# div_ctrl

div_ctrl/ff_map.png
Bar = 50 um. Other sequential cells in the stronger grey, the rest of the logic in the fainter grey.
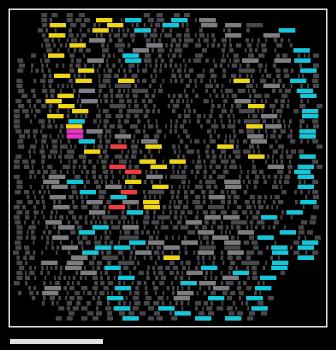

==> config.mk <==
export PLATFORM = sky130hd
export DESIGN_NAME = div_ctrl
export DESIGN_NICKNAME = d
export VERILOG_FILES = /design/src/rtl/div_ctrl_pkg.sv /design/src/rtl/div_step.sv /design/src/rtl/div_ctrl.sv
export SDC_FILE = /design/constraint.sdc
export NUM_CORES = 1
export LEC_CHECK = 0
export CELL_PAD_IN_SITES_DETAIL_PLACEMENT = 1
export CELL_PAD_IN_SITES_GLOBAL_PLACEMENT = 1
export CORE_UTILIZATION = 43
export DETAILED_ROUTE_END_ITERATION = 8
export PLACE_DENSITY_LB_ADDON = 0.3
export SYNTH_ARGS = -nofsm -noshare
export SYNTH_HDL_FRONTEND = slang
export SYNTH_SLANG_ARGS = --single-unit
==> constraint.sdc <==
create_clock -name clk -period 6 [get_ports clk]
set_input_delay 1.8 -clock clk [delete_from_list [all_inputs] [get_ports clk]]
set_output_delay 1.8 -clock clk [all_outputs]
set_load 0.005 [all_outputs]
==> src/rtl/div_ctrl_pkg.sv <==
// Shared definitions for the multi-cycle restoring divider: state encoding,
// default operand width and iteration-counter sizing.
package div_ctrl_pkg;

  localparam int unsigned DIV_DATA_W = 32;

  // Counter only has to reach DATA_W-1, so log2(DATA_W) bits suffice
  function automatic int unsigned div_cnt_w(input int unsigned data_w);
    return (data_w > 1) ? $clog2(data_w) : 1;
  endfunction

  localparam int unsigned DIV_CNT_W = div_cnt_w(DIV_DATA_W);

  typedef enum logic [1:0] {
    IDLE   = 2'd0,
    BYZERO = 2'd1,
    ON     = 2'd2,
    END    = 2'd3
  } div_state_e;

endpackage

==> src/rtl/div_step.sv <==
// One restoring-division iteration: shift the next dividend bit into the
// partial remainder and subtract the divisor if it fits.
module div_step #(
  parameter int unsigned DATA_W = 32
) (
  input  logic [DATA_W-1:0] rem_i,
  input  logic              bit_i,
  input  logic [DATA_W-1:0] dvs_i,
  output logic [DATA_W-1:0] rem_c,
  output logic              q_bit_c
);

  logic [DATA_W:0] partial;
  logic [DATA_W:0] trial;

  // rem_i < dvs_i always holds, so a restored or reduced remainder fits DATA_W bits
  always_comb begin
    partial = {rem_i, bit_i};
    trial   = partial - {1'b0, dvs_i};
    q_bit_c = (partial >= {1'b0, dvs_i});
    rem_c   = q_bit_c ? trial[DATA_W-1:0] : partial[DATA_W-1:0];
  end

endmodule

==> src/rtl/div_ctrl.sv <==
// Multi-cycle signed/unsigned divider controller: one quotient bit per cycle,
// result {remainder, quotient} held while the requester keeps start high.
module div_ctrl
  import div_ctrl_pkg::*;
#(
  parameter int unsigned DATA_W = DIV_DATA_W
) (
  input  logic                clk,
  input  logic                reset,
  input  logic                start,
  input  logic                annul,
  input  logic                signed_div,
  input  logic [DATA_W-1:0]   opdata1,
  input  logic [DATA_W-1:0]   opdata2,
  output logic [2*DATA_W-1:0] result,
  output logic                ready,
  output logic                stall_req
);

  localparam int unsigned CNT_W = div_cnt_w(DATA_W);
  localparam int unsigned RES_W = 2 * DATA_W;

  div_state_e        state_q, state_d;
  logic [CNT_W-1:0]  cnt_q, cnt_d;
  logic [DATA_W-1:0] rem_q, rem_d;
  logic [DATA_W-1:0] quo_q, quo_d;
  logic [DATA_W-1:0] dvs_q, dvs_d;
  logic              neg_quo_q, neg_quo_d;
  logic              neg_rem_q, neg_rem_d;
  logic [RES_W-1:0]  result_q, result_d;
  logic              ready_q, ready_d;

  logic              op1_neg, op2_neg;
  logic [DATA_W-1:0] op1_mag, op2_mag;
  logic [DATA_W-1:0] step_rem;
  logic              step_qbit;
  logic [DATA_W-1:0] quo_step;
  logic [DATA_W-1:0] quo_fix, rem_fix;

  // The dividend magnitude sits in quo_q and shifts out MSB-first as quotient bits shift in
  div_step #(.DATA_W(DATA_W)) u_step (
    .rem_i   (rem_q),
    .bit_i   (quo_q[DATA_W-1]),
    .dvs_i   (dvs_q),
    .rem_c   (step_rem),
    .q_bit_c (step_qbit)
  );

  always_comb begin
    op1_neg  = signed_div & opdata1[DATA_W-1];
    op2_neg  = signed_div & opdata2[DATA_W-1];
    op1_mag  = op1_neg ? (~opdata1 + DATA_W'(1)) : opdata1;
    op2_mag  = op2_neg ? (~opdata2 + DATA_W'(1)) : opdata2;
    quo_step = {quo_q[DATA_W-2:0], step_qbit};
    quo_fix  = neg_quo_q ? (~quo_step + DATA_W'(1)) : quo_step;
    rem_fix  = neg_rem_q ? (~step_rem + DATA_W'(1)) : step_rem;
  end

  // Next-state and datapath update; ready/result default low outside END
  always_comb begin
    state_d   = state_q;
    cnt_d     = cnt_q;
    rem_d     = rem_q;
    quo_d     = quo_q;
    dvs_d     = dvs_q;
    neg_quo_d = neg_quo_q;
    neg_rem_d = neg_rem_q;
    ready_d   = 1'b0;
    result_d  = '0;

    case (state_q)
      IDLE: begin
        if (start && !annul) begin
          neg_quo_d = op1_neg ^ op2_neg;
          neg_rem_d = op1_neg;
          rem_d     = '0;
          quo_d     = op1_mag;
          dvs_d     = op2_mag;
          cnt_d     = '0;
          state_d   = (opdata2 == '0) ? BYZERO : ON;
        end
      end
      BYZERO: begin
        if (annul) begin
          state_d = IDLE;
        end else begin
          state_d = END;
          ready_d = 1'b1;
        end
      end
      ON: begin
        if (annul) begin
          state_d = IDLE;
        end else begin
          rem_d = step_rem;
          quo_d = quo_step;
          cnt_d = cnt_q + CNT_W'(1);
          if (cnt_q == CNT_W'(DATA_W - 1)) begin
            state_d  = END;
            ready_d  = 1'b1;
            result_d = {rem_fix, quo_fix};
          end
        end
      end
      END: begin
        if (annul || !start) begin
          state_d = IDLE;
        end else begin
          ready_d  = 1'b1;
          result_d = result_q;
        end
      end
      default: state_d = IDLE;
    endcase
  end

  always_ff @(posedge clk or negedge reset) begin
    if (!reset) begin
      state_q   <= IDLE;
      cnt_q     <= '0;
      rem_q     <= '0;
      quo_q     <= '0;
      dvs_q     <= '0;
      neg_quo_q <= 1'b0;
      neg_rem_q <= 1'b0;
      result_q  <= '0;
      ready_q   <= 1'b0;
    end else begin
      state_q   <= state_d;
      cnt_q     <= cnt_d;
      rem_q     <= rem_d;
      quo_q     <= quo_d;
      dvs_q     <= dvs_d;
      neg_quo_q <= neg_quo_d;
      neg_rem_q <= neg_rem_d;
      result_q  <= result_d;
      ready_q   <= ready_d;
    end
  end

  assign result = result_q;
  assign ready  = ready_q;

  // Gated by reset so a held start cannot stall the pipe during reset
  assign stall_req = reset & start & ~annul & (state_q != END);

endmodule

# router_a_seq

===== src/rtl/kf_seq_pkg.sv =====
// Shared definitions for the Router A command sequencer: command opcodes,
// FSM states and the Router A select encodings.
package kf_seq_pkg;

  // Command opcodes carried on CMD_OP
  typedef enum logic [1:0] {
    OP_LOAD  = 2'd0,
    OP_EXEC  = 2'd1,
    OP_CLEAR = 2'd2,
    OP_NOP   = 2'd3
  } cmd_op_e;

  // Sequencer states
  typedef enum logic [2:0] {
    ST_IDLE  = 3'd0,
    ST_LOAD  = 3'd1,
    ST_READ  = 3'd2,
    ST_WAIT  = 3'd3,
    ST_WB    = 3'd4,
    ST_CLEAR = 3'd5
  } state_e;

  // sel_data codes: source of the word written into the bank
  localparam logic [1:0] SEL_DATA_IN = 2'd0;
  localparam logic [1:0] SEL_RESULT  = 2'd1;
  localparam logic [1:0] SEL_ZERO    = 2'd2;

  // sel_write codes: bank write enable mode
  localparam logic [1:0] SEL_WR_WR  = 2'd0;
  localparam logic [1:0] SEL_WR_RDY = 2'd1;
  localparam logic [1:0] SEL_WR_OFF = 2'd2;
  localparam logic [1:0] SEL_WR_ON  = 2'd3;

  // Width of the WAIT timeout counter
  localparam int unsigned TMO_CNTW = 8;

endpackage


===== src/rtl/router_a_seq.sv =====
// Router A command sequencer: takes LOAD / EXEC / CLEAR / NOP commands from
// the filter control FSM and drives Router A selects, addresses and the ALU
// launch. All outputs decode from registered state and captured fields.
// Optional feature: define KF_SEQ_TIMEOUT_EN to enable the WAIT timeout
// counter and the sticky ERR flag; otherwise WAIT lasts until READY.
module router_a_seq
  import kf_seq_pkg::*;
#(
  parameter int unsigned ADDRW = 5,
  parameter int unsigned TMO   = 255
) (
  input  logic             CLK,
  input  logic             RST,
  input  logic             CMD_VALID,
  output logic             CMD_READY,
  input  logic [1:0]       CMD_OP,
  input  logic [ADDRW-1:0] CMD_SRCA,
  input  logic [ADDRW-1:0] CMD_SRCB,
  input  logic [ADDRW-1:0] CMD_DST,
  input  logic [ADDRW-1:0] CMD_LEN,
  input  logic             READY,
  output logic             ALU_START,
  output logic [ADDRW-1:0] CTL_A,
  output logic [ADDRW-1:0] CTL_B,
  output logic [ADDRW-1:0] DIR_EXT,
  output logic             WRITE_REQ,
  output logic [1:0]       sel_data,
  output logic             sel_dira,
  output logic             sel_dirb,
  output logic [1:0]       sel_write,
  output logic             BUSY,
  output logic             DONE,
  output logic             ERR
);

  state_e           state_q, state_d;
  logic             rdy_q, rdy_d;
  logic             done_q, done_d;
  logic [ADDRW-1:0] srca_q, srca_d;
  logic [ADDRW-1:0] srcb_q, srcb_d;
  logic [ADDRW-1:0] dst_q, dst_d;
  logic [ADDRW-1:0] ptr_q, ptr_d;
  logic [ADDRW-1:0] rem_q, rem_d;
  logic             accept;

`ifdef KF_SEQ_TIMEOUT_EN
  logic [TMO_CNTW-1:0] tmo_cnt_q, tmo_cnt_d;
  logic                err_q, err_d;
`else
  logic                tmo_unused;
  assign tmo_unused = ^TMO_CNTW'(TMO);
`endif

  assign accept = rdy_q && (state_q == ST_IDLE) && CMD_VALID;

  // State register
  always_ff @(posedge CLK or posedge RST) begin
    if (RST) begin
      state_q <= ST_IDLE;
    end else begin
      state_q <= state_d;
    end
  end

  // Captured command fields, CLEAR pointer/count, ready and done flags
  always_ff @(posedge CLK or posedge RST) begin
    if (RST) begin
      rdy_q  <= 1'b0;
      done_q <= 1'b0;
      srca_q <= '0;
      srcb_q <= '0;
      dst_q  <= '0;
      ptr_q  <= '0;
      rem_q  <= '0;
    end else begin
      rdy_q  <= rdy_d;
      done_q <= done_d;
      srca_q <= srca_d;
      srcb_q <= srcb_d;
      dst_q  <= dst_d;
      ptr_q  <= ptr_d;
      rem_q  <= rem_d;
    end
  end

`ifdef KF_SEQ_TIMEOUT_EN
  // WAIT timeout counter and sticky error flag
  always_ff @(posedge CLK or posedge RST) begin
    if (RST) begin
      tmo_cnt_q <= '0;
      err_q     <= 1'b0;
    end else begin
      tmo_cnt_q <= tmo_cnt_d;
      err_q     <= err_d;
    end
  end
`endif

  // Next-state and next-field logic
  always_comb begin
    state_d = state_q;
    rdy_d   = 1'b1;
    done_d  = 1'b0;
    srca_d  = srca_q;
    srcb_d  = srcb_q;
    dst_d   = dst_q;
    ptr_d   = ptr_q;
    rem_d   = rem_q;
`ifdef KF_SEQ_TIMEOUT_EN
    tmo_cnt_d = tmo_cnt_q;
    err_d     = err_q;
`endif
    case (state_q)
      ST_IDLE: begin
        if (accept) begin
          srca_d = CMD_SRCA;
          srcb_d = CMD_SRCB;
          dst_d  = CMD_DST;
          ptr_d  = CMD_DST;
          rem_d  = CMD_LEN;
`ifdef KF_SEQ_TIMEOUT_EN
          err_d  = 1'b0;
`endif
          case (cmd_op_e'(CMD_OP))
            OP_LOAD:  state_d = ST_LOAD;
            OP_EXEC:  state_d = ST_READ;
            OP_CLEAR: state_d = ST_CLEAR;
            OP_NOP:   done_d  = 1'b1;
            default:  state_d = ST_IDLE;
          endcase
        end
      end
      ST_LOAD: begin
        state_d = ST_IDLE;
        done_d  = 1'b1;
      end
      ST_READ: begin
        state_d = ST_WAIT;
`ifdef KF_SEQ_TIMEOUT_EN
        tmo_cnt_d = '0;
`endif
      end
      ST_WAIT: begin
        if (READY) begin
          state_d = ST_WB;
`ifdef KF_SEQ_TIMEOUT_EN
        end else if (tmo_cnt_q == TMO_CNTW'(TMO - 1)) begin
          state_d = ST_IDLE;
          done_d  = 1'b1;
          err_d   = 1'b1;
        end else begin
          tmo_cnt_d = tmo_cnt_q + TMO_CNTW'(1);
`endif
        end
      end
      ST_WB: begin
        state_d = ST_IDLE;
        done_d  = 1'b1;
      end
      ST_CLEAR: begin
        if (rem_q == '0) begin
          state_d = ST_IDLE;
          done_d  = 1'b1;
        end else begin
          rem_d = rem_q - ADDRW'(1);
          ptr_d = ptr_q + ADDRW'(1);
        end
      end
      default: state_d = ST_IDLE;
    endcase
  end

  // Router A select / address decode from the current state
  always_comb begin
    ALU_START = 1'b0;
    CTL_A     = '0;
    CTL_B     = '0;
    DIR_EXT   = '0;
    sel_data  = SEL_DATA_IN;
    sel_dira  = 1'b0;
    sel_dirb  = 1'b0;
    sel_write = SEL_WR_OFF;
    case (state_q)
      ST_LOAD: begin
        sel_data  = SEL_DATA_IN;
        sel_dira  = 1'b1;
        DIR_EXT   = dst_q;
        sel_write = SEL_WR_ON;
      end
      ST_READ: begin
        CTL_A     = srca_q;
        CTL_B     = srcb_q;
        ALU_START = 1'b1;
      end
      ST_WAIT: begin
        CTL_A = srca_q;
        CTL_B = srcb_q;
      end
      ST_WB: begin
        sel_data  = SEL_RESULT;
        sel_dira  = 1'b1;
        DIR_EXT   = dst_q;
        sel_write = SEL_WR_ON;
      end
      ST_CLEAR: begin
        sel_data  = SEL_ZERO;
        sel_dira  = 1'b1;
        DIR_EXT   = ptr_q;
        sel_write = SEL_WR_ON;
      end
      default: ;
    endcase
  end

  // Status outputs
  assign CMD_READY = rdy_q && (state_q == ST_IDLE);
  assign BUSY      = (state_q != ST_IDLE);
  assign DONE      = done_q;
  assign WRITE_REQ = 1'b1;
`ifdef KF_SEQ_TIMEOUT_EN
  assign ERR = err_q;
`else
  assign ERR = 1'b0;
`endif

endmodule


===== config.mk =====
export PLATFORM = sky130hd
export DESIGN_NAME = router_a_seq
export DESIGN_NICKNAME = d
export VERILOG_FILES = /design/src/rtl/kf_seq_pkg.sv /design/src/rtl/router_a_seq.sv
export SDC_FILE = /design/constraint.sdc
export NUM_CORES = 1
export LEC_CHECK = 0
export ABC_AREA = 1
export ABC_CLOCK_PERIOD_IN_PS = 1600
export CAP_MARGIN = 10
export CORE_MARGIN = 2
export CORE_UTILIZATION = 40
export CTS_BUF_LIST = sky130_fd_sc_hd__clkbuf_16
export CTS_CLUSTER_SIZE = 30
export DETAILED_ROUTE_END_ITERATION = 8
export PLACE_DENSITY = 0.69
export SYNTH_ARGS = -nofsm -noshare
export SYNTH_HDL_FRONTEND = slang
export SYNTH_SLANG_ARGS = --single-unit

===== constraint.sdc =====
create_clock -name CLK -period 1.6 [get_ports CLK]
set_input_delay 0.32 -clock CLK [delete_from_list [all_inputs] [get_ports CLK]]
set_output_delay 0.32 -clock CLK [all_outputs]
set_load 0.005 [all_outputs]

router_a_seq/class_map.png
Bar = 20 um.
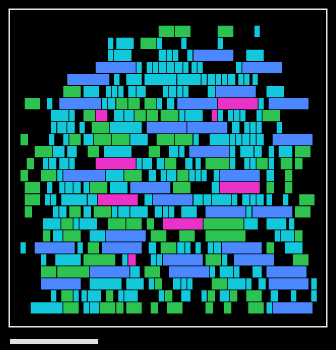
colour	class	cells	share of their area
blue	registers	30	26%
magenta	clock drivers and dummy loads	8	5.0%
cyan	remaining logic cells	207	42%
green	remaining buffers and delay cells	84	27%
flop share of the area: 25.9%
Placeable Area: 0.00438 mm2

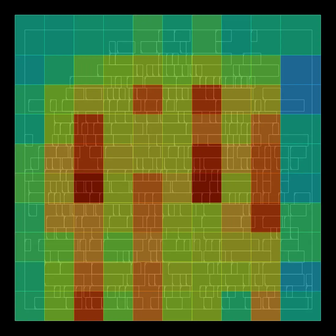
router_a_seq/congestion_map.png
GR met1 Demand/Resource: 24.5%
busiest layer in global routing: met2
global routing usage on met2: 32.1%

==> run notes, router_a_seq <==
The layout was made with Yosys and OpenROAD.

Per the finish-stage timing summary, setup violations number 15. After clock tree synthesis, the repair step resized 82 gates. The first global-routing pass estimated 7670 um of wire. The tree is rooted in a clkbuf_16.

The layout cell share with drive strength beyond 1 is 36.2%. The data required time of the critical path is 1280 ps. The largest non-sequential cell family by area is simple AND/OR/NAND/NOR gates. Of the post-synthesis cell area, the dominant cell type holds 41.2%.

Multi-input combinational cells in the finished layout were counted as 170. The full die area is 0.00511 mm2. For this block, the initial DRC count from the detailed router was 135. The last weighted congestion value of the routability-driven placer is 0.827. Buffers added to address setup during post-CTS repair amount to 10. The count of clock-net buffers in the final layout is 5. Cells fill 66.6% of the core in the end.

Counting along the longest clock path gives a buffer depth of 2. The cell type with the highest occurrence count on the critical path is buf_6. The power per cell area is 1930 mW/mm2. The run finished, with violations left.

The script logs the ratio of routed vias to standard cells as 4.85. For the worst flop-to-flop path, the logic depth is 10. The netlist area before placement is 0.00182 mm2. The number of buffer cells added on primary ports is 48. The number of antenna violations at the first check in global routing is 0. Summed over all nets, wire length on met2 after detailed routing comes to 2720 um. In the final layout, excluding clock inverters the inverter count is 37. Endpoints failing hold in the final report were tallied at 0. OpenSTA lists the critical path endpoint as DIR_EXT[1]. Once routing completed, OpenROAD measured the worst setup slack at -62.3 ps.

In the floorplan report the effective utilization is 41.6%. The final reports fail on negative setup slack. The detailed-placement wirelength estimate is 3060 um. For reference, the final report shows the max-slew violation count at 0.
## router_a_seq: cell usage after synthesis, drive strengths merged
library cell / number
inv: 37
nand3: 17
nor2: 27
nor3: 3
a21boi: 1
o22ai: 2
nand2: 77
o21ai: 28
ha: 2
a21oi: 2
nand3b: 1
conb: 2
dfrtp: 30
buf: 13
nand4: 3
xnor2: 1
## router_a_seq: power breakdown
group	switching [mW]	total, mW	internal (mW)
Clock	0.325	0.892	0.566
Combinational	1.80	3.37	1.57
Sequential	0.243	1.37	1.13
Total	2.37	5.63	3.26
## router_a_seq: cells in the final DEF, fill, tap and decap left out, drive strengths merged
| cell | n |
|---|---|
| o22ai | 2 |
| nand3 | 17 |
| nand2 | 78 |
| nor3 | 3 |
| clkbuf | 17 |
| a21oi | 2 |
| nand4 | 3 |
| buf | 46 |
| a21boi | 1 |
| o21ai | 28 |
| xnor2 | 1 |
| clkinv | 2 |
| clkinvlp | 1 |
| nor2 | 27 |
| nand3b | 1 |
| ha | 2 |
| conb | 5 |
| inv | 37 |
| clkdlybuf4s50 | 26 |
| dfrtp | 30 |
## router_a_seq: critical path, delay by kind of cell (launching register included)
kind,cells,cell delay [ps]
flops,1,450
simple gates,2,140
compound gates,1,60
buf+inv,4,420
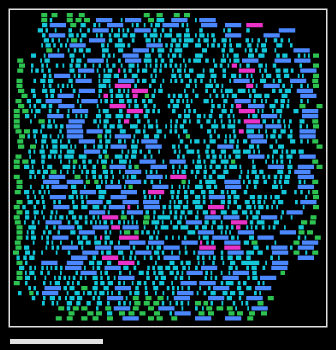
div_ctrl/class_map.png
Bar = 50 um.
colour	class	cells	share of their area
blue	registers	170	31%
green	remaining buffers and delay cells	150	11%
cyan	remaining logic cells	1255	55%
magenta	clock drivers and dummy loads	32	4.1%
number of placement rows: 61
summed area of non-filler cells in the final layout: 0.0143 mm2

Notes on div_ctrl/ff_map.png above:
colour	signal	flops
magenta	`state_q`	2
red	`cnt_q`	5
cyan	`result`	64
yellow	`dvs_q`	32
not coloured	67

==> run notes, div_ctrl <==
The layout was made with Yosys and OpenROAD.

The post-route clock period utilization is 92.5%. Once the clock tree was built, the setup fixing pass inserted 0 buffers. The insertion delay at the late pin of the worst-skew pair is 440 ps.

The cell sitting at the root of the clock tree is a clkbuf_16. The warning tally printed by Yosys for this design is 0. Routing resource usage on met1 recorded by global route was 40.5%.

The maximum fanout along the worst path is 9. The worst-case IR drop observed on VDD is 0.241 mV. The power report puts the leakage power at 5.90 nW.

Per the synth stats, the proportion of register bits with asynchronous set or reset is 100%. The internal power consumption is 3.66 mW. The residual overflow from global routing is 0. The instance tally after logic synthesis is 1520. Endpoints with negative setup slack in the final report add up to 0. The tally of max-capacitance violations is 0. The count of instantiated cells in the yosys netlist is 1520. The switching part of the total power is 51.4%. Counting instances, the worst hold path has a depth of 2. The startpoint identified for the worst register-to-register timing path is rem_q[5]. The cell total after placement is 1953. For reference, the top cells by area after synthesis are dfrtp_1 35%, o21ai_0 7.5%, nand2_1 7.5%. The power share of the clock group is 14.5%. After detailed routing, the met3 layer carries 1870 um of wire. The type of origin of the critical path is a flop. The sum of negative setup slack is 0 ps. The top routing layer in use is met5. The x dimension of the die is 170 um.

The launch point of the worst path is rem_q[5]. The sum of internal, switching and leakage power is 7.54 mW. The flow ran to the end, and the final reports show no timing, DRC or antenna violations. The largest share of the power goes to combinational logic. The worst setup path is captured at a flop. The register-to-register setup slack is 450 ps. The sequential cells in the finished layout cover a total of 0.00425 mm2.

For this block, the via count after detailed routing is 11675. The class of the tightest hold or removal check is flop to flop. Sequential power for this build is 1.80 mW.

Of the post-synthesis cell area, the dominant cell type holds 35.0%. The floorplan step records an initial core utilization of 43.7%. On met3, the global router reports a usage of 4.42%.
div_ctrl: per-stage QoR:
stage / util, % / setup WS [ps] / hold slack, ps
floorplan: - / 805 / 450
global placement: 49.4 / 787 / 461
detailed placement: 49.4 / 578 / 469
CTS: 51.4 / 510 / 483
global route: 51.4 / 144 / 498
finish: 51.4 / 450 / 474
div_ctrl: worst max-delay path, delay by kind of cell (launching register included):
| family | cells | cell delay, ps |
|---|---|---|
| AND-OR/OR-AND | 10 | 2680 |
| AND/OR/NAND/NOR | 4 | 1100 |
| adder cells (fa/ha/maj) | 2 | 760 |
| flip-flops | 1 | 420 |
| buffers and inverters | 1 | 290 |
| XOR/XNOR | 1 | 150 |
div_ctrl: cells by family (layout without fill, tap and decap cells):
group / Yosys count / count (layout) / synth area share, %
compound gates: 458 / 458 / 22.8
xor+xnor: 138 / 138 / 9.96
fa+ha+maj: 44 / 44 / 4.60
buf+inv: 146 / 233 / 4.74
flops: 170 / 170 / 35.0
mux: 29 / 29 / 2.40
simple gates: 535 / 535 / 20.4
div_ctrl: sequential cells by signal, summed over array words and instances, names as in the netlist:
register	cells
result	64
quo_q	32
neg_rem_q	1
ready	1
dvs_q	32
rem_q	32
state_q	2
neg_quo_q	1
cnt_q	5

==> notes/layouts.md <==
Pictures saved along the way, in no particular order.

Gate families picked out.
picture 1
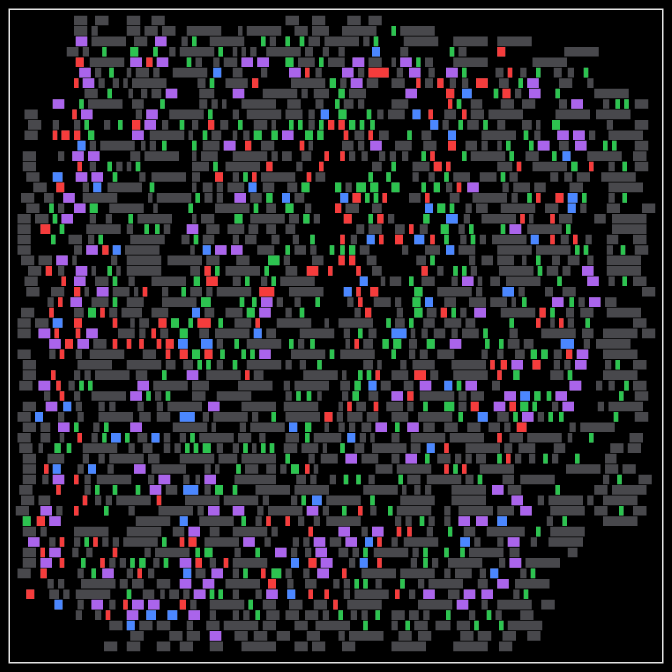
picture 2
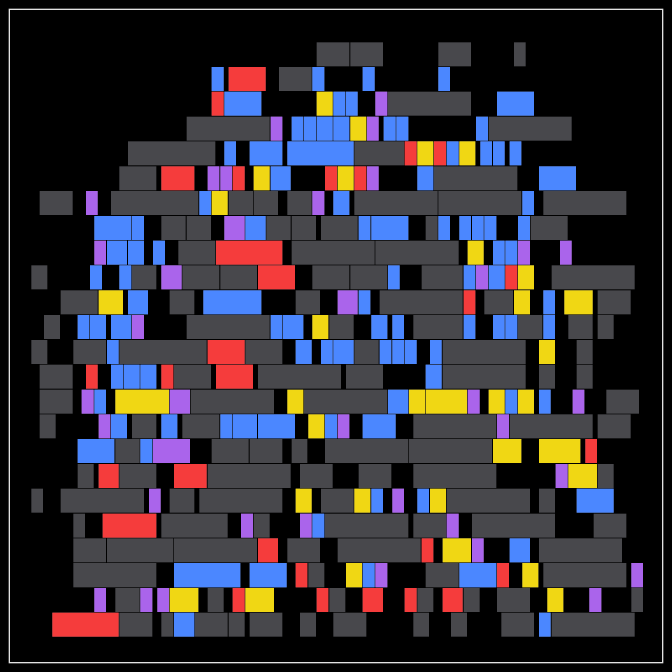
picture 2: router_a_seq
picture 1: div_ctrl
- most cells: picture 1

Key to picture 2:
colour	family	cells
red	nor cells	30
purple	inv cells	37
blue	nand cells	99
yellow	aoi and oai cells	33


# control_unit_flat

control_unit_flat/congestion_map.png
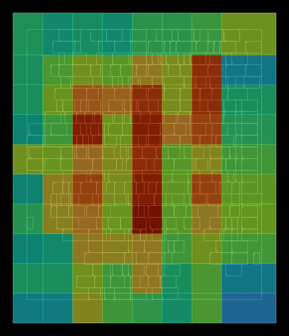

`config.mk`:
```
export PLATFORM = sky130hd
export DESIGN_NAME = control_unit_flat
export DESIGN_NICKNAME = d
export VERILOG_FILES = /design/src/rtl/control_unit_pkg.sv /design/src/rtl/control_unit_if.sv /design/src/rtl/control_unit_onehot_dec.sv /design/src/rtl/control_unit.sv /design/src/flat_wrapper.sv
export SDC_FILE = /design/constraint.sdc
export NUM_CORES = 1
export LEC_CHECK = 0
export CORE_ASPECT_RATIO = 1.2
export CORE_MARGIN = 3
export CORE_UTILIZATION = 35
export DETAILED_ROUTE_END_ITERATION = 8
export PLACE_DENSITY = 0.92
export SLEW_MARGIN = 20
export SYNTH_ARGS = -nofsm -noshare
export SYNTH_HDL_FRONTEND = slang
export SYNTH_HIERARCHICAL = 1
export SYNTH_SLANG_ARGS = --single-unit
```
`constraint.sdc`:
```
create_clock -name clk -period 6.7 [get_ports clk]
set_clock_uncertainty 0.15 [all_clocks]
set_input_delay 2.01 -clock clk [delete_from_list [all_inputs] [get_ports clk]]
set_output_delay 2.01 -clock clk [all_outputs]
set_load 0.005 [all_outputs]
```
`src/rtl/control_unit_pkg.sv`:
```
// Shared definitions for the hardwired control sequencer: opcodes, IR field
// positions, sequencer states and the opcode-class helper.
package cu_pkg;

  localparam int N_REGS = 16;
  localparam int OP_W   = 5;

  // IR field positions (opcode[31:27] Ra[26:23] Rb[22:19] Rc[18:15])
  localparam int OPC_MSB = 31;
  localparam int OPC_LSB = 27;
  localparam int RA_LSB  = 23;
  localparam int RB_LSB  = 19;
  localparam int RC_LSB  = 15;

  localparam logic [OP_W-1:0] OPC_ADD  = 5'b00011;
  localparam logic [OP_W-1:0] OPC_SUB  = 5'b00100;
  localparam logic [OP_W-1:0] OPC_AND  = 5'b00101;
  localparam logic [OP_W-1:0] OPC_OR   = 5'b00110;
  localparam logic [OP_W-1:0] OPC_SHR  = 5'b00111;
  localparam logic [OP_W-1:0] OPC_SHRA = 5'b01000;
  localparam logic [OP_W-1:0] OPC_SHL  = 5'b01001;
  localparam logic [OP_W-1:0] OPC_ROR  = 5'b01010;
  localparam logic [OP_W-1:0] OPC_ROL  = 5'b01011;
  localparam logic [OP_W-1:0] OPC_MUL  = 5'b01111;
  localparam logic [OP_W-1:0] OPC_DIV  = 5'b10000;
  localparam logic [OP_W-1:0] OPC_NEG  = 5'b10001;
  localparam logic [OP_W-1:0] OPC_NOT  = 5'b10010;
  localparam logic [OP_W-1:0] OPC_NOP  = 5'b11010;
  localparam logic [OP_W-1:0] OPC_HALT = 5'b11011;

  typedef enum logic [2:0] {
    FETCH0 = 3'd0,
    FETCH1 = 3'd1,
    FETCH2 = 3'd2,
    EX3    = 3'd3,
    EX4    = 3'd4,
    EX5    = 3'd5,
    EX6    = 3'd6,
    HALTED = 3'd7
  } state_t;

  typedef enum logic [2:0] {
    CL_ALU3    = 3'd0,
    CL_MULDIV  = 3'd1,
    CL_UNARY   = 3'd2,
    CL_NOP     = 3'd3,
    CL_HALT    = 3'd4,
    CL_ILLEGAL = 3'd5
  } op_class_t;

  // Map an opcode onto the execution class that shapes its EX steps.
  function automatic op_class_t classify(input logic [OP_W-1:0] opc);
    op_class_t cls;
    case (opc)
      OPC_ADD, OPC_SUB, OPC_AND, OPC_OR, OPC_SHR,
      OPC_SHRA, OPC_SHL, OPC_ROR, OPC_ROL: cls = CL_ALU3;
      OPC_MUL, OPC_DIV:                    cls = CL_MULDIV;
      OPC_NEG, OPC_NOT:                    cls = CL_UNARY;
      OPC_NOP:                             cls = CL_NOP;
      OPC_HALT:                            cls = CL_HALT;
      default:                             cls = CL_ILLEGAL;
    endcase
    return cls;
  endfunction

endpackage

```
`src/rtl/control_unit_if.sv`:
```
// Control bus between the sequencer (master) and the datapath (slave):
// IR/handshake inputs to the sequencer and every select/load strobe out of it.
interface control_unit_if;
  import cu_pkg::*;

  logic [31:0]       ir;
  logic              mem_rdy;
  logic              stop;
  logic [N_REGS-1:0] R_rd;
  logic [N_REGS-1:0] R_wrt;
  logic              PC_out, MDR_out, Zhi_out, Zlo_out, HI_out, LO_out;
  logic              MAR_rd, PC_rd, MDR_rd, IR_rd, Y_rd, Zlo_rd, HI_rd, LO_rd;
  logic              IncPC, Read;
  logic [OP_W-1:0]   op_sel;
  logic              run;
  logic              illegal;

  modport master (
    input  ir, mem_rdy, stop,
    output R_rd, R_wrt, PC_out, MDR_out, Zhi_out, Zlo_out, HI_out, LO_out,
           MAR_rd, PC_rd, MDR_rd, IR_rd, Y_rd, Zlo_rd, HI_rd, LO_rd,
           IncPC, Read, op_sel, run, illegal
  );

  modport slave (
    output ir, mem_rdy, stop,
    input  R_rd, R_wrt, PC_out, MDR_out, Zhi_out, Zlo_out, HI_out, LO_out,
           MAR_rd, PC_rd, MDR_rd, IR_rd, Y_rd, Zlo_rd, HI_rd, LO_rd,
           IncPC, Read, op_sel, run, illegal
  );
endinterface

```
`src/rtl/control_unit_onehot_dec.sv`:
```
// 4-to-16 one-hot decoder with enable; all-zero when disabled.
module onehot_dec
  import cu_pkg::*;
(
  input  logic              en,
  input  logic [3:0]        idx,
  output logic [N_REGS-1:0] onehot
);

  // Select one register line, or none when the step does not touch the file.
  always_comb begin
    onehot = 16'h0000;
    if (en) begin
      onehot = 16'h0001 << idx;
    end else begin
      onehot = 16'h0000;
    end
  end

endmodule

```
`src/rtl/control_unit.sv`:
```
// Hardwired control sequencer: fetch plus per-class execute microsteps, one
// step per clock, driving the datapath bus selects and register loads.
module control_unit
  import cu_pkg::*;
(
  input  logic          clk,
  input  logic          clr,
  control_unit_if.master bus
);

  state_t          state_r, state_s;
  logic            f1_first_r;
  logic            run_r;
  logic [OP_W-1:0] opc_s;
  logic [3:0]      ra_s, rb_s, rc_s;
  op_class_t       class_s;
  logic            last_s;
  state_t          end_s;
  logic            rd_en_s, wrt_en_s;
  logic [3:0]      rd_idx_s, wrt_idx_s;
  logic [N_REGS-1:0] rd_hot_s, wrt_hot_s;

  assign opc_s   = bus.ir[OPC_MSB:OPC_LSB];
  assign ra_s    = bus.ir[RA_LSB+3:RA_LSB];
  assign rb_s    = bus.ir[RB_LSB+3:RB_LSB];
  assign rc_s    = bus.ir[RC_LSB+3:RC_LSB];
  assign class_s = classify(opc_s);

  // State register; f1_first_r marks the first FETCH1 cycle so PC loads once.
  always_ff @(posedge clk) begin
    if (clr) begin
      state_r    <= FETCH0;
      f1_first_r <= 1'b0;
      run_r      <= 1'b1;
    end else begin
      state_r    <= state_s;
      f1_first_r <= (state_r == FETCH0);
      run_r      <= (state_s != HALTED);
    end
  end

  // Next-state: stop is honoured only on the final step of an instruction.
  // NOP/HALT are resolved in FETCH2 from the ir value presented that cycle.
  always_comb begin
    state_s = state_r;
    last_s  = 1'b0;
    end_s   = bus.stop ? HALTED : FETCH0;
    case (state_r)
      FETCH2:  last_s = (class_s == CL_NOP);
      EX3:     last_s = (class_s == CL_ILLEGAL);
      EX4:     last_s = (class_s == CL_UNARY);
      EX5:     last_s = (class_s == CL_ALU3);
      EX6:     last_s = 1'b1;
      default: last_s = 1'b0;
    endcase
    case (state_r)
      FETCH0:  state_s = FETCH1;
      FETCH1:  state_s = bus.mem_rdy ? FETCH2 : FETCH1;
      FETCH2: begin
        if (class_s == CL_HALT) begin
          state_s = HALTED;
        end else if (last_s) begin
          state_s = end_s;
        end else begin
          state_s = EX3;
        end
      end
      EX3:     state_s = last_s ? end_s : EX4;
      EX4:     state_s = last_s ? end_s : EX5;
      EX5:     state_s = last_s ? end_s : EX6;
      EX6:     state_s = end_s;
      HALTED:  state_s = HALTED;
      default: state_s = FETCH0;
    endcase
  end

  // Moore output decode; everything except run is held low while clr is high.
  always_comb begin
    bus.PC_out = 1'b0;  bus.MDR_out = 1'b0; bus.Zhi_out = 1'b0;
    bus.Zlo_out = 1'b0; bus.HI_out = 1'b0;  bus.LO_out = 1'b0;
    bus.MAR_rd = 1'b0;  bus.PC_rd = 1'b0;   bus.MDR_rd = 1'b0;
    bus.IR_rd = 1'b0;   bus.Y_rd = 1'b0;    bus.Zlo_rd = 1'b0;
    bus.HI_rd = 1'b0;   bus.LO_rd = 1'b0;   bus.IncPC = 1'b0;
    bus.Read = 1'b0;    bus.op_sel = 5'b00000; bus.illegal = 1'b0;
    rd_en_s = 1'b0;  rd_idx_s = 4'd0;
    wrt_en_s = 1'b0; wrt_idx_s = 4'd0;
    if (clr) begin
      bus.Read = 1'b0;
    end else begin
      case (state_r)
        FETCH0: begin
          bus.PC_out = 1'b1; bus.MAR_rd = 1'b1; bus.IncPC = 1'b1; bus.Zlo_rd = 1'b1;
        end
        FETCH1: begin
          bus.Zlo_out = 1'b1; bus.PC_rd = f1_first_r; bus.Read = 1'b1; bus.MDR_rd = 1'b1;
        end
        FETCH2: begin
          bus.MDR_out = 1'b1; bus.IR_rd = 1'b1;
        end
        EX3: begin
          case (class_s)
            CL_ALU3:    begin wrt_en_s = 1'b1; wrt_idx_s = rb_s; bus.Y_rd = 1'b1; end
            CL_MULDIV:  begin wrt_en_s = 1'b1; wrt_idx_s = ra_s; bus.Y_rd = 1'b1; end
            CL_UNARY:   begin wrt_en_s = 1'b1; wrt_idx_s = rb_s; bus.op_sel = opc_s; bus.Zlo_rd = 1'b1; end
            CL_ILLEGAL: bus.illegal = 1'b1;
            default:    bus.illegal = 1'b0;
          endcase
        end
        EX4: begin
          case (class_s)
            CL_ALU3:   begin wrt_en_s = 1'b1; wrt_idx_s = rc_s; bus.op_sel = opc_s; bus.Zlo_rd = 1'b1; end
            CL_MULDIV: begin wrt_en_s = 1'b1; wrt_idx_s = rb_s; bus.op_sel = opc_s; bus.Zlo_rd = 1'b1; end
            CL_UNARY:  begin bus.Zlo_out = 1'b1; rd_en_s = 1'b1; rd_idx_s = ra_s; end
            default:   bus.Zlo_out = 1'b0;
          endcase
        end
        EX5: begin
          case (class_s)
            CL_ALU3:   begin bus.Zlo_out = 1'b1; rd_en_s = 1'b1; rd_idx_s = ra_s; end
            CL_MULDIV: begin bus.Zlo_out = 1'b1; bus.LO_rd = 1'b1; end
            default:   bus.Zlo_out = 1'b0;
          endcase
        end
        EX6: begin
          bus.Zhi_out = 1'b1; bus.HI_rd = 1'b1;
        end
        default: bus.Read = 1'b0;
      endcase
    end
  end

  onehot_dec u_rd_dec  (.en(rd_en_s),  .idx(rd_idx_s),  .onehot(rd_hot_s));
  onehot_dec u_wrt_dec (.en(wrt_en_s), .idx(wrt_idx_s), .onehot(wrt_hot_s));

  assign bus.R_rd  = rd_hot_s;
  assign bus.R_wrt = wrt_hot_s;
  assign bus.run   = run_r;

endmodule
```
`src/flat_wrapper.sv`:
```
// flat-port wrapper written by rule: the top's interface ports become plain ports
module control_unit_flat import cu_pkg::*;
  (clk, clr, bus_ir, bus_mem_rdy, bus_stop, bus_R_rd, bus_R_wrt, bus_PC_out, bus_MDR_out, bus_Zhi_out, bus_Zlo_out, bus_HI_out, bus_LO_out, bus_MAR_rd, bus_PC_rd, bus_MDR_rd, bus_IR_rd, bus_Y_rd, bus_Zlo_rd, bus_HI_rd, bus_LO_rd, bus_IncPC, bus_Read, bus_op_sel, bus_run, bus_illegal);
  control_unit_if bus_i ();
  input  logic clk;
  input  logic clr;
  input wire logic [$bits(bus_i.ir)-1:0] bus_ir;
  input wire logic [$bits(bus_i.mem_rdy)-1:0] bus_mem_rdy;
  input wire logic [$bits(bus_i.stop)-1:0] bus_stop;
  output wire logic [$bits(bus_i.R_rd)-1:0] bus_R_rd;
  output wire logic [$bits(bus_i.R_wrt)-1:0] bus_R_wrt;
  output wire logic [$bits(bus_i.PC_out)-1:0] bus_PC_out;
  output wire logic [$bits(bus_i.MDR_out)-1:0] bus_MDR_out;
  output wire logic [$bits(bus_i.Zhi_out)-1:0] bus_Zhi_out;
  output wire logic [$bits(bus_i.Zlo_out)-1:0] bus_Zlo_out;
  output wire logic [$bits(bus_i.HI_out)-1:0] bus_HI_out;
  output wire logic [$bits(bus_i.LO_out)-1:0] bus_LO_out;
  output wire logic [$bits(bus_i.MAR_rd)-1:0] bus_MAR_rd;
  output wire logic [$bits(bus_i.PC_rd)-1:0] bus_PC_rd;
  output wire logic [$bits(bus_i.MDR_rd)-1:0] bus_MDR_rd;
  output wire logic [$bits(bus_i.IR_rd)-1:0] bus_IR_rd;
  output wire logic [$bits(bus_i.Y_rd)-1:0] bus_Y_rd;
  output wire logic [$bits(bus_i.Zlo_rd)-1:0] bus_Zlo_rd;
  output wire logic [$bits(bus_i.HI_rd)-1:0] bus_HI_rd;
  output wire logic [$bits(bus_i.LO_rd)-1:0] bus_LO_rd;
  output wire logic [$bits(bus_i.IncPC)-1:0] bus_IncPC;
  output wire logic [$bits(bus_i.Read)-1:0] bus_Read;
  output wire logic [$bits(bus_i.op_sel)-1:0] bus_op_sel;
  output wire logic [$bits(bus_i.run)-1:0] bus_run;
  output wire logic [$bits(bus_i.illegal)-1:0] bus_illegal;
  assign bus_i.ir = bus_ir;
  assign bus_i.mem_rdy = bus_mem_rdy;
  assign bus_i.stop = bus_stop;
  assign bus_R_rd = bus_i.R_rd;
  assign bus_R_wrt = bus_i.R_wrt;
  assign bus_PC_out = bus_i.PC_out;
  assign bus_MDR_out = bus_i.MDR_out;
  assign bus_Zhi_out = bus_i.Zhi_out;
  assign bus_Zlo_out = bus_i.Zlo_out;
  assign bus_HI_out = bus_i.HI_out;
  assign bus_LO_out = bus_i.LO_out;
  assign bus_MAR_rd = bus_i.MAR_rd;
  assign bus_PC_rd = bus_i.PC_rd;
  assign bus_MDR_rd = bus_i.MDR_rd;
  assign bus_IR_rd = bus_i.IR_rd;
  assign bus_Y_rd = bus_i.Y_rd;
  assign bus_Zlo_rd = bus_i.Zlo_rd;
  assign bus_HI_rd = bus_i.HI_rd;
  assign bus_LO_rd = bus_i.LO_rd;
  assign bus_IncPC = bus_i.IncPC;
  assign bus_Read = bus_i.Read;
  assign bus_op_sel = bus_i.op_sel;
  assign bus_run = bus_i.run;
  assign bus_illegal = bus_i.illegal;
  control_unit u_core (.clk(clk), .clr(clr), .bus(bus_i));
endmodule
```
# instr_encoder

==> src/rtl/instr_encoder.sv <==
// Control-bundle to 16-bit instruction encoder with a first-word-fall-through
// output FIFO and a saturating counter of illegal bundles.
module instr_encoder #(
    parameter int DEPTH = 4,
    parameter int AW    = 2
) (
    input  logic          clk,
    input  logic          reset,
    input  logic          flush,
    input  logic          in_valid,
    output logic          in_ready,
    input  logic [13:0]   in_ctrl,
    input  logic [2:0]    in_rs,
    input  logic [2:0]    in_rt,
    input  logic [2:0]    in_rd,
    input  logic [2:0]    in_funct,
    input  logic [5:0]    in_imm,
    input  logic [11:0]   in_jaddr,
    output logic          out_valid,
    input  logic          out_ready,
    output logic [15:0]   out_instr,
    output logic [AW:0]   count,
    output logic          err_illegal,
    output logic [7:0]    illegal_cnt
);

    localparam logic [AW:0] FULL = (AW+1)'(DEPTH);

    typedef enum logic [1:0] {
        FMT_R,
        FMT_I,
        FMT_J
    } fmt_e;

    logic [15:0]   mem_q [DEPTH];
    logic [AW-1:0] wptr_q, wptr_d;
    logic [AW-1:0] rptr_q, rptr_d;
    logic [AW:0]   count_q, count_d;
    logic          err_q, err_d;
    logic [7:0]    icnt_q, icnt_d;

    logic [3:0]    op;
    logic          legal;
    fmt_e          fmt;
    logic [15:0]   word;
    logic          accept, push, pop;

    // Field order: rd rw as alu_op mr mw mtr beq bne blt bgt jump
    always_comb begin
        op    = 4'h0;
        legal = 1'b1;
        fmt   = FMT_I;
        unique casez (in_ctrl)
            14'b1_1_0_000_0_0_0_0_0_0_0_0: begin op = 4'h0; fmt = FMT_R; end
            14'b0_1_1_001_0_0_0_0_0_0_0_0: op = 4'h1;
            14'b0_1_1_010_0_0_0_0_0_0_0_0: op = 4'h2;
            14'b0_1_1_011_0_0_0_0_0_0_0_0: op = 4'h3;
            14'b0_1_1_100_0_0_0_0_0_0_0_0: op = 4'h4;
            14'b0_1_1_001_1_0_1_0_0_0_0_0: op = 4'h7;
            14'b?_1_1_001_0_1_0_0_0_0_0_0: op = 4'h8;
            14'b?_0_0_101_0_0_?_1_0_0_0_0: op = 4'h9;
            14'b?_0_0_101_0_0_?_0_1_0_0_0: op = 4'hA;
            14'b?_0_0_101_0_0_?_0_0_1_0_0: op = 4'hB;
            14'b?_0_0_101_0_0_?_0_0_0_1_0: op = 4'hC;
            14'b?_0_0_001_0_0_?_0_0_0_0_1: begin op = 4'hF; fmt = FMT_J; end
            default: legal = 1'b0;
        endcase
    end

    always_comb begin
        word = {op, in_rs, in_rt, in_imm};
        unique case (fmt)
            FMT_R:   word = {op, in_rs, in_rt, in_rd, in_funct};
            FMT_J:   word = {op, in_jaddr};
            default: word = {op, in_rs, in_rt, in_imm};
        endcase
    end

    assign in_ready  = (count_q != FULL);
    assign out_valid = (count_q != '0);
    assign accept    = in_valid & in_ready;
    assign push      = accept & legal & ~flush;
    assign pop       = out_valid & out_ready & ~flush;

    always_comb begin
        wptr_d  = wptr_q + AW'(push);
        rptr_d  = rptr_q + AW'(pop);
        count_d = count_q;
        unique case ({push, pop})
            2'b10:   count_d = count_q + 1'b1;
            2'b01:   count_d = count_q - 1'b1;
            default: count_d = count_q;
        endcase
        if (flush) begin
            wptr_d  = '0;
            rptr_d  = '0;
            count_d = '0;
        end
        err_d  = accept & ~legal;
        icnt_d = icnt_q;
        if (err_d && icnt_q != 8'hFF)
            icnt_d = icnt_q + 8'd1;
    end

    always_ff @(posedge clk or negedge reset) begin
        if (!reset) begin
            for (int i = 0; i < DEPTH; i++)
                mem_q[i] <= '0;
            wptr_q  <= '0;
            rptr_q  <= '0;
            count_q <= '0;
            err_q   <= 1'b0;
            icnt_q  <= '0;
        end else begin
            if (push)
                mem_q[wptr_q] <= word;
            wptr_q  <= wptr_d;
            rptr_q  <= rptr_d;
            count_q <= count_d;
            err_q   <= err_d;
            icnt_q  <= icnt_d;
        end
    end

    assign out_instr   = out_valid ? mem_q[rptr_q] : 16'h0000;
    assign count       = count_q;
    assign err_illegal = err_q;
    assign illegal_cnt = icnt_q;

endmodule

==> config.mk <==
export PLATFORM = sky130hd
export DESIGN_NAME = instr_encoder
export DESIGN_NICKNAME = d
export VERILOG_FILES = /design/src/rtl/instr_encoder.sv
export SDC_FILE = /design/constraint.sdc
export NUM_CORES = 1
export LEC_CHECK = 0
export CORE_MARGIN = 2
export CORE_UTILIZATION = 57
export CTS_BUF_LIST = sky130_fd_sc_hd__clkbuf_16
export CTS_CLUSTER_DIAMETER = 120
export CTS_CLUSTER_SIZE = 24
export DETAILED_ROUTE_END_ITERATION = 10
export PLACE_DENSITY = 0.86
export SLEW_MARGIN = 20
export SYNTH_ARGS = -nofsm -noshare
export SYNTH_HDL_FRONTEND = slang
export SYNTH_SLANG_ARGS = --single-unit
==> constraint.sdc <==
create_clock -name clk -period 3.95 [get_ports clk]
set_input_delay 0.9875 -clock clk [delete_from_list [all_inputs] [get_ports clk]]
set_output_delay 0.9875 -clock clk [all_outputs]
set_load 0.02 [all_outputs]
# jk_bank_driver

### src/rtl/jk_bank_driver.sv
`timescale 1ns/1ps
// jk_bank_driver
// Drives a bank of WIDTH JK flip-flops to a requested word. The J/K word comes
// from the JK excitation table applied to the bank's current Q and the target.
// CE is pulsed for one cycle, Q is read back one cycle later, and the drive is
// retried up to MAX_RETRY times before giving up.
//
// Build option:
//   JK_DRV_TOGGLE_EN  defined   -> changing bits are driven with J=K=1 (toggle)
//                     undefined -> changing bits use set (J1 K0) / reset (J0 K1)
//
// Ports:
//   CLK        clock, all state changes on the rising edge
//   R          synchronous active-high reset, priority over START
//   START      request, sampled only in IDLE
//   TARGET     requested Q word, latched when START is accepted
//   Q_FB       Q outputs of the driven bank
//   J, K       registered J/K inputs of the bank
//   CE         registered clock enable of the bank, one-cycle pulse per attempt
//   BUSY       high whenever the controller is not IDLE
//   DONE       one-cycle pulse: bank matched the target
//   ERR        one-cycle pulse: retries exhausted without a match
//   RETRY_CNT  retries used by the current/last operation
//
// state | meaning
// IDLE  | waiting for START; J, K, CE held low
// DRIVE | CE high for this cycle; bank samples J/K at the closing edge
// CHECK | compare Q_FB with latched target; finish, retry or error
module jk_bank_driver #(
    parameter int WIDTH     = 4,
    parameter int MAX_RETRY = 2
) (
    input  logic             CLK,
    input  logic             R,
    input  logic             START,
    input  logic [WIDTH-1:0] TARGET,
    input  logic [WIDTH-1:0] Q_FB,
    output logic [WIDTH-1:0] J,
    output logic [WIDTH-1:0] K,
    output logic             CE,
    output logic             BUSY,
    output logic             DONE,
    output logic             ERR,
    output logic [2:0]       RETRY_CNT
);

    typedef enum logic [1:0] {
        IDLE  = 2'd0,
        DRIVE = 2'd1,
        CHECK = 2'd2
    } state_t;

    localparam logic [2:0] RETRY_LIMIT = 3'(MAX_RETRY);

    state_t           state;
    state_t           state_nx;
    logic [WIDTH-1:0] tgt;
    logic [WIDTH-1:0] tgt_nx;
    logic [WIDTH-1:0] exc_tgt;
    logic [WIDTH-1:0] exc_j;
    logic [WIDTH-1:0] exc_k;
    logic [WIDTH-1:0] j_nx;
    logic [WIDTH-1:0] k_nx;
    logic             ce_nx;
    logic             done_nx;
    logic             err_nx;
    logic [2:0]       retry_nx;
    logic             match;
    logic             can_retry;

    assign BUSY      = (state != IDLE);
    assign match     = (Q_FB == tgt);
    assign can_retry = (RETRY_CNT < RETRY_LIMIT);

    // On acceptance the target is not latched yet, so excite from the live input.
    assign exc_tgt = (state == IDLE) ? TARGET : tgt;

`ifdef JK_DRV_TOGGLE_EN
    assign exc_j = Q_FB ^ exc_tgt;
    assign exc_k = Q_FB ^ exc_tgt;
`else
    assign exc_j = ~Q_FB & exc_tgt;
    assign exc_k = Q_FB & ~exc_tgt;
`endif

    // State and registered outputs
    always_ff @(posedge CLK) begin
        if (R) begin
            state     <= IDLE;
            tgt       <= '0;
            J         <= '0;
            K         <= '0;
            CE        <= 1'b0;
            DONE      <= 1'b0;
            ERR       <= 1'b0;
            RETRY_CNT <= 3'd0;
        end else begin
            state     <= state_nx;
            tgt       <= tgt_nx;
            J         <= j_nx;
            K         <= k_nx;
            CE        <= ce_nx;
            DONE      <= done_nx;
            ERR       <= err_nx;
            RETRY_CNT <= retry_nx;
        end
    end

    // Next state
    always_comb begin
        state_nx = state;
        case (state)
            IDLE:    if (START) state_nx = DRIVE;
            DRIVE:   state_nx = CHECK;
            CHECK: begin
                if (match)          state_nx = IDLE;
                else if (can_retry) state_nx = DRIVE;
                else                state_nx = IDLE;
            end
            default: state_nx = IDLE;
        endcase
    end

    // Next values of the registered outputs; J/K/CE/DONE/ERR default low so
    // every pulse lasts exactly one cycle.
    always_comb begin
        tgt_nx   = tgt;
        j_nx     = '0;
        k_nx     = '0;
        ce_nx    = 1'b0;
        done_nx  = 1'b0;
        err_nx   = 1'b0;
        retry_nx = RETRY_CNT;
        case (state)
            IDLE: begin
                if (START) begin
                    tgt_nx   = TARGET;
                    retry_nx = 3'd0;
                    j_nx     = exc_j;
                    k_nx     = exc_k;
                    ce_nx    = 1'b1;
                end
            end
            CHECK: begin
                if (match) begin
                    done_nx = 1'b1;
                end else if (can_retry) begin
                    retry_nx = RETRY_CNT + 3'd1;
                    j_nx     = exc_j;
                    k_nx     = exc_k;
                    ce_nx    = 1'b1;
                end else begin
                    err_nx = 1'b1;
                end
            end
            default: ;
        endcase
    end

endmodule
### config.mk
export PLATFORM = sky130hd
export DESIGN_NAME = jk_bank_driver
export DESIGN_NICKNAME = d
export VERILOG_FILES = /design/src/rtl/jk_bank_driver.sv
export SDC_FILE = /design/constraint.sdc
export NUM_CORES = 1
export LEC_CHECK = 0
export CAP_MARGIN = 0
export CORE_MARGIN = 2
export CORE_UTILIZATION = 43
export DETAILED_ROUTE_END_ITERATION = 16
export PLACE_DENSITY = 0.76
export SETUP_SLACK_MARGIN = 0.2
export SLEW_MARGIN = 10
export SYNTH_ARGS = -nofsm -noshare
export SYNTH_HDL_FRONTEND = slang
export SYNTH_SLANG_ARGS = --single-unit
export TNS_END_PERCENT = 5
### constraint.sdc
create_clock -name CLK -period 2.1 [get_ports CLK]
set_input_delay 0.525 -clock CLK [delete_from_list [all_inputs] [get_ports CLK]]
set_output_delay 0.525 -clock CLK [all_outputs]
set_load 0.02 [all_outputs]
# rps_score_keeper

$ cat src/rtl/rps_score_keeper.sv
// rps_score_keeper
//    Judges Rock-Paper-Scissors rounds, keeps one BCD score digit per player
//    and declares the match winner once a player reaches WIN_SCORE.
//    The scores feed the seven-segment digit decoders directly.
//
// Parameters
//    WIN_SCORE     score that ends the match (1..9, keeps scores one BCD digit)
//
// Build option
//    RPS_TIE_COUNT_EN  when defined, tie_count counts judged ties mod 10;
//                      otherwise tie_count is tied to zero.
//
// Ports
//    clk           system clock, rising edge
//    rst_n         asynchronous active-low reset
//    round_valid   one-cycle strobe, p1_move/p2_move hold a round
//    p1_move       00 none, 01 rock, 10 paper, 11 scissors
//    p2_move       same encoding as p1_move
//    clear_game    synchronous match restart, beats everything but reset
//    busy          high while a round is being judged
//    result_valid  one-cycle pulse when round_result updates
//    round_result  00 none, 01 P1 win, 10 P2 win, 11 tie (held)
//    round_err     one-cycle pulse, round rejected due to a 00 move
//    p1_score      P1 wins, BCD 0..WIN_SCORE
//    p2_score      P2 wins, BCD 0..WIN_SCORE
//    winner        00 none, 01 P1, 10 P2
//    game_over     high once the match is decided
//    tie_count     BCD tie count (zero unless RPS_TIE_COUNT_EN)
//
// State table
//    state  | meaning
//    PLAY   | idle, accepting rounds
//    JUDGE  | one cycle: latched moves are scored
//    OVER   | match decided, waiting for clear_game or reset

module rps_score_keeper #(
   parameter int WIN_SCORE = 5
) (
   input  logic       clk,
   input  logic       rst_n,
   input  logic       round_valid,
   input  logic [1:0] p1_move,
   input  logic [1:0] p2_move,
   input  logic       clear_game,
   output logic       busy,
   output logic       result_valid,
   output logic [1:0] round_result,
   output logic       round_err,
   output logic [3:0] p1_score,
   output logic [3:0] p2_score,
   output logic [1:0] winner,
   output logic       game_over,
   output logic [3:0] tie_count
);

   localparam logic [1:0] S_PLAY  = 2'd0;
   localparam logic [1:0] S_JUDGE = 2'd1;
   localparam logic [1:0] S_OVER  = 2'd2;

   localparam logic [1:0] MV_NONE     = 2'b00;
   localparam logic [1:0] MV_ROCK     = 2'b01;
   localparam logic [1:0] MV_PAPER    = 2'b10;
   localparam logic [1:0] MV_SCISSORS = 2'b11;

   localparam logic [1:0] RES_NONE = 2'b00;
   localparam logic [1:0] RES_P1   = 2'b01;
   localparam logic [1:0] RES_P2   = 2'b10;
   localparam logic [1:0] RES_TIE  = 2'b11;

   localparam logic [3:0] WIN_BCD = 4'(WIN_SCORE);

   logic [1:0] state;
   logic [1:0] p1_mv;
   logic [1:0] p2_mv;
   logic       p1_beats;
   logic [1:0] judged;
   logic [3:0] p1_next;
   logic [3:0] p2_next;

   assign busy      = (state == S_JUDGE);
   assign game_over = (state == S_OVER);
   assign p1_next   = p1_score + 4'd1;
   assign p2_next   = p2_score + 4'd1;

   always_comb begin
      p1_beats = ((p1_mv == MV_ROCK)     && (p2_mv == MV_SCISSORS)) ||
                 ((p1_mv == MV_SCISSORS) && (p2_mv == MV_PAPER))    ||
                 ((p1_mv == MV_PAPER)    && (p2_mv == MV_ROCK));
      if (p1_mv == p2_mv)
         judged = RES_TIE;
      else if (p1_beats)
         judged = RES_P1;
      else
         judged = RES_P2;
   end

   always_ff @(posedge clk or negedge rst_n) begin
      if (!rst_n) begin
         state        <= S_PLAY;
         p1_mv        <= MV_NONE;
         p2_mv        <= MV_NONE;
         result_valid <= 1'b0;
         round_result <= RES_NONE;
         round_err    <= 1'b0;
         p1_score     <= 4'd0;
         p2_score     <= 4'd0;
         winner       <= 2'b00;
      end else begin
         result_valid <= 1'b0;
         round_err    <= 1'b0;
         if (clear_game) begin
            // a pending round in JUDGE is simply dropped
            state        <= S_PLAY;
            round_result <= RES_NONE;
            p1_score     <= 4'd0;
            p2_score     <= 4'd0;
            winner       <= 2'b00;
         end else begin
            case (state)
               S_PLAY: begin
                  if (round_valid) begin
                     if ((p1_move == MV_NONE) || (p2_move == MV_NONE)) begin
                        round_err <= 1'b1;
                     end else begin
                        p1_mv <= p1_move;
                        p2_mv <= p2_move;
                        state <= S_JUDGE;
                     end
                  end
               end
               S_JUDGE: begin
                  result_valid <= 1'b1;
                  round_result <= judged;
                  state        <= S_PLAY;
                  if (judged == RES_P1) begin
                     p1_score <= p1_next;
                     if (p1_next == WIN_BCD) begin
                        state  <= S_OVER;
                        winner <= 2'b01;
                     end
                  end else if (judged == RES_P2) begin
                     p2_score <= p2_next;
                     if (p2_next == WIN_BCD) begin
                        state  <= S_OVER;
                        winner <= 2'b10;
                     end
                  end
               end
               S_OVER: begin
                  state <= S_OVER;
               end
               default: begin
                  state <= S_PLAY;
               end
            endcase
         end
      end
   end

`ifdef RPS_TIE_COUNT_EN
   logic [3:0] tie_cnt;

   always_ff @(posedge clk or negedge rst_n) begin
      if (!rst_n) begin
         tie_cnt <= 4'd0;
      end else if (clear_game) begin
         tie_cnt <= 4'd0;
      end else if ((state == S_JUDGE) && (judged == RES_TIE)) begin
         tie_cnt <= (tie_cnt == 4'd9) ? 4'd0 : tie_cnt + 4'd1;
      end
   end

   assign tie_count = tie_cnt;
`else
   assign tie_count = 4'b0000;
`endif

endmodule

$ cat config.mk
export PLATFORM = sky130hd
export DESIGN_NAME = rps_score_keeper
export DESIGN_NICKNAME = d
export VERILOG_FILES = /design/src/rtl/rps_score_keeper.sv
export SDC_FILE = /design/constraint.sdc
export NUM_CORES = 1
export LEC_CHECK = 0
export CAP_MARGIN = 20
export CORE_UTILIZATION = 35
export CTS_BUF_LIST = sky130_fd_sc_hd__clkbuf_8 sky130_fd_sc_hd__clkbuf_16
export CTS_CLUSTER_DIAMETER = 40
export DETAILED_ROUTE_END_ITERATION = 6
export PLACE_DENSITY_LB_ADDON = 0.2
export SLEW_MARGIN = 20
export SYNTH_ARGS = -nofsm -noshare
export SYNTH_HDL_FRONTEND = slang
export SYNTH_SLANG_ARGS = --single-unit
$ cat constraint.sdc
create_clock -name clk -period 2.2 [get_ports clk]
set_clock_uncertainty 0.05 [all_clocks]
set_input_delay 0.44 -clock clk [delete_from_list [all_inputs] [get_ports clk]]
set_output_delay 0.44 -clock clk [all_outputs]
set_load 0.05 [all_outputs]
control_unit_flat/route_heat.png
Bar = 20 um. 12 x 14 tiles, from dark blue (low) to red (high), scaled to the fullest tile. Values are wire area over tile area, all layers added.
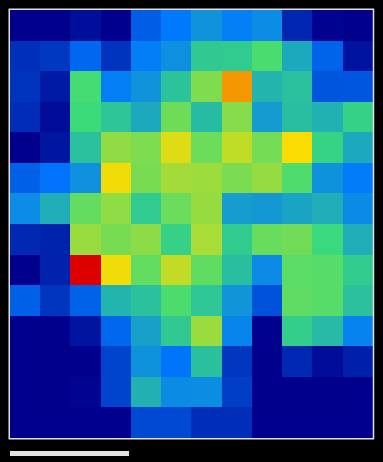
fullest tile	0.54
mean over tiles	0.17
emptiest ninth of the die	lower left
densest ninth of the die	centre
nearly empty tiles	17%
routed wire length: 4510 um
via count of the routed design: 1727

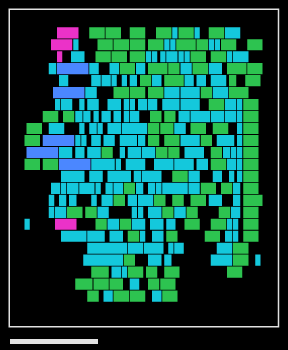
control_unit_flat/class_map.png
Bar = 20 um.
colour	class	cells	share of their area
cyan	remaining logic cells	166	51%
green	remaining buffers and delay cells	104	42%
blue	registers	5	4.4%
magenta	clock drivers and dummy loads	4	2.0%

Notes on control_unit_flat/congestion_map.png above:
Final Util: 68.8%
met3 layer usage reported by global route: 1.98%
average detailed-routed wire length per instance: 14.3 um

==> run notes, control_unit_flat <==
The layout was made with Yosys and OpenROAD.

The power share of the clock group is 30.6%. The full die area is 0.00437 mm2. The transition time recorded at the tightest slew-check pin is 786 ps. In the power breakdown, the biggest contributor is combinational logic. The final cell count without fillers is 316. The fraction of registers with async set/reset is 0%. The number of antenna violations at the first check in global routing is 0. In the setup report, the worst path falls into the class input port to output port. The effective utilization at floorplan is 37.2%. The longest incremental delay of any stage on the critical path is reported as 520 ps. The area of the synthesized netlist per yosys stat is 0.00126 mm2. Yosys stat counts 188 cells in the synthesized netlist. The run finished with clean final reports. The sum of buffers and inverters on the critical path is 3. According to the I/O placement log, the pin count is 91.

The number of synthesized flops with an enable pin is 0.
==> control_unit_flat: through the flow <==
| stage | utilization (%) | setup slack, ps | setup TNS (ps) | cell area [um2] |
|---|---|---|---|---|
| 2_1_floorplan | - | 586 | 0 | 1270 |
| 3_3_place_gp | 62.6 | -354 | -8040 | 2130 |
| 3_5_place_dp | 62.6 | -385 | -9680 | 2130 |
| 4_1_cts | 66.6 | 9.54 | 0 | 2260 |
| 5_1_grt | 68.8 | -113 | -1250 | 2340 |
| 6_report | 68.8 | 49.9 | 0 | 2340 |
==> control_unit_flat: cells by family after synthesis <==
kind of cell / Yosys count / share of synthesized area (%)
other: 1 / 0.297
buffers and inverters: 22 / 10.8
flip-flops: 5 / 7.92
AND-OR/OR-AND: 46 / 28.0
multiplexers: 2 / 1.98
AND/OR/NAND/NOR: 110 / 49.0
adder cells (fa/ha/maj): 2 / 1.98
==> control_unit_flat: final cells by class <==
cell class,instances,area (um2),share of cell area [%]
sequential,5,100,4.28
timing repair buffer,104,973,41.6
tap,37,46.3,1.98
multi-input combinational,162,1160,49.5
inverter,4,15.0,0.642
clock buffer,4,45.0,1.93
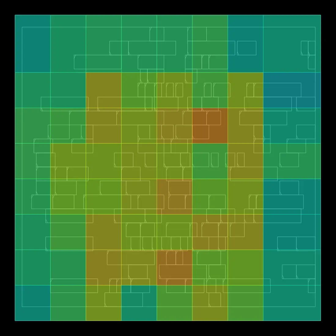
rps_score_keeper/congestion_map.png
global routing usage on met2: 20.9%
met3 layer usage reported by global route: 2.62%
average detailed-routed wire length per instance: 12.3 um
Final Util: 46.4%
GR met1 Demand/Resource: 19.4%

==> run notes, rps_score_keeper <==
The layout was made with Yosys and OpenROAD.

Per report_power, the combinational group accounts for 25.4% of the total. The count of clock-net buffers in the final layout is 3. The number of antenna diodes in the final layout is 0. The power of the clock network is 0.240 mW. Of all flip-flops after synthesis, the portion carrying an async set or reset was 100%.

The report counts max-capacitance violations totalling 0. The largest stage delay on the critical path is 850 ps. Across all stage logs, warnings added up to 28.

The layout cell share with drive strength beyond 1 is 12.1%. After synthesis, the most frequently instantiated cells are 20 x dfrtp_1, 9 x a21oi_1, 9 x nor2_1, 7 x inv_1. The part of the power in registers is 48.6%. The post-CTS setup repair buffer count is 0.

The full die area is 0.00354 mm2. The via density per instance is 4.91. The final timing report gives a worst setup slack of 154 ps. The wire length reported by the detailed router is 2160 um.

The first-pass GRT wire length is 3680 um. The run finished with clean final reports. The primary flip-flop cell chosen by synthesis mapping is dfrtp_1.

The placement report lists the number of port buffers as 23. The area recorded from the Yosys report for this design is 0.00116 mm2. The largest cell class by area is combinational gates. The number of synthesized flops with an enable pin is 0.

The switching power is 0.303 mW. Timing analysis after detailed placement gives a worst setup slack of 13.0 ps. After Yosys synthesis, full adders, half adders and majority gates account for 4.33% of the synthesized area. The power per cell area is 641 mW/mm2. Of the total synthesized cell area, the portion taken by AND-OR and OR-AND cells is 14.3%.

Between the synthesized netlist and the finished layout, the area growth was recorded as 24.6%.
-- rps_score_keeper: path summary, 6_finish.rpt --
path / start / cells after the start / end
worst min register to register: round_result[1] / 2 / round_result[1]
worst max register to register: p2_score[1] / 6 / winner[0]
worst min-delay path: rst_n / 2 / p2_score[2]
min in group clk: round_result[1] / 2 / round_result[1]
worst max-delay path: p1_score[0] / 1 / p1_score[0]
max in group asynchronous: rst_n / 2 / p1_score[0]
-- rps_score_keeper: state kept, by name (all words and copies together), names as in the netlist --
| signal | flops |
|---|---|
| round_err | 1 |
| round_result | 2 |
| p1_mv | 2 |
| winner | 2 |
| p1_score | 4 |
| result_valid | 1 |
| state | 2 |
| p2_mv | 2 |
| p2_score | 4 |
-- rps_score_keeper: through the flow --
step                      hold WS, ps  cells
after CTS                         477    176
after global placement            445    173
after global routing              485    176
after detailed placement          460    173
final                             468    176
after floorplan                  94.4    114
-- rps_score_keeper: per-layer routing --
layer | part of all wire (%) | routed length, um | vias to the layer above | global-route usage (%)
li1 | - | - | 427 | -
met1 | 51 | 1100 | 412 | 19.4
met2 | 44 | 946 | 21 | 20.9
met3 | 2.9 | 63 | 5 | 2.62
met4 | 2.1 | 45 | 0 | 7.14
met5 | 0 | 0 | - | 0
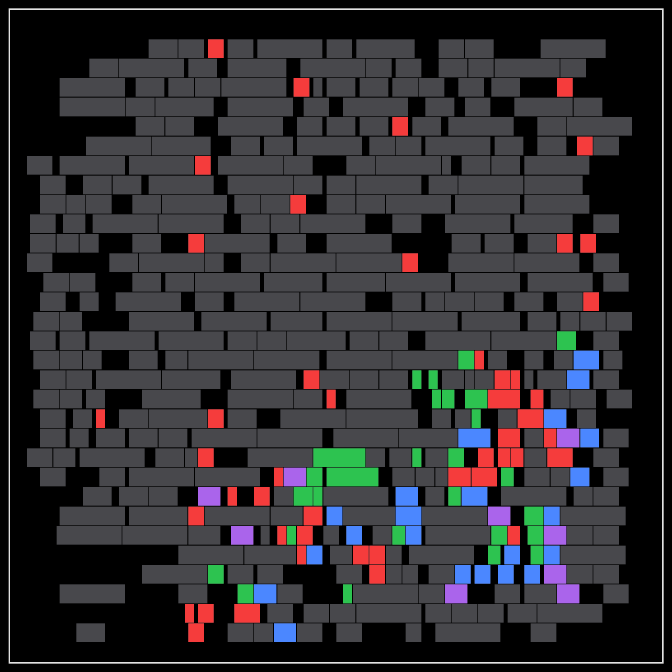
instr_encoder/gates.png
colour	family	cells
red	nor cells	47
blue	and/or cells	22
purple	xor and xnor cells	9
green	nand cells	27
Final Non-Filler Cells: 524
combinational fraction of the cell area: 39.5%
most common library cell in the layout ignoring fill and taps: dfrtp_1

==> run notes, instr_encoder <==
The layout was made with Yosys and OpenROAD.

The flow ran to the end, and the final reports show no timing, DRC or antenna violations. The tree is rooted in a clkbuf_16. The part of the power in registers is 45.8%. The H-tree was split into 3 levels. The data required time of the critical path is 4220 ps. Setup violations remaining at the end of the flow were counted as 0. At floorplan, the net count of the design was reported as 381. In the power breakdown, the biggest contributor is sequential cells. The number of synthesized flops with an enable pin is 0. The per-cell routed wire length is 18.9 um. The combinational gate power is 0.292 mW. The capturing instance or port of the critical path is count[2].

At the end of the flow the core is filled with cells to 76.5%. The leakage power is 2.58 nW. The TritonCTS clock tree is built. Setup repair after global routing left no endpoint under its margin. The top cell type by area accounts for 46.3% of the synthesized area.

The report puts the cell count of the worst reg-to-reg path at 10. The slowest cell on the critical path is or4_1. In this run the count of I/O pins placed on the die edge is 79. The launch point of the worst register-to-register path is recorded as count[0]. STA classifies the critical path startpoint as an input port.
[instr_encoder: area by class of cell]
| class | count | area [um2] |
|---|---|---|
| clock inverters | 7 | 52.6 |
| well taps | 99 | 124 |
| repair buffers | 98 | 957 |
| fillers | 465 | 1710 |
| clock buffers | 9 | 225 |
| multi-input cells | 227 | 2200 |
| flip-flops and latches | 80 | 2000 |
| inverters | 4 | 15.0 |
[instr_encoder: per-stage QoR]
step / cell area (um2) / std cells / hold WS (ps) / setup WS [ps]
after global routing: 5580 / 524 / 520 / 69.8
after CTS: 5580 / 524 / 486 / 231
after global placement: 5300 / 508 / 468 / -31.1
after detailed placement: 5300 / 508 / 474 / -52.2
after floorplan: 4320 / 328 / 453 / 555
final: 5580 / 524 / 484 / 232
[instr_encoder: sequential cells by signal, summed over array words and instances (netlist names)]
register	cells
illegal_cnt	8
rptr_q	2
wptr_q	2
count	3
mem_q	64
err_illegal	1
[instr_encoder: layer usage]
layer  routed length, um  share of wire [%]
met2                5170                 52
met1                4170                 42
met4                 133                1.3
met3                 407                4.1
met5                   0                  0
[instr_encoder: critical path: cells and delay by family]
family,cells,cell delay (ps)
compound gates,2,610
fa+ha+maj,1,410
buf+inv,1,450
simple gates,7,1530
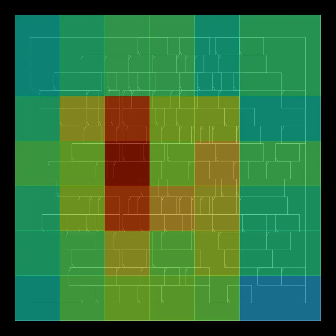
jk_bank_driver/congestion_map.png
global routing usage on met2: 23.0%
met3 layer usage reported by global route: 5.00%
average detailed-routed wire length per instance: 11.8 um
busiest layer in global routing: met1

==> run notes, jk_bank_driver <==
The layout was made with Yosys and OpenROAD.

Synthesis produced a netlist with a net count of 90. All stages included, the depth of the critical timing path comes to 1. Among the non-sequential cells, simple AND/OR/NAND/NOR gates take the most area.

The clock tree root driver cell is clkbuf_4. The run finished with clean final reports. The combinational gate power is 0.138 mW. The area of the synthesized netlist per yosys stat is 793 um2. TritonCTS built the clock tree. Sorting the synthesized cells by area gives the leading types as dfxtp_1 50%, nor3b_2 6.3%, mux2i_1 5.0%. The worst reg2reg path depth is 4. The synthesized area divided by synthesized cell count is 10.2 um2. Setup repair after global routing could not meet its margin everywhere. The OpenROAD warning count is 28. The capturing instance or port of the critical path is RETRY_CNT[2].

In this run the biggest area consumer among cell types represents 50.5% of the synthesized area. The netlist area before placement is 793 um2. The share of total power dissipated in the clock network is 24.5%. Setup slack on the worst path after placement came out at 89.0 ps. The final number of max-transition violations is 0. The number of buffer cells added on primary ports is 25.

After layout, the setup clock skew is reported as 6.16 ps. The synthesized netlist devotes 11.5% of its cell area to compound gates. The instance tally after logic synthesis is 78. The leakage power is 0.458 nW.
## jk_bank_driver: metrics by stage
stage | hold slack [ps] | power, mW | utilization, % | cells
after floorplan | 461 | 0.488 | - | 78
after global placement | 467 | 0.553 | 63.8 | 131
after detailed placement | 474 | 0.556 | 63.8 | 131
after CTS | 489 | 0.726 | 65.0 | 134
after global routing | 519 | 0.757 | 65.1 | 134
final | 490 | 0.721 | 65.1 | 134
## jk_bank_driver: what timing repair did
action	CTS	global route
resized	1	1
hold endpoints to repair	0	0
setup endpoints to repair	2	3
## jk_bank_driver: sequential cells by signal, summed over array words and instances (netlist names)
signal     flops
tgt            4
state          2
J              4
RETRY_CNT      3
CE             1
ERR            1
DONE           1
K              4
## jk_bank_driver: worst reg2reg max path, delay by kind of cell (launching register included)
family / cells / cell delay (ps)
AND/OR/NAND/NOR: 2 / 750
flip-flops: 1 / 380
AND-OR/OR-AND: 2 / 530
## jk_bank_driver: cell type report
cell class	count	area [um2]	area share, %
multi-input combinational	54	378	33.6
timing repair buffer	29	282	25.0
sequential	20	400	35.6
clock buffer	3	22.5	2.00
inverter	3	11.3	1.00
tap	25	31.3	2.78

==> layout pictures side by side <==
Sequential cells grouped by signal name.
panel A
Bar = 20 um. Other sequential cells in the stronger grey, the rest of the logic in the fainter grey.
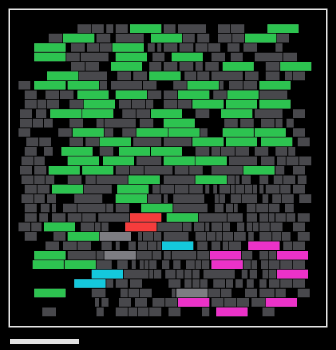
panel B
Bar = 20 um. Other sequential cells in the stronger grey, the rest of the logic in the fainter grey.
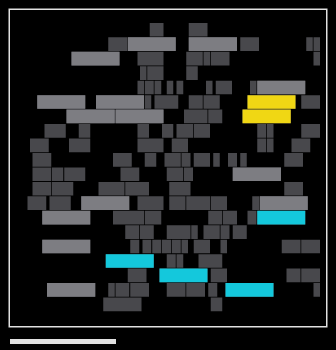
panel C
Bar = 10 um. Other sequential cells in the stronger grey, the rest of the logic in the fainter grey.
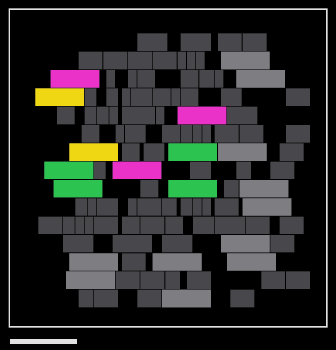
| from | picture |
|---|---|
| instr_encoder | panel A |
| rps_score_keeper | panel B |
| jk_bank_driver | panel C |
- most sequential cells: panel A
- most cells: panel A

Key to panel A:
colour	signal	flops
red	`wptr_q`	2
cyan	`count`	3
magenta	`illegal_cnt`	8
green	`mem_q`	64
not coloured	3


# soc_result_sink

### config.mk
export PLATFORM = sky130hd
export DESIGN_NAME = soc_result_sink
export DESIGN_NICKNAME = d
export VERILOG_FILES = /design/src/rtl/soc_result_sink.sv
export SDC_FILE = /design/constraint.sdc
export NUM_CORES = 1
export LEC_CHECK = 0
export CAP_MARGIN = 0
export CORE_MARGIN = 10
export CORE_UTILIZATION = 55
export CTS_CLUSTER_SIZE = 24
export DETAILED_ROUTE_END_ITERATION = 6
export PLACE_DENSITY = 0.81
export REMOVE_ABC_BUFFERS = 1
export SKIP_LAST_GASP = 1
export SLEW_MARGIN = 20
export SYNTH_ARGS = -nofsm -noshare
export SYNTH_HDL_FRONTEND = slang
export SYNTH_SLANG_ARGS = --single-unit
### constraint.sdc
create_clock -name clk -period 6.12 [get_ports clk]
set_input_delay 0.612 -clock clk [delete_from_list [all_inputs] [get_ports clk]]
set_output_delay 0.612 -clock clk [all_outputs]
set_load 0.005 [all_outputs]
### src/rtl/soc_result_sink.sv
// Result sink for the SoC datapath: captures {mixed,y1,y0} triples into a small FIFO,
// sums drained entries into a checksum, and latches IRQ rising edges as maskable pending bits.
module soc_result_sink #(
    parameter int DEPTH = 4,
    parameter int CW    = 16
) (
    input  logic                     clk,
    input  logic                     rst_n,
    input  logic                     cap_en,
    input  logic [7:0]               y0,
    input  logic [7:0]               y1,
    input  logic [7:0]               mixed,
    input  logic [3:0]               irq_in,
    input  logic [3:0]               irq_mask,
    input  logic [3:0]               irq_clr,
    input  logic                     ovf_clr,
    input  logic                     rd_ready,
    output logic                     rd_valid,
    output logic [23:0]              rd_data,
    output logic [$clog2(DEPTH):0]   fifo_count,
    output logic                     overflow,
    output logic [CW-1:0]            checksum,
    output logic [3:0]               irq_pending,
    output logic                     irq_out
);

    localparam int AW = $clog2(DEPTH);
    localparam logic [AW:0] FULL_CNT = (AW+1)'(DEPTH);

    logic [23:0]   mem_q [DEPTH];
    logic [AW-1:0] wr_ptr_q, wr_ptr_d;
    logic [AW-1:0] rd_ptr_q, rd_ptr_d;
    logic [AW:0]   count_q, count_d;
    logic          overflow_q, overflow_d;
    logic [CW-1:0] checksum_q, checksum_d;
    logic [3:0]    irq_prev_q;
    logic [3:0]    irq_pending_q, irq_pending_d;
    logic [3:0]    irq_edge;
    logic          push, pop, drop;

    // Read handshake: a transfer (pop) happens on a rising edge where rd_valid && rd_ready;
    // rd_valid never depends on rd_ready, and rd_data holds the head while rd_valid is high.
    assign rd_valid = (count_q != '0);
    assign rd_data  = rd_valid ? mem_q[rd_ptr_q] : 24'h0;

    assign pop  = rd_valid & rd_ready;
    // A full FIFO still accepts a capture when the head leaves in the same cycle.
    assign push = cap_en & ((count_q != FULL_CNT) | pop);
    assign drop = cap_en & ~push;

    assign irq_edge = irq_in & ~irq_prev_q;

    always_comb begin
        wr_ptr_d      = wr_ptr_q;
        rd_ptr_d      = rd_ptr_q;
        count_d       = count_q;
        checksum_d    = checksum_q;
        if (push) wr_ptr_d = wr_ptr_q + AW'(1);
        if (pop) begin
            rd_ptr_d   = rd_ptr_q + AW'(1);
            checksum_d = checksum_q + CW'(rd_data[7:0]) + CW'(rd_data[15:8])
                         + CW'(rd_data[23:16]);
        end
        case ({push, pop})
            2'b10:   count_d = count_q + (AW+1)'(1);
            2'b01:   count_d = count_q - (AW+1)'(1);
            default: count_d = count_q;
        endcase
        // A drop in the same cycle as the clear keeps the flag set.
        overflow_d    = drop | (overflow_q & ~ovf_clr);
        irq_pending_d = irq_edge | (irq_pending_q & ~irq_clr);
    end

    always_ff @(posedge clk or negedge rst_n) begin
        if (!rst_n) begin
            wr_ptr_q      <= '0;
            rd_ptr_q      <= '0;
            count_q       <= '0;
            overflow_q    <= 1'b0;
            checksum_q    <= '0;
            irq_prev_q    <= '0;
            irq_pending_q <= '0;
        end else begin
            wr_ptr_q      <= wr_ptr_d;
            rd_ptr_q      <= rd_ptr_d;
            count_q       <= count_d;
            overflow_q    <= overflow_d;
            checksum_q    <= checksum_d;
            irq_prev_q    <= irq_in;
            irq_pending_q <= irq_pending_d;
        end
    end

    // Storage carries no reset; only entries between the pointers are ever observed.
    always_ff @(posedge clk) begin
        if (push) mem_q[wr_ptr_q] <= {mixed, y1, y0};
    end

    assign fifo_count  = count_q;
    assign overflow    = overflow_q;
    assign checksum    = checksum_q;
    assign irq_pending = irq_pending_q;
    assign irq_out     = |(irq_pending_q & irq_mask);

endmodule

# wfg_drive_pat_cfg_seq

===== src/rtl/wfg_drive_pat_cfg_seq.sv =====
// Wishbone master that loads a drive_pat register image: CTRL off, CFG, PATSEL0, PATSEL1, CTRL on.
// Define WFG_DRIVE_PAT_CFG_SEQ_VERIFY_EN to add readback verification of the image after the writes.
module wfg_drive_pat_cfg_seq #(
  parameter int unsigned BUSW    = 32,
  parameter int unsigned TIMEOUT = 15
) (
  input  logic              wb_clk_i,
  input  logic              wb_rst_i,
  input  logic              start_i,
  input  logic [31:0]       ctrl_en_i,
  input  logic [31:0]       cfg_i,
  input  logic [31:0]       patsel0_i,
  input  logic [31:0]       patsel1_i,
  output logic              busy_o,
  output logic              done_o,
  output logic              error_o,
  output logic              wbm_cyc_o,
  output logic              wbm_stb_o,
  output logic              wbm_we_o,
  output logic [BUSW/8-1:0] wbm_sel_o,
  output logic [BUSW-1:0]   wbm_adr_o,
  output logic [BUSW-1:0]   wbm_dat_o,
  input  logic [BUSW-1:0]   wbm_dat_i,
  input  logic              wbm_ack_i
);
  localparam int unsigned SELW    = BUSW / 8;
  localparam int unsigned STEPW   = 3;
  localparam int unsigned TMOW    = 8;
  localparam int unsigned LAST_WR = 4;
`ifdef WFG_DRIVE_PAT_CFG_SEQ_VERIFY_EN
  localparam int unsigned LAST_RD = 3;
`endif

  typedef enum logic [1:0] {
    S_IDLE   = 2'd0,
    S_WRITE  = 2'd1,
    S_FINISH = 2'd2
`ifdef WFG_DRIVE_PAT_CFG_SEQ_VERIFY_EN
    , S_READ = 2'd3
`endif
  } state_e;

  state_e            state_q, state_d;
  logic [STEPW-1:0]  step_q, step_d;
  logic [TMOW-1:0]   tmo_q, tmo_d;
  logic [BUSW-1:0]   ctrl_q, ctrl_d, cfg_q, cfg_d, pat0_q, pat0_d, pat1_q, pat1_d;
  logic              busy_q, busy_d, done_q, done_d, error_q, error_d;
  logic              cyc_q, cyc_d, stb_q, stb_d, we_q, we_d;
  logic [SELW-1:0]   sel_q, sel_d;
  logic [BUSW-1:0]   adr_q, adr_d, dat_q, dat_d;
  logic [BUSW-1:0]   wr_adr_c, wr_dat_c;
  logic              acked_c;

  // Write image in order: CTRL cleared first, CTRL enable value last
  always_comb begin
    wr_adr_c = '0;
    wr_dat_c = '0;
    case (step_q)
      3'd0:    begin wr_adr_c = BUSW'(4'h0); wr_dat_c = '0;     end
      3'd1:    begin wr_adr_c = BUSW'(4'h4); wr_dat_c = cfg_q;  end
      3'd2:    begin wr_adr_c = BUSW'(4'h8); wr_dat_c = pat0_q; end
      3'd3:    begin wr_adr_c = BUSW'(4'hC); wr_dat_c = pat1_q; end
      default: begin wr_adr_c = BUSW'(4'h0); wr_dat_c = ctrl_q; end
    endcase
  end

`ifdef WFG_DRIVE_PAT_CFG_SEQ_VERIFY_EN
  logic [BUSW-1:0] rd_adr_c, rd_exp_c;

  always_comb begin
    rd_adr_c = '0;
    rd_exp_c = '0;
    case (step_q)
      3'd0:    begin rd_adr_c = BUSW'(4'h4); rd_exp_c = cfg_q;  end
      3'd1:    begin rd_adr_c = BUSW'(4'h8); rd_exp_c = pat0_q; end
      3'd2:    begin rd_adr_c = BUSW'(4'hC); rd_exp_c = pat1_q; end
      default: begin rd_adr_c = BUSW'(4'h0); rd_exp_c = ctrl_q; end
    endcase
  end
`else
  logic unused_dat;
  assign unused_dat = ^wbm_dat_i;
`endif

  assign acked_c = stb_q & wbm_ack_i;

  always_comb begin
    state_d = state_q;
    step_d  = step_q;
    tmo_d   = tmo_q;
    ctrl_d  = ctrl_q;
    cfg_d   = cfg_q;
    pat0_d  = pat0_q;
    pat1_d  = pat1_q;
    busy_d  = busy_q;
    done_d  = 1'b0;
    error_d = error_q;
    cyc_d   = cyc_q;
    stb_d   = stb_q;
    we_d    = we_q;
    adr_d   = adr_q;
    dat_d   = dat_q;

    case (state_q)
      S_IDLE: begin
        if (start_i) begin
          ctrl_d  = BUSW'(ctrl_en_i);
          cfg_d   = BUSW'(cfg_i & 32'h0001_FFFF);
          pat0_d  = BUSW'(patsel0_i);
          pat1_d  = BUSW'(patsel1_i);
          error_d = 1'b0;
          busy_d  = 1'b1;
          step_d  = '0;
          tmo_d   = '0;
          state_d = S_WRITE;
          cyc_d   = 1'b1;
          stb_d   = 1'b1;
          we_d    = 1'b1;
          adr_d   = BUSW'(4'h0);
          dat_d   = '0;
        end
      end

      S_WRITE: begin
        if (!cyc_q) begin
          cyc_d = 1'b1;
          stb_d = 1'b1;
          we_d  = 1'b1;
          adr_d = wr_adr_c;
          dat_d = wr_dat_c;
          tmo_d = '0;
        end else if (acked_c) begin
          cyc_d = 1'b0;
          stb_d = 1'b0;
          if (step_q == STEPW'(LAST_WR)) begin
            step_d  = '0;
`ifdef WFG_DRIVE_PAT_CFG_SEQ_VERIFY_EN
            state_d = S_READ;
`else
            state_d = S_FINISH;
`endif
          end else begin
            step_d = step_q + STEPW'(1);
          end
        end else if (tmo_q == TMOW'(TIMEOUT)) begin
          cyc_d   = 1'b0;
          stb_d   = 1'b0;
          error_d = 1'b1;
          state_d = S_FINISH;
        end else begin
          tmo_d = tmo_q + TMOW'(1);
        end
      end

`ifdef WFG_DRIVE_PAT_CFG_SEQ_VERIFY_EN
      // A mismatch is recorded but the remaining reads still run
      S_READ: begin
        if (!cyc_q) begin
          cyc_d = 1'b1;
          stb_d = 1'b1;
          we_d  = 1'b0;
          adr_d = rd_adr_c;
          dat_d = '0;
          tmo_d = '0;
        end else if (acked_c) begin
          cyc_d = 1'b0;
          stb_d = 1'b0;
          if (wbm_dat_i != rd_exp_c) error_d = 1'b1;
          if (step_q == STEPW'(LAST_RD)) state_d = S_FINISH;
          else                           step_d  = step_q + STEPW'(1);
        end else if (tmo_q == TMOW'(TIMEOUT)) begin
          cyc_d   = 1'b0;
          stb_d   = 1'b0;
          error_d = 1'b1;
          state_d = S_FINISH;
        end else begin
          tmo_d = tmo_q + TMOW'(1);
        end
      end
`endif

      S_FINISH: begin
        done_d  = 1'b1;
        busy_d  = 1'b0;
        we_d    = 1'b0;
        state_d = S_IDLE;
      end

      default: state_d = S_IDLE;
    endcase

    sel_d = cyc_d ? '1 : '0;
  end

  always_ff @(posedge wb_clk_i) begin
    if (wb_rst_i) begin
      state_q <= S_IDLE;
      step_q  <= '0;
      tmo_q   <= '0;
      ctrl_q  <= '0;
      cfg_q   <= '0;
      pat0_q  <= '0;
      pat1_q  <= '0;
      busy_q  <= 1'b0;
      done_q  <= 1'b0;
      error_q <= 1'b0;
      cyc_q   <= 1'b0;
      stb_q   <= 1'b0;
      we_q    <= 1'b0;
      sel_q   <= '0;
      adr_q   <= '0;
      dat_q   <= '0;
    end else begin
      state_q <= state_d;
      step_q  <= step_d;
      tmo_q   <= tmo_d;
      ctrl_q  <= ctrl_d;
      cfg_q   <= cfg_d;
      pat0_q  <= pat0_d;
      pat1_q  <= pat1_d;
      busy_q  <= busy_d;
      done_q  <= done_d;
      error_q <= error_d;
      cyc_q   <= cyc_d;
      stb_q   <= stb_d;
      we_q    <= we_d;
      sel_q   <= sel_d;
      adr_q   <= adr_d;
      dat_q   <= dat_d;
    end
  end

  assign busy_o    = busy_q;
  assign done_o    = done_q;
  assign error_o   = error_q;
  assign wbm_cyc_o = cyc_q;
  assign wbm_stb_o = stb_q;
  assign wbm_we_o  = we_q;
  assign wbm_sel_o = sel_q;
  assign wbm_adr_o = adr_q;
  assign wbm_dat_o = dat_q;

endmodule

===== config.mk =====
export PLATFORM = sky130hd
export DESIGN_NAME = wfg_drive_pat_cfg_seq
export DESIGN_NICKNAME = d
export VERILOG_FILES = /design/src/rtl/wfg_drive_pat_cfg_seq.sv
export SDC_FILE = /design/constraint.sdc
export NUM_CORES = 1
export LEC_CHECK = 0
export CAP_MARGIN = 25
export CORE_MARGIN = 2
export CORE_UTILIZATION = 40
export DETAILED_ROUTE_END_ITERATION = 8
export MAX_ROUTING_LAYER = met4
export PLACE_DENSITY = 0.75
export SLEW_MARGIN = 20
export SYNTH_ARGS = -nofsm -noshare
export SYNTH_HDL_FRONTEND = slang
export SYNTH_SLANG_ARGS = --single-unit

===== constraint.sdc =====
create_clock -name wb_clk_i -period 1.75 [get_ports wb_clk_i]
set_input_delay 0.4375 -clock wb_clk_i [delete_from_list [all_inputs] [get_ports wb_clk_i]]
set_output_delay 0.4375 -clock wb_clk_i [all_outputs]
set_load 0.005 [all_outputs]

soc_result_sink/congestion_map.png
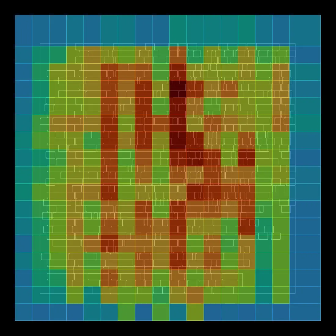
busiest layer in global routing: met2
met3 layer usage reported by global route: 4.79%
Final Util: 72.1%

==> run notes, soc_result_sink <==
The layout was made with Yosys and OpenROAD.

The run finished with clean final reports. The flop share of the area is 49.5%. The per-cell routed wire length is 20.1 um. The routing usage on met1 is 20.6%.

The residual overflow from global routing is 0. In this design, the largest share of critical-path delay is due to adder cells. After layout, the setup clock skew is reported as 14.7 ps. Sorting the synthesized cells by how often they occur yields 96 x edfxtp_1, 49 x inv_1, 32 x dfrtp_1, 26 x and2_1, 25 x nand2_1. The synthesized flop and latch total is 128. The placed cell area is 0.00690 mm2.

The cell accounting for the most synthesized area is edfxtp_1. The number of cells on the worst hold path is listed as 1. The clock H-tree reported by CTS has 4 levels.

Sorting the synthesized cells by area gives the leading types as edfxtp_1 49%, dfrtp_1 14%, mux4_2 8.1%. The via density per instance is 5.50. The tightest hold path in the finished design has a slack of 430 ps.

The detailed-placement wirelength estimate is 8380 um. The critical path endpoint has a required time of 6550 ps.
-- soc_result_sink: state kept, by name, summed over array words and instances (netlist names) --
signal       count
irq_prev_q       4
mem_q           96
overflow         1
checksum        16
irq_pending      4
wr_ptr_q         2
fifo_count       3
rd_ptr_q         2
-- soc_result_sink: worst max-delay path by stage --
stage,startpoint,to,cells past startpoint
final,rd_ptr_q[0],checksum[11],13
after global routing,rd_ptr_q[0],checksum[11],13
after CTS,rd_ptr_q[0],checksum[11],13
after detailed placement,rd_ptr_q[0],checksum[13],13
after global placement,rd_ptr_q[0],checksum[11],13
after floorplan,rd_ptr_q[0],checksum[11],14
-- soc_result_sink: logic make-up after synthesis --
kind of cell / count (synthesis) / share of synthesized area [%]
AOI/OAI and AO/OA: 47 / 5.33
adders and majority gates: 32 / 9.06
buffers and inverters: 62 / 4.17
and+or+nand+nor: 68 / 6.25
DFF: 128 / 63.2
xor gates and xnor gates: 15 / 2.25
muxes: 30 / 9.73
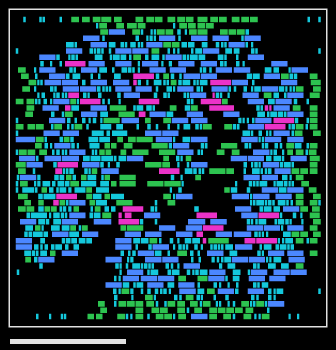
wfg_drive_pat_cfg_seq/class_map.png
Bar = 50 um.
colour	class	cells	share of their area
magenta	clock drivers and dummy loads	32	5.9%
green	remaining buffers and delay cells	219	24%
blue	registers	166	35%
cyan	remaining logic cells	601	35%
flop share of the area: 34.2%
number of placement rows: 48
Placeable Area: 0.0172 mm2
summed area of non-filler cells in the final layout: 0.00975 mm2

==> run notes, wfg_drive_pat_cfg_seq <==
The layout was made with Yosys and OpenROAD.

The flow ran to the end, and the final reports show no timing, DRC or antenna violations. For this run, asynchronously set or reset flops after synthesis account for 0%. The number of global-route vias before repair is 5974. The min-delay analysis places its worst path in the category input port to flop. The first-pass GRT wire length is 30000 um.

After synthesis, the largest area contributor takes up 47.7% of total cell area. The report lists the cells along the critical path as clkdlybuf4s50_1. The final layout contains 1175 nets.

After synthesis, the cell types taking the most area are dfxtp_1 48%, nand2_1 13%, a21oi_1 8.6%. The most popular library cell in the synthesized design by count is nand2_1. The routed design uses 9240 um of met2 wire.

The clock tree cell share of total cell area is 5.75%. Cells fill 56.8% of the core in the end. The cell type taking the most area is registers. Across all hold checks on the routed design, the worst slack comes to 352 ps. Summing every instance area after synthesis gives 0.00697 mm2. The normalized max-slew margin is 57.1%. Summing all multi-input logic gate instances after layout gives 0.00320 mm2.
-- wfg_drive_pat_cfg_seq: what timing repair did --
item,4_1_cts,5_1_grt
endpoints found under the setup margin,18,47
pin swaps,0,15
gates cloned,0,3
gates resized,16,26
setup buffers,1,5
-- wfg_drive_pat_cfg_seq: cell families after synthesis --
group / synth area share, %
XOR/XNOR: 0.126
flip-flops: 47.7
other: 0.0538
buffers and inverters: 9.23
AND/OR/NAND/NOR: 19.4
multiplexers: 0.162
AND-OR/OR-AND: 22.2
adder cells (fa/ha/maj): 1.08
-- wfg_drive_pat_cfg_seq: final timing paths --
path              depth (start not counted)             to  slack (ps)
setup / recovery                          1  wbm_dat_o[17]          40
hold / removal                            2       tmo_q[4]         350
setup reg to reg                          9  wbm_dat_o[27]          40
hold reg to reg                           2         busy_o         440

# fixed_point_alu

fixed_point_alu/ff_map.png
Bar = 50 um. Other sequential cells in the stronger grey, the rest of the logic in the fainter grey.
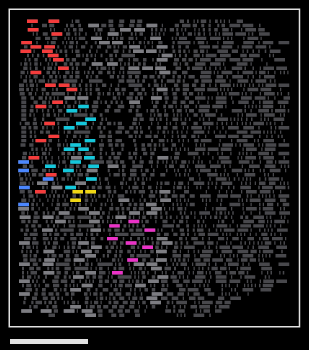

File: src/rtl/fixed_point_pkg.sv
// Shared op codes, FSM states and fixed-point helpers for the expression-evaluator ALU.
// Pure declarations: no latency, no flow control.
package fixed_point_pkg;

  localparam logic [2:0] PLUS = 3'b000;
  localparam logic [2:0] SUB  = 3'b001;
  localparam logic [2:0] MUL  = 3'b010;
  localparam logic [2:0] DIV  = 3'b011;
  localparam logic [2:0] POW  = 3'b100;

  typedef enum logic [1:0] {IDLE, BUSY, DONE} alu_state_t;

  // 1.0 in a format with frac_width fractional bits; callers size-cast to N.
  function automatic logic [63:0] fx_one(input int frac_width);
    return 64'd1 << frac_width;
  endfunction

endpackage

File: src/rtl/fixed_point_divider.sv
// Sequential signed divider computing (a << F) / b, truncated toward zero, low N bits kept.
// Latency N+F edges from start to a one-cycle done pulse; start while busy is ignored.
module fixed_point_divider #(
  parameter int N = 16,
  parameter int F = 8
) (
  input  logic         clk,
  input  logic         rst_n,
  input  logic         start,
  input  logic [N-1:0] a,
  input  logic [N-1:0] b,
  output logic         done,
  output logic [N-1:0] quotient
);

  localparam int DW = N + F;
  localparam int CW = $clog2(DW + 1);

  logic [DW-1:0] dvd;
  logic [N-1:0]  rem;
  logic [N-1:0]  dvs;
  logic [CW-1:0] cnt;
  logic          busy;
  logic          neg;
  logic          a_neg;
  logic          div_zero;
  logic [N-1:0]  a_mag;
  logic [N-1:0]  b_mag;
  logic [N:0]    shifted;
  logic [N:0]    trial;
  logic [N-1:0]  q_low;

  // Magnitudes fit in N unsigned bits, including the most negative value.
  assign a_mag   = a[N-1] ? -a : a;
  assign b_mag   = b[N-1] ? -b : b;
  assign shifted = {rem, dvd[DW-1]};
  assign trial   = shifted - {1'b0, dvs};
  assign q_low   = dvd[N-1:0];

  always_ff @(posedge clk) begin
    if (!rst_n) begin
      busy     <= 1'b0;
      done     <= 1'b0;
      cnt      <= '0;
      dvd      <= '0;
      rem      <= '0;
      dvs      <= '0;
      neg      <= 1'b0;
      a_neg    <= 1'b0;
      div_zero <= 1'b0;
    end else begin
      done <= 1'b0;
      if (start && !busy) begin
        busy     <= 1'b1;
        cnt      <= CW'(DW);
        dvd      <= {a_mag, {F{1'b0}}};
        rem      <= '0;
        dvs      <= b_mag;
        neg      <= a[N-1] ^ b[N-1];
        a_neg    <= a[N-1];
        div_zero <= (b == '0);
      end else if (busy) begin
        // Restoring step: quotient bits shift into the freed low end of dvd.
        if (trial[N]) begin
          rem <= shifted[N-1:0];
          dvd <= {dvd[DW-2:0], 1'b0};
        end else begin
          rem <= trial[N-1:0];
          dvd <= {dvd[DW-2:0], 1'b1};
        end
        cnt <= cnt - 1'b1;
        if (cnt == CW'(1)) begin
          busy <= 1'b0;
          done <= 1'b1;
        end
      end
    end
  end

  always_comb begin
    quotient = neg ? -q_low : q_low;
    if (div_zero) quotient = a_neg ? {1'b1, {(N-1){1'b0}}} : {1'b0, {(N-1){1'b1}}};
  end

endmodule

File: src/rtl/fixed_point_alu.sv
// Multi-cycle signed fixed-point ALU (add/sub/mul/div/pow) with start/done handshake.
// Latency 1 edge (DIV N+F+1, POW 1+e); start while busy is ignored, done holds until next start.
module fixed_point_alu
  import fixed_point_pkg::*;
#(
  parameter int INTEGER_PART_WIDTH    = 8,
  parameter int FRACTIONAL_PART_WIDTH = 8,
  localparam int N = INTEGER_PART_WIDTH + FRACTIONAL_PART_WIDTH,
  localparam int F = FRACTIONAL_PART_WIDTH
) (
  input  logic         clk,
  input  logic         rst_n,
  input  logic         start,
  output logic         done,
  input  logic [2:0]   op,
  input  logic [N-1:0] a,
  input  logic [N-1:0] b,
  output logic [N-1:0] result
);

  localparam logic [N-1:0] ONE = N'(fx_one(F));

  alu_state_t state, state_nxt;

  logic [2:0]                    op_q;
  logic [N-1:0]                  a_q;
  logic [N-1:0]                  b_q;
  logic [N-1:0]                  acc;
  logic [INTEGER_PART_WIDTH-1:0] exp_cnt;
  logic                          accept;
  logic                          fin;
  logic [N-1:0]                  fin_val;
  logic [N-1:0]                  mul_x;
  logic [N-1:0]                  mul_y;
  logic signed [N+F-1:0]         mul_prod;
  logic [N-1:0]                  mul_res;
  logic [F-1:0]                  mul_frac_unused;
  logic                          div_done;
  logic [N-1:0]                  div_q;

  assign accept = start && (state != BUSY);
  assign done   = (state == DONE);

  // Low N+F bits of the signed product; dropping the bottom F is an arithmetic shift.
  assign mul_prod = $signed({{F{mul_x[N-1]}}, mul_x}) * $signed({{F{mul_y[N-1]}}, mul_y});
  assign {mul_res, mul_frac_unused} = mul_prod;

  fixed_point_divider #(.N(N), .F(F)) u_div (
    .clk      (clk),
    .rst_n    (rst_n),
    .start    (accept && (op == DIV)),
    .a        (a),
    .b        (b),
    .done     (div_done),
    .quotient (div_q)
  );

  always_ff @(posedge clk) begin
    if (!rst_n) state <= IDLE;
    else        state <= state_nxt;
  end

  always_comb begin
    state_nxt = state;
    fin       = 1'b0;
    fin_val   = '0;
    mul_x     = a_q;
    mul_y     = b_q;
    case (state)
      IDLE, DONE: if (start) state_nxt = BUSY;
      BUSY: begin
        case (op_q)
          PLUS: begin fin = 1'b1; fin_val = a_q + b_q; end
          SUB:  begin fin = 1'b1; fin_val = a_q - b_q; end
          MUL:  begin fin = 1'b1; fin_val = mul_res;   end
          DIV:  begin fin = div_done; fin_val = div_q; end
          POW: begin
            mul_x = acc;
            mul_y = a_q;
            if (b_q[N-1])          begin fin = 1'b1; fin_val = '0;  end
            else if (exp_cnt == '0) begin fin = 1'b1; fin_val = acc; end
          end
          default: begin fin = 1'b1; fin_val = '0; end
        endcase
        if (fin) state_nxt = DONE;
      end
      default: state_nxt = IDLE;
    endcase
  end

  always_ff @(posedge clk) begin
    if (!rst_n) begin
      result  <= '0;
      op_q    <= '0;
      a_q     <= '0;
      b_q     <= '0;
      acc     <= '0;
      exp_cnt <= '0;
    end else if (accept) begin
      op_q    <= op;
      a_q     <= a;
      b_q     <= b;
      acc     <= ONE;
      exp_cnt <= b[N-1:F];
    end else if (state == BUSY) begin
      if (fin) begin
        result <= fin_val;
      end else if (op_q == POW) begin
        acc     <= mul_res;
        exp_cnt <= exp_cnt - 1'b1;
      end
    end
  end

endmodule

File: config.mk
export PLATFORM = sky130hd
export DESIGN_NAME = fixed_point_alu
export DESIGN_NICKNAME = d
export VERILOG_FILES = /design/src/rtl/fixed_point_pkg.sv /design/src/rtl/fixed_point_divider.sv /design/src/rtl/fixed_point_alu.sv
export SDC_FILE = /design/constraint.sdc
export NUM_CORES = 1
export LEC_CHECK = 0
export CAP_MARGIN = 5
export CELL_PAD_IN_SITES_DETAIL_PLACEMENT = 1
export CELL_PAD_IN_SITES_GLOBAL_PLACEMENT = 1
export CORE_ASPECT_RATIO = 1.1
export CORE_MARGIN = 5
export CORE_UTILIZATION = 50
export DETAILED_ROUTE_END_ITERATION = 10
export GPL_TIMING_DRIVEN = 0
export PLACE_DENSITY = 0.83
export SYNTH_ARGS = -nofsm -noshare
export SYNTH_HDL_FRONTEND = slang
export SYNTH_SLANG_ARGS = --single-unit
File: constraint.sdc
create_clock -name clk -period 11.5 [get_ports clk]
set_input_delay 2.875 -clock clk [delete_from_list [all_inputs] [get_ports clk]]
set_output_delay 2.875 -clock clk [all_outputs]
set_load 0.05 [all_outputs]
# channel_rr_arbiter

$ cat config.mk
export PLATFORM = sky130hd
export DESIGN_NAME = channel_rr_arbiter
export DESIGN_NICKNAME = d
export VERILOG_FILES = /design/src/rtl/channel_arb_pkg.sv /design/src/rtl/rr_priority_pick.sv /design/src/rtl/channel_rr_arbiter.sv
export SDC_FILE = /design/constraint.sdc
export NUM_CORES = 1
export LEC_CHECK = 0
export CORE_ASPECT_RATIO = 0.75
export CORE_UTILIZATION = 38
export CTS_CLUSTER_SIZE = 10
export DETAILED_ROUTE_END_ITERATION = 6
export PLACE_DENSITY_LB_ADDON = 0.05
export SKIP_LAST_GASP = 1
export SLEW_MARGIN = 20
export SYNTH_ARGS = -nofsm -noshare
export SYNTH_HDL_FRONTEND = slang
export SYNTH_SLANG_ARGS = --single-unit
$ cat constraint.sdc
create_clock -name clk -period 2.25 [get_ports clk]
set_input_delay 0.3375 -clock clk [delete_from_list [all_inputs] [get_ports clk]]
set_output_delay 0.3375 -clock clk [all_outputs]
set_load 0.01 [all_outputs]
$ cat src/rtl/channel_arb_pkg.sv
// Shared helpers for the channel round-robin arbiter: tag width function and default source-id type.
package channel_arb_pkg;

  function automatic int clog2_min1(input int m);
    return (m <= 2) ? 1 : $clog2(m);
  endfunction

  localparam int DEF_M = 4;
  typedef logic [clog2_min1(DEF_M)-1:0] src_id_t;

endpackage

$ cat src/rtl/rr_priority_pick.sv
// Combinational round-robin pick: first set request at or after ptr, wrapping modulo M.
module rr_priority_pick
  import channel_arb_pkg::*;
#(
  parameter  int M   = 4,
  localparam int IdW = clog2_min1(M)
) (
  input  logic [M-1:0]   req,
  input  logic [IdW-1:0] ptr,
  output logic [IdW-1:0] gnt_idx,
  output logic           any
);

  logic [2*M-1:0] dbl;
  logic [M-1:0]   rot;

  // Doubling the vector makes the rotate a plain shift; the lowest set bit of rot wins.
  always_comb begin
    dbl     = {req, req};
    rot     = M'(dbl >> ptr);
    any     = |req;
    gnt_idx = '0;
    for (int k = M-1; k >= 0; k--)
      if (rot[k]) gnt_idx = IdW'((int'(ptr) + k) % M);
  end

endmodule

$ cat src/rtl/channel_rr_arbiter.sv
// M-to-1 round-robin channel merge with source tagging, one-entry output register and optional packet lock.
module channel_rr_arbiter
  import channel_arb_pkg::*;
#(
  parameter  int N          = 8,
  parameter  int M          = 4,
  parameter  int PacketMode = 0,
  parameter  int TailBit    = N-1,
  localparam int IdW        = clog2_min1(M)
) (
  input  logic                  clk,
  input  logic                  reset,
  input  logic [M-1:0]          in_v,
  input  logic [M-1:0][N-1:0]   in_d,
  output logic [M-1:0]          in_a,
  output logic                  out_v,
  output logic [IdW+N-1:0]      out_d,
  input  logic                  out_a,
  output logic                  locked,
  output logic [IdW-1:0]        owner
);

  logic [IdW-1:0] ptr, g, g_next;
  logic [M-1:0]   req;
  logic           any, load, xfer, tail;

  // While locked only the owner may be granted; its valid alone decides a transfer.
  always_comb begin
    req = in_v;
    if (locked) begin
      req        = '0;
      req[owner] = in_v[owner];
    end
  end

  rr_priority_pick #(.M(M)) u_pick (
    .req     (req),
    .ptr     (ptr),
    .gnt_idx (g),
    .any     (any)
  );

  assign load   = ~out_v | out_a;
  assign xfer   = load & any;
  assign g_next = (int'(g) == M-1) ? '0 : g + 1'b1;
  assign tail   = in_d[g][TailBit];

  always_comb begin
    in_a = '0;
    if (xfer) in_a[g] = 1'b1;
  end

  always_ff @(posedge clk or negedge reset) begin
    if (!reset) begin
      out_v  <= 1'b0;
      out_d  <= '0;
      locked <= 1'b0;
      owner  <= '0;
      ptr    <= '0;
    end else if (xfer) begin
      out_v <= 1'b1;
      out_d <= {g, in_d[g]};
      if (PacketMode == 0) begin
        ptr <= g_next;
      end else if (tail) begin
        locked <= 1'b0;
        owner  <= '0;
        ptr    <= g_next;
      end else begin
        locked <= 1'b1;
        owner  <= g;
      end
    end else if (out_a) begin
      out_v <= 1'b0;
    end
  end

endmodule
# multdiv_iter

==> src/rtl/multdiv_pkg.sv <==
// multdiv_pkg: shared state and op encodings for the iterative mult/div unit.
package multdiv_pkg;
  typedef enum logic [1:0] {IDLE, MULT, DIV, FIN} state_t;
  typedef enum logic [1:0] {OP_MUL, OP_DIV, OP_BAD} op_t;
endpackage

==> src/rtl/multdiv_signfix.sv <==
// multdiv_signfix: conditional two's-complement negate, used for operand abs-value and result sign fix-up.
module multdiv_signfix #(
  parameter int W = 33
) (
  input  logic [W-1:0] i_val,
  input  logic         i_neg,
  output logic [W-1:0] o_val
);
  assign o_val = i_neg ? -i_val : i_val;
endmodule

==> src/rtl/multdiv_iter.sv <==
// multdiv_iter: iterative shift-add multiplier / restoring divider with ready/busy handshake and exceptions.
module multdiv_iter
  import multdiv_pkg::*;
#(
  parameter int WIDTH  = 32,
  parameter bit SIGNED = 1'b1
) (
  input  logic             clock,
  input  logic             reset_n,
  input  logic [WIDTH-1:0] data_operandA,
  input  logic [WIDTH-1:0] data_operandB,
  input  logic             ctrl_MULT,
  input  logic             ctrl_DIV,
  output logic [WIDTH-1:0] data_result,
  output logic             data_exception,
  output logic             data_inputRDY,
  output logic             data_resultRDY
);
  localparam int W  = WIDTH;
  localparam int CW = $clog2(WIDTH) + 1;
  state_t r_state, w_next_state;
  op_t r_op, w_op;
  logic [2*W-1:0] r_acc, w_acc_next, w_fix_in, w_fix;
  logic [W:0] r_mc, w_abs_a, w_abs_b, w_sum, w_rsh;
  logic [W-1:0] r_result, w_rem;
  logic [CW-1:0] r_cnt;
  logic r_exc, r_neg, w_sa, w_sb, w_start, w_busy, w_done, w_ge, w_mexc, w_dexc;
  // Magnitudes are W+1 bits so |MIN_INT| is representable.
  assign w_sa = SIGNED & data_operandA[W-1];
  assign w_sb = SIGNED & data_operandB[W-1];
  multdiv_signfix #(.W(W+1)) u_abs_a (.i_val({w_sa, data_operandA}), .i_neg(w_sa), .o_val(w_abs_a));
  multdiv_signfix #(.W(W+1)) u_abs_b (.i_val({w_sb, data_operandB}), .i_neg(w_sb), .o_val(w_abs_b));
  assign data_inputRDY  = r_state == IDLE || r_state == FIN;
  assign data_resultRDY = r_state == FIN;
  assign data_result    = r_result;
  assign data_exception = r_exc;
  assign w_start = data_inputRDY & (ctrl_MULT | ctrl_DIV);
  assign w_op = (ctrl_MULT & ctrl_DIV) || (ctrl_DIV && data_operandB == '0) ? OP_BAD :
                ctrl_MULT ? OP_MUL : OP_DIV;
  assign w_busy = r_state == MULT || r_state == DIV;
  assign w_done = r_cnt == CW'(W);
  // Multiply: add multiplicand into upper half when the low multiplier bit is set, then shift right.
  assign w_sum = {1'b0, r_acc[2*W-1:W]} + (r_acc[0] ? r_mc : '0);
  // Divide: upper half is the partial remainder, lower half shifts dividend out and quotient in.
  assign w_rsh = r_acc[2*W-1:W-1];
  assign w_ge  = w_rsh >= r_mc;
  assign w_rem = W'(w_ge ? w_rsh - r_mc : w_rsh);
  assign w_acc_next = r_op == OP_DIV ? {w_rem, r_acc[W-2:0], w_ge} : {w_sum, r_acc[W-1:1]};
  assign w_fix_in = r_op == OP_DIV ? {{W{1'b0}}, r_acc[W-1:0]} : r_acc;
  multdiv_signfix #(.W(2*W)) u_fix (.i_val(w_fix_in), .i_neg(r_neg), .o_val(w_fix));
  assign w_mexc = SIGNED ? !(&w_fix[2*W-1:W-1] || ~|w_fix[2*W-1:W-1]) : |w_fix[2*W-1:W];
  // Only MIN_INT / -1 yields a positive quotient magnitude with the top bit set.
  assign w_dexc = SIGNED & ~r_neg & r_acc[W-1];
  always_ff @(posedge clock or negedge reset_n)
    if (!reset_n) r_state <= IDLE;
    else r_state <= w_next_state;
  always_comb begin
    w_next_state = r_state;
    if (data_inputRDY) w_next_state = w_start ? (w_op == OP_MUL ? MULT : DIV) : IDLE;
    else if (w_done) w_next_state = FIN;
  end
  always_ff @(posedge clock or negedge reset_n)
    if (!reset_n) begin
      r_op     <= OP_MUL;
      r_neg    <= 1'b0;
      r_cnt    <= '0;
      r_mc     <= '0;
      r_acc    <= '0;
      r_result <= '0;
      r_exc    <= 1'b0;
    end else if (w_start) begin
      r_op  <= w_op;
      r_neg <= SIGNED & (data_operandA[W-1] ^ data_operandB[W-1]);
      r_cnt <= w_op == OP_BAD ? CW'(W) : '0;
      r_mc  <= w_op == OP_MUL ? w_abs_a : w_abs_b;
      r_acc <= {{(W-1){1'b0}}, w_op == OP_MUL ? w_abs_b : w_abs_a};
    end else if (w_busy) begin
      if (w_done) begin
        r_result <= r_op == OP_BAD ? '0 : w_fix[W-1:0];
        r_exc    <= r_op == OP_BAD || (r_op == OP_MUL ? w_mexc : w_dexc);
      end else begin
        r_acc <= w_acc_next;
        r_cnt <= r_cnt + CW'(1);
      end
    end
endmodule

==> config.mk <==
export PLATFORM = sky130hd
export DESIGN_NAME = multdiv_iter
export DESIGN_NICKNAME = d
export VERILOG_FILES = /design/src/rtl/multdiv_pkg.sv /design/src/rtl/multdiv_signfix.sv /design/src/rtl/multdiv_iter.sv
export SDC_FILE = /design/constraint.sdc
export NUM_CORES = 1
export LEC_CHECK = 0
export CORE_ASPECT_RATIO = 1.75
export CORE_MARGIN = 2
export CORE_UTILIZATION = 40
export CTS_CLUSTER_DIAMETER = 120
export CTS_CLUSTER_SIZE = 12
export DETAILED_ROUTE_END_ITERATION = 10
export PLACE_DENSITY = 0.64
export RECOVER_POWER = 100
export SLEW_MARGIN = 20
export SYNTH_ARGS = -nofsm -noshare
export SYNTH_HDL_FRONTEND = slang
export SYNTH_HIERARCHICAL = 1
export SYNTH_SLANG_ARGS = --single-unit
export TNS_END_PERCENT = 100
==> constraint.sdc <==
create_clock -name clock -period 4.15 [get_ports clock]
set_input_delay 0.83 -clock clock [delete_from_list [all_inputs] [get_ports clock]]
set_output_delay 0.83 -clock clock [all_outputs]
set_load 0.01 [all_outputs]
channel_rr_arbiter/gates.png
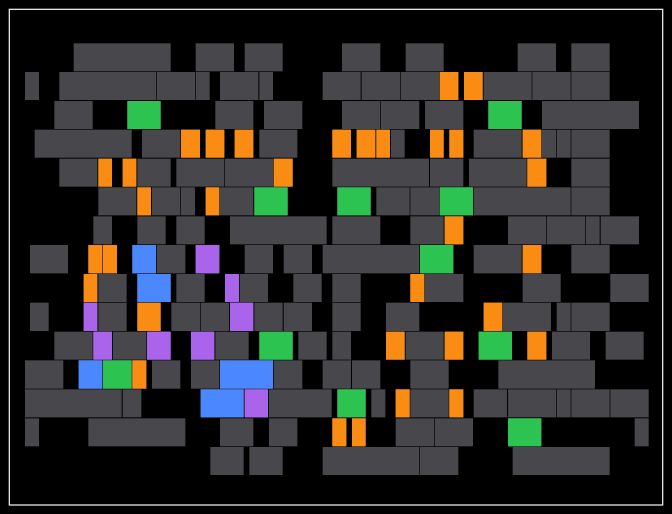
colour	family	cells
green	non-inverting ao/oa cells	11
purple	nor cells	8
orange	nand cells	33
blue	and/or cells	5
most common library cell in the layout ignoring fill and taps: clkdlybuf4s50_1
Final Non-Filler Cells: 215
combinational fraction of the cell area: 34.2%

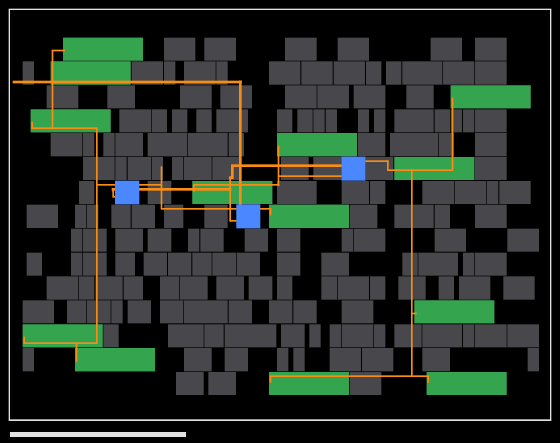
channel_rr_arbiter/clock_wires.png
Bar = 20 um.
[blue] clock-net drivers | count: 3
[green] flip-flops | count: 13
[orange] clock wires | length: 243 um
flops lie	spread over the die
routed clock nets	4
Clock net power: 0.162 mW
skew final: 1.86 ps
Clk Latency, worst-skew pair: 290 ps
relative contribution of the clock network to total power: 10.6%

==> run notes, channel_rr_arbiter <==
The layout was made with Yosys and OpenROAD.

The cell sitting at the root of the clock tree is a clkbuf_4. The run finished with clean final reports. Sequential cells placed in the final layout were counted as 13. The number of different library cells in the post-synthesis netlist is 32. The setup path with the least slack is of type input port to output port. Entering global routing, the biggest net connects 21 pins.

Leaving out fill and tap cells, the most frequent cells in the layout are 45 x clkdlybuf4s50_1, 20 x buf_4, 16 x nand2_1, 16 x nand3_1, 13 x dfrtp_1. The count of vias placed by the detailed router is 1092. The final cell utilization of the core is 69.2%. The number of buffers on the longest clock path is 2. In this build the clock could be raised as far as 466 MHz. The clock period minus worst slack is 2140 ps. The via density per instance is 5.08. Global routing used 21.8% of the available tracks across all layers. The clock tree cell share of total cell area is 1.58%.

The count of inverters not on the clock network in the layout is 9. The post-route clock period utilization is 95.3%. The final number of max-transition violations is 0. Per the layout report, the design carries 4 clock buffers.
==> channel_rr_arbiter: where the power goes <==
group / internal, mW / total [mW] / leakage, nW / switching [mW]
sequential: 0.335 / 0.395 / 0.152 / 0.0600
clock: 0.0690 / 0.162 / 0.0150 / 0.0926
combinational: 0.543 / 0.975 / 0.587 / 0.432
==> channel_rr_arbiter: worst max-delay path: stages <==
cell	delay, ps
dlygate4sd2_1	270
nor2b_1	150
or4_4	570
nand2_2	100
and3_1	150
clkdlybuf4s15_1	230
==> channel_rr_arbiter: state kept, by name (all words and copies together), names as in the netlist <==
name   flops
out_d     10
out_v      1
ptr        2
==> channel_rr_arbiter: worst max-delay path by stage <==
stage	startpoint	endpoint	slack (ps)	cells past startpoint
global route	ptr[1]	in_a[3]	8	5
finish	in_v[0]	in_a[3]	110	6
CTS	in_v[0]	in_a[2]	5	6
floorplan	in_v[2]	in_a[2]	160	7
global placement	in_v[0]	in_a[1]	-420	7
detailed placement	in_v[0]	in_a[1]	-470	7
==> channel_rr_arbiter: what timing repair did <==
action	in CTS	in global routing
hold endpoints to repair	0	0
pin swaps	1	2
resized	9	7
setup endpoints to repair	4	4
buffers inserted	1	0
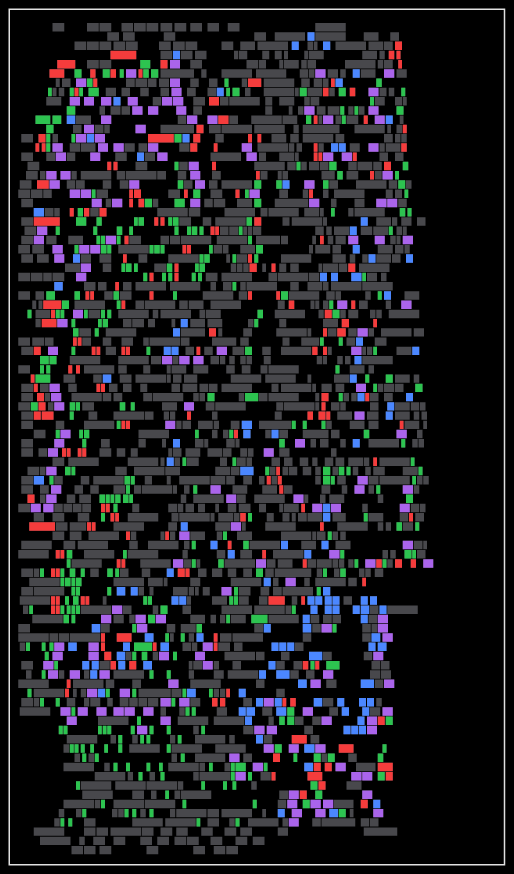
multdiv_iter/gates.png
colour	family	cells
red	nor cells	198
blue	and/or cells	129
green	nand cells	340
purple	xor and xnor cells	183

==> run notes, multdiv_iter <==
The layout was made with Yosys and OpenROAD.

The combined area of the multi-input logic cells is 0.00986 mm2. STA classifies the critical path endpoint as a flop. The final number of max-transition violations is 159. The synthesized area divided by synthesized cell count is 7.87 um2.

The number of buffer cells added on primary ports is 102. The type of the worst setup path is flop to flop. The checks that failed: max-capacitance violations, max-slew violations.

The count of instantiated cells in the yosys netlist is 1776. The report counts max-capacitance violations totalling 5. The effective utilization at floorplan is 40.6%.

By instance count after routing, the leading logic cell types are 228 x nand2_1, 162 x xnor2_1, 140 x dfrtp_1, 125 x nor2_1, 109 x o21ai_0. The maximum fanout along the worst path is 12. The number of design-rule violations left by the first detailed-router iteration is 1241.

More flip-flops sit in one register than any other, and that register is r_acc. For this run the detailed placement stage logged an HPWL of 42600 um. The clock network consumes a total of 1.56 mW. The post-synthesis mux area share is 0.600%. The layout report lists the non-clock buffer share of cell area as 9.94%. Sequential cells account for 19.1% of the total power. After detailed routing, the total wire length is 54400 um. OpenSTA lists the critical path startpoint as r_op[1]. Counting the warning lines in the Yosys log gives 6. The clock period minus worst slack is 4030 ps.

The combinational gate power is 11.1 mW. The flow ran to the end, but the final reports show violations.
==> multdiv_iter: worst max-delay path: cells and delay by family, from the launching register on <==
kind,cells,cell delay [ps]
AND-OR/OR-AND,4,550
AND/OR/NAND/NOR,9,2640
XOR/XNOR,1,130
buffers and inverters,1,170
flip-flops,1,380
==> multdiv_iter: synth_stat cells (16+ instances only) <==
| master | n |
|---|---|
| nor2_1 | 127 |
| ha_1 | 71 |
| o21ai_1 | 20 |
| or4_1 | 16 |
| and2_1 | 70 |
| a211oi_1 | 17 |
| inv_1 | 63 |
| nor3_1 | 19 |
| nand4_1 | 28 |
| o22ai_1 | 33 |
| nor4_1 | 30 |
| nand2_1 | 229 |
| a21o_1 | 26 |
| clkbuf_1 | 78 |
| nand3_1 | 54 |
| dfrtp_1 | 141 |
| or3_1 | 16 |
| o21ai_0 | 110 |
| xor2_1 | 21 |
| o31ai_1 | 48 |
| nand2b_1 | 16 |
| a22oi_1 | 35 |
| a222oi_1 | 33 |
| xnor2_1 | 162 |
| o41ai_1 | 25 |
| a21oi_1 | 89 |
==> multdiv_iter: per-layer routing <==
layer,vias to the layer above,track usage (%)
li1,6738,-
met1,6931,28.5
met2,567,53.7
met3,210,3.76
met4,0,25.5
met5,-,0
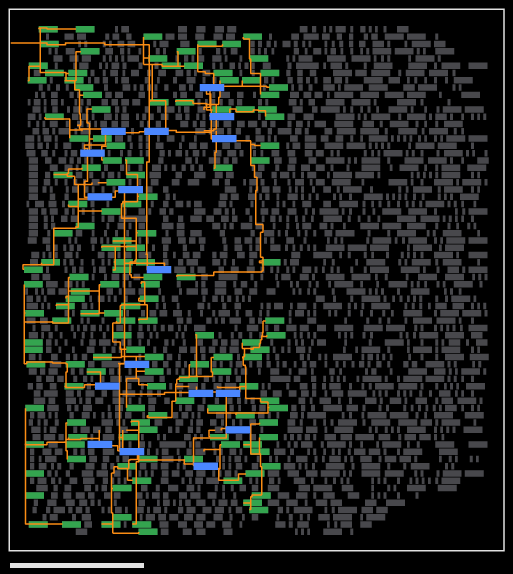
fixed_point_alu/clock_wires.png
Bar = 50 um.
[blue] clock-net drivers | count: 17
[orange] clock wires | length: 2040 um
[green] flip-flops | count: 143
routed clock nets	18
Clk Latency, worst-skew pair: 430 ps
Clock net power: 0.589 mW
skew final: 15.6 ps

About fixed_point_alu/ff_map.png:
colour	signal	flops
blue	`u_div.cnt`	5
cyan	`a_q`	16
magenta	`exp_cnt`	8
red	`u_div.dvd`	24
yellow	`op_q`	3
not coloured	87
Final Util: 55.5%
flop share of the area: 15.6%
power in sequential cells: 0.548 mW
Reg area: 0.00286 mm2

==> run notes, fixed_point_alu <==
The layout was made with Yosys and OpenROAD.

The number of synthesis warnings is 0. The number of nets still failing antenna checks after routing is 0. Of the total standard cell area in the layout, the multi-input combinational portion is 67.2%. The part of the power in registers is 29.7%. Summing over every cut layer, the via total after detailed routing is 15351. The number of buffers on the longest clock path is 2. From synthesis to final layout, the design area changed by 9.99%. The layout has 4173 filler cells. The sequential share of the synthesized area is 17.1%. The post-route cell area is 0.0184 mm2. By area the synthesized netlist is led by fa_1 23%, dfxtp_1 17%, nand2_1 8.4%. The number of gates resized after CTS was 0. The flow ran to the end, and the final reports show no timing, DRC or antenna violations. The routing usage on met1 is 37.1%.

During I/O placement, the number of pins put on the boundary was 55. In this run, the synthesized area fraction spent on adder and majority cells is recorded as 30.6%. Yosys mapped a number of flops with a built-in enable equal to 0. The OpenROAD warning count is 27.
-- fixed_point_alu: layer usage --
layer | part of all wire, % | vias up
met1 | 38 | 7720
met2 | 52 | 482
met3 | 3.6 | 196
met5 | 0 | -
li1 | - | 6953
met4 | 6.9 | 0
-- fixed_point_alu: registers in the layout, indices dropped and copies added (netlist names) --
register	flops
u_div.neg	1
a_q	16
u_div.div_zero	1
u_div.busy	1
op_q	3
u_div.dvs	16
u_div.cnt	5
u_div.done	1
acc	16
u_div.a_neg	1
u_div.dvd	24
u_div.rem	16
b_q	16
exp_cnt	8
state	2
result	16
-- fixed_point_alu: path summary, 6_finish.rpt --
kind | start | endpoint | slack [ps] | depth (start not counted)
setup / recovery | op_q[1] | acc[15] | 2080 | 26
hold / removal | result[10] | result[10] | 460 | 2
setup reg to reg | op_q[1] | acc[15] | 2080 | 26
hold reg to reg | result[10] | result[10] | 460 | 2
-- fixed_point_alu: worst min-delay path, cell delays in order (launching register included) --
cell and delay [ps]:
dfxtp_1 330, nand2_1 40, o21ai_0 60


==> gallery <==
Clock distribution.
shot_01.png
Bar = 50 um.
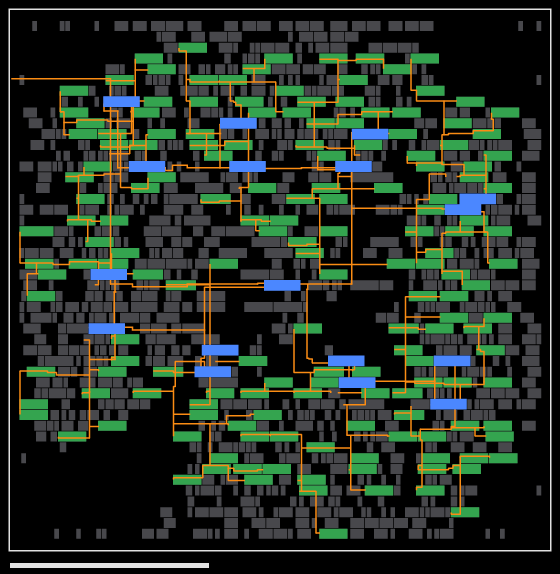
shot_02.png
Bar = 20 um.
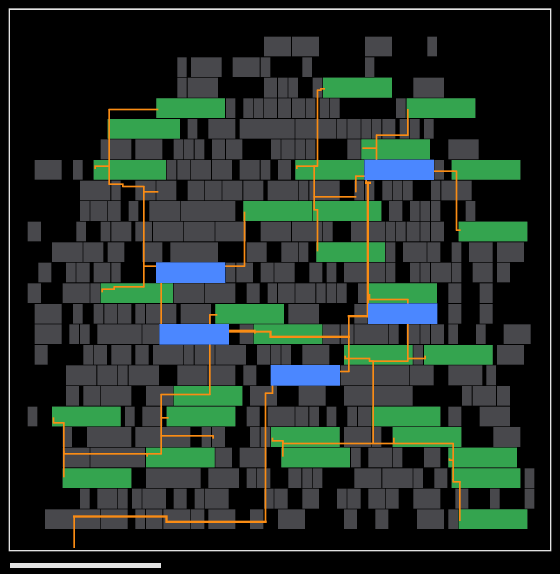
shot_03.png
Bar = 20 um.
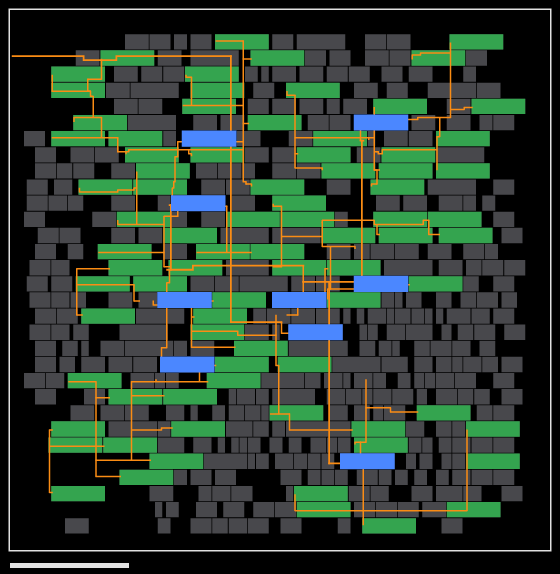
shot_04.png
Bar = 50 um.
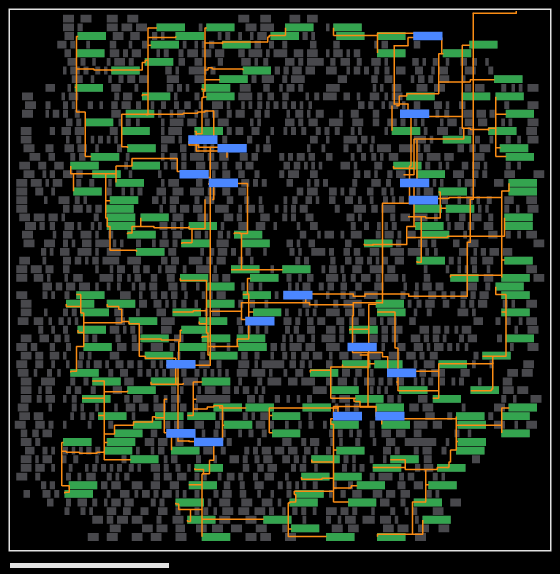
shot_05.png
Bar = 10 um.
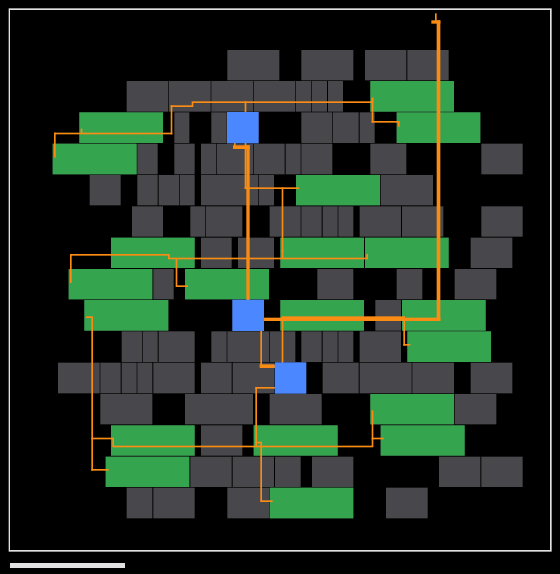
shot_06.png
Bar = 20 um.
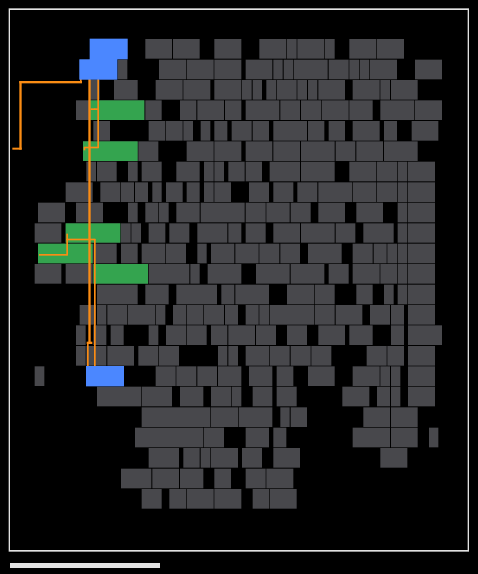
| picture | from |
|---|---|
| shot_03.png | instr_encoder |
| shot_02.png | router_a_seq |
| shot_06.png | control_unit_flat |
| shot_05.png | jk_bank_driver |
| shot_01.png | wfg_drive_pat_cfg_seq |
| shot_04.png | div_ctrl |
Of these, fewest sequential cells: shot_06.png
Of these, largest die: shot_04.png


## Gallery

Clock distribution.
(a)
Bar = 20 um.
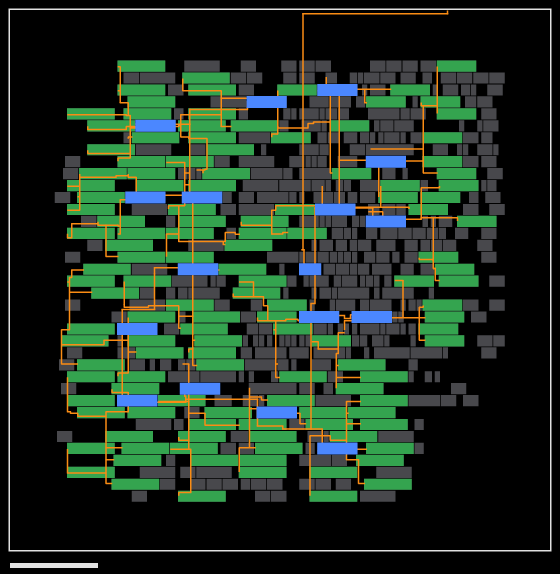
(b)
Bar = 50 um.
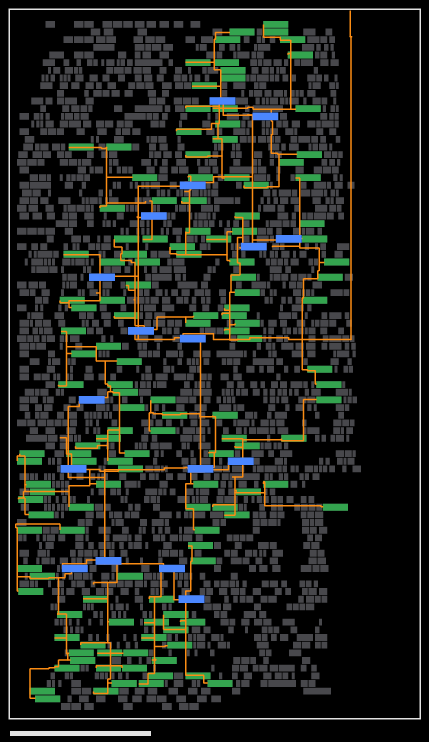
(c)
Bar = 20 um.
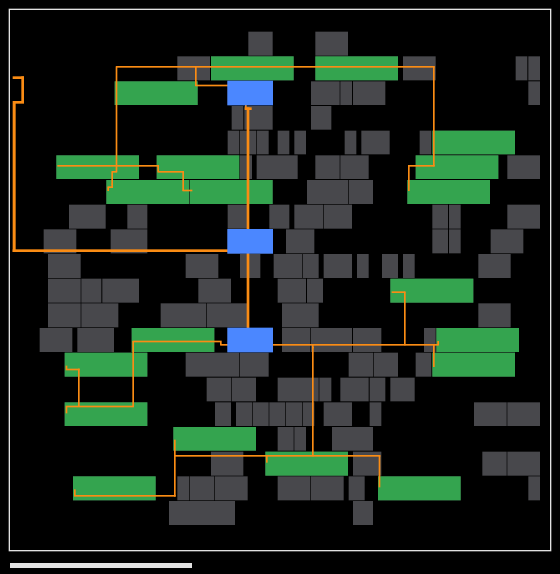
multdiv_iter: (b)
soc_result_sink: (a)
rps_score_keeper: (c)
Of these, smallest die: (c)
Of these, largest die: (b)

Power is estimated from default activity; no workload was simulated.
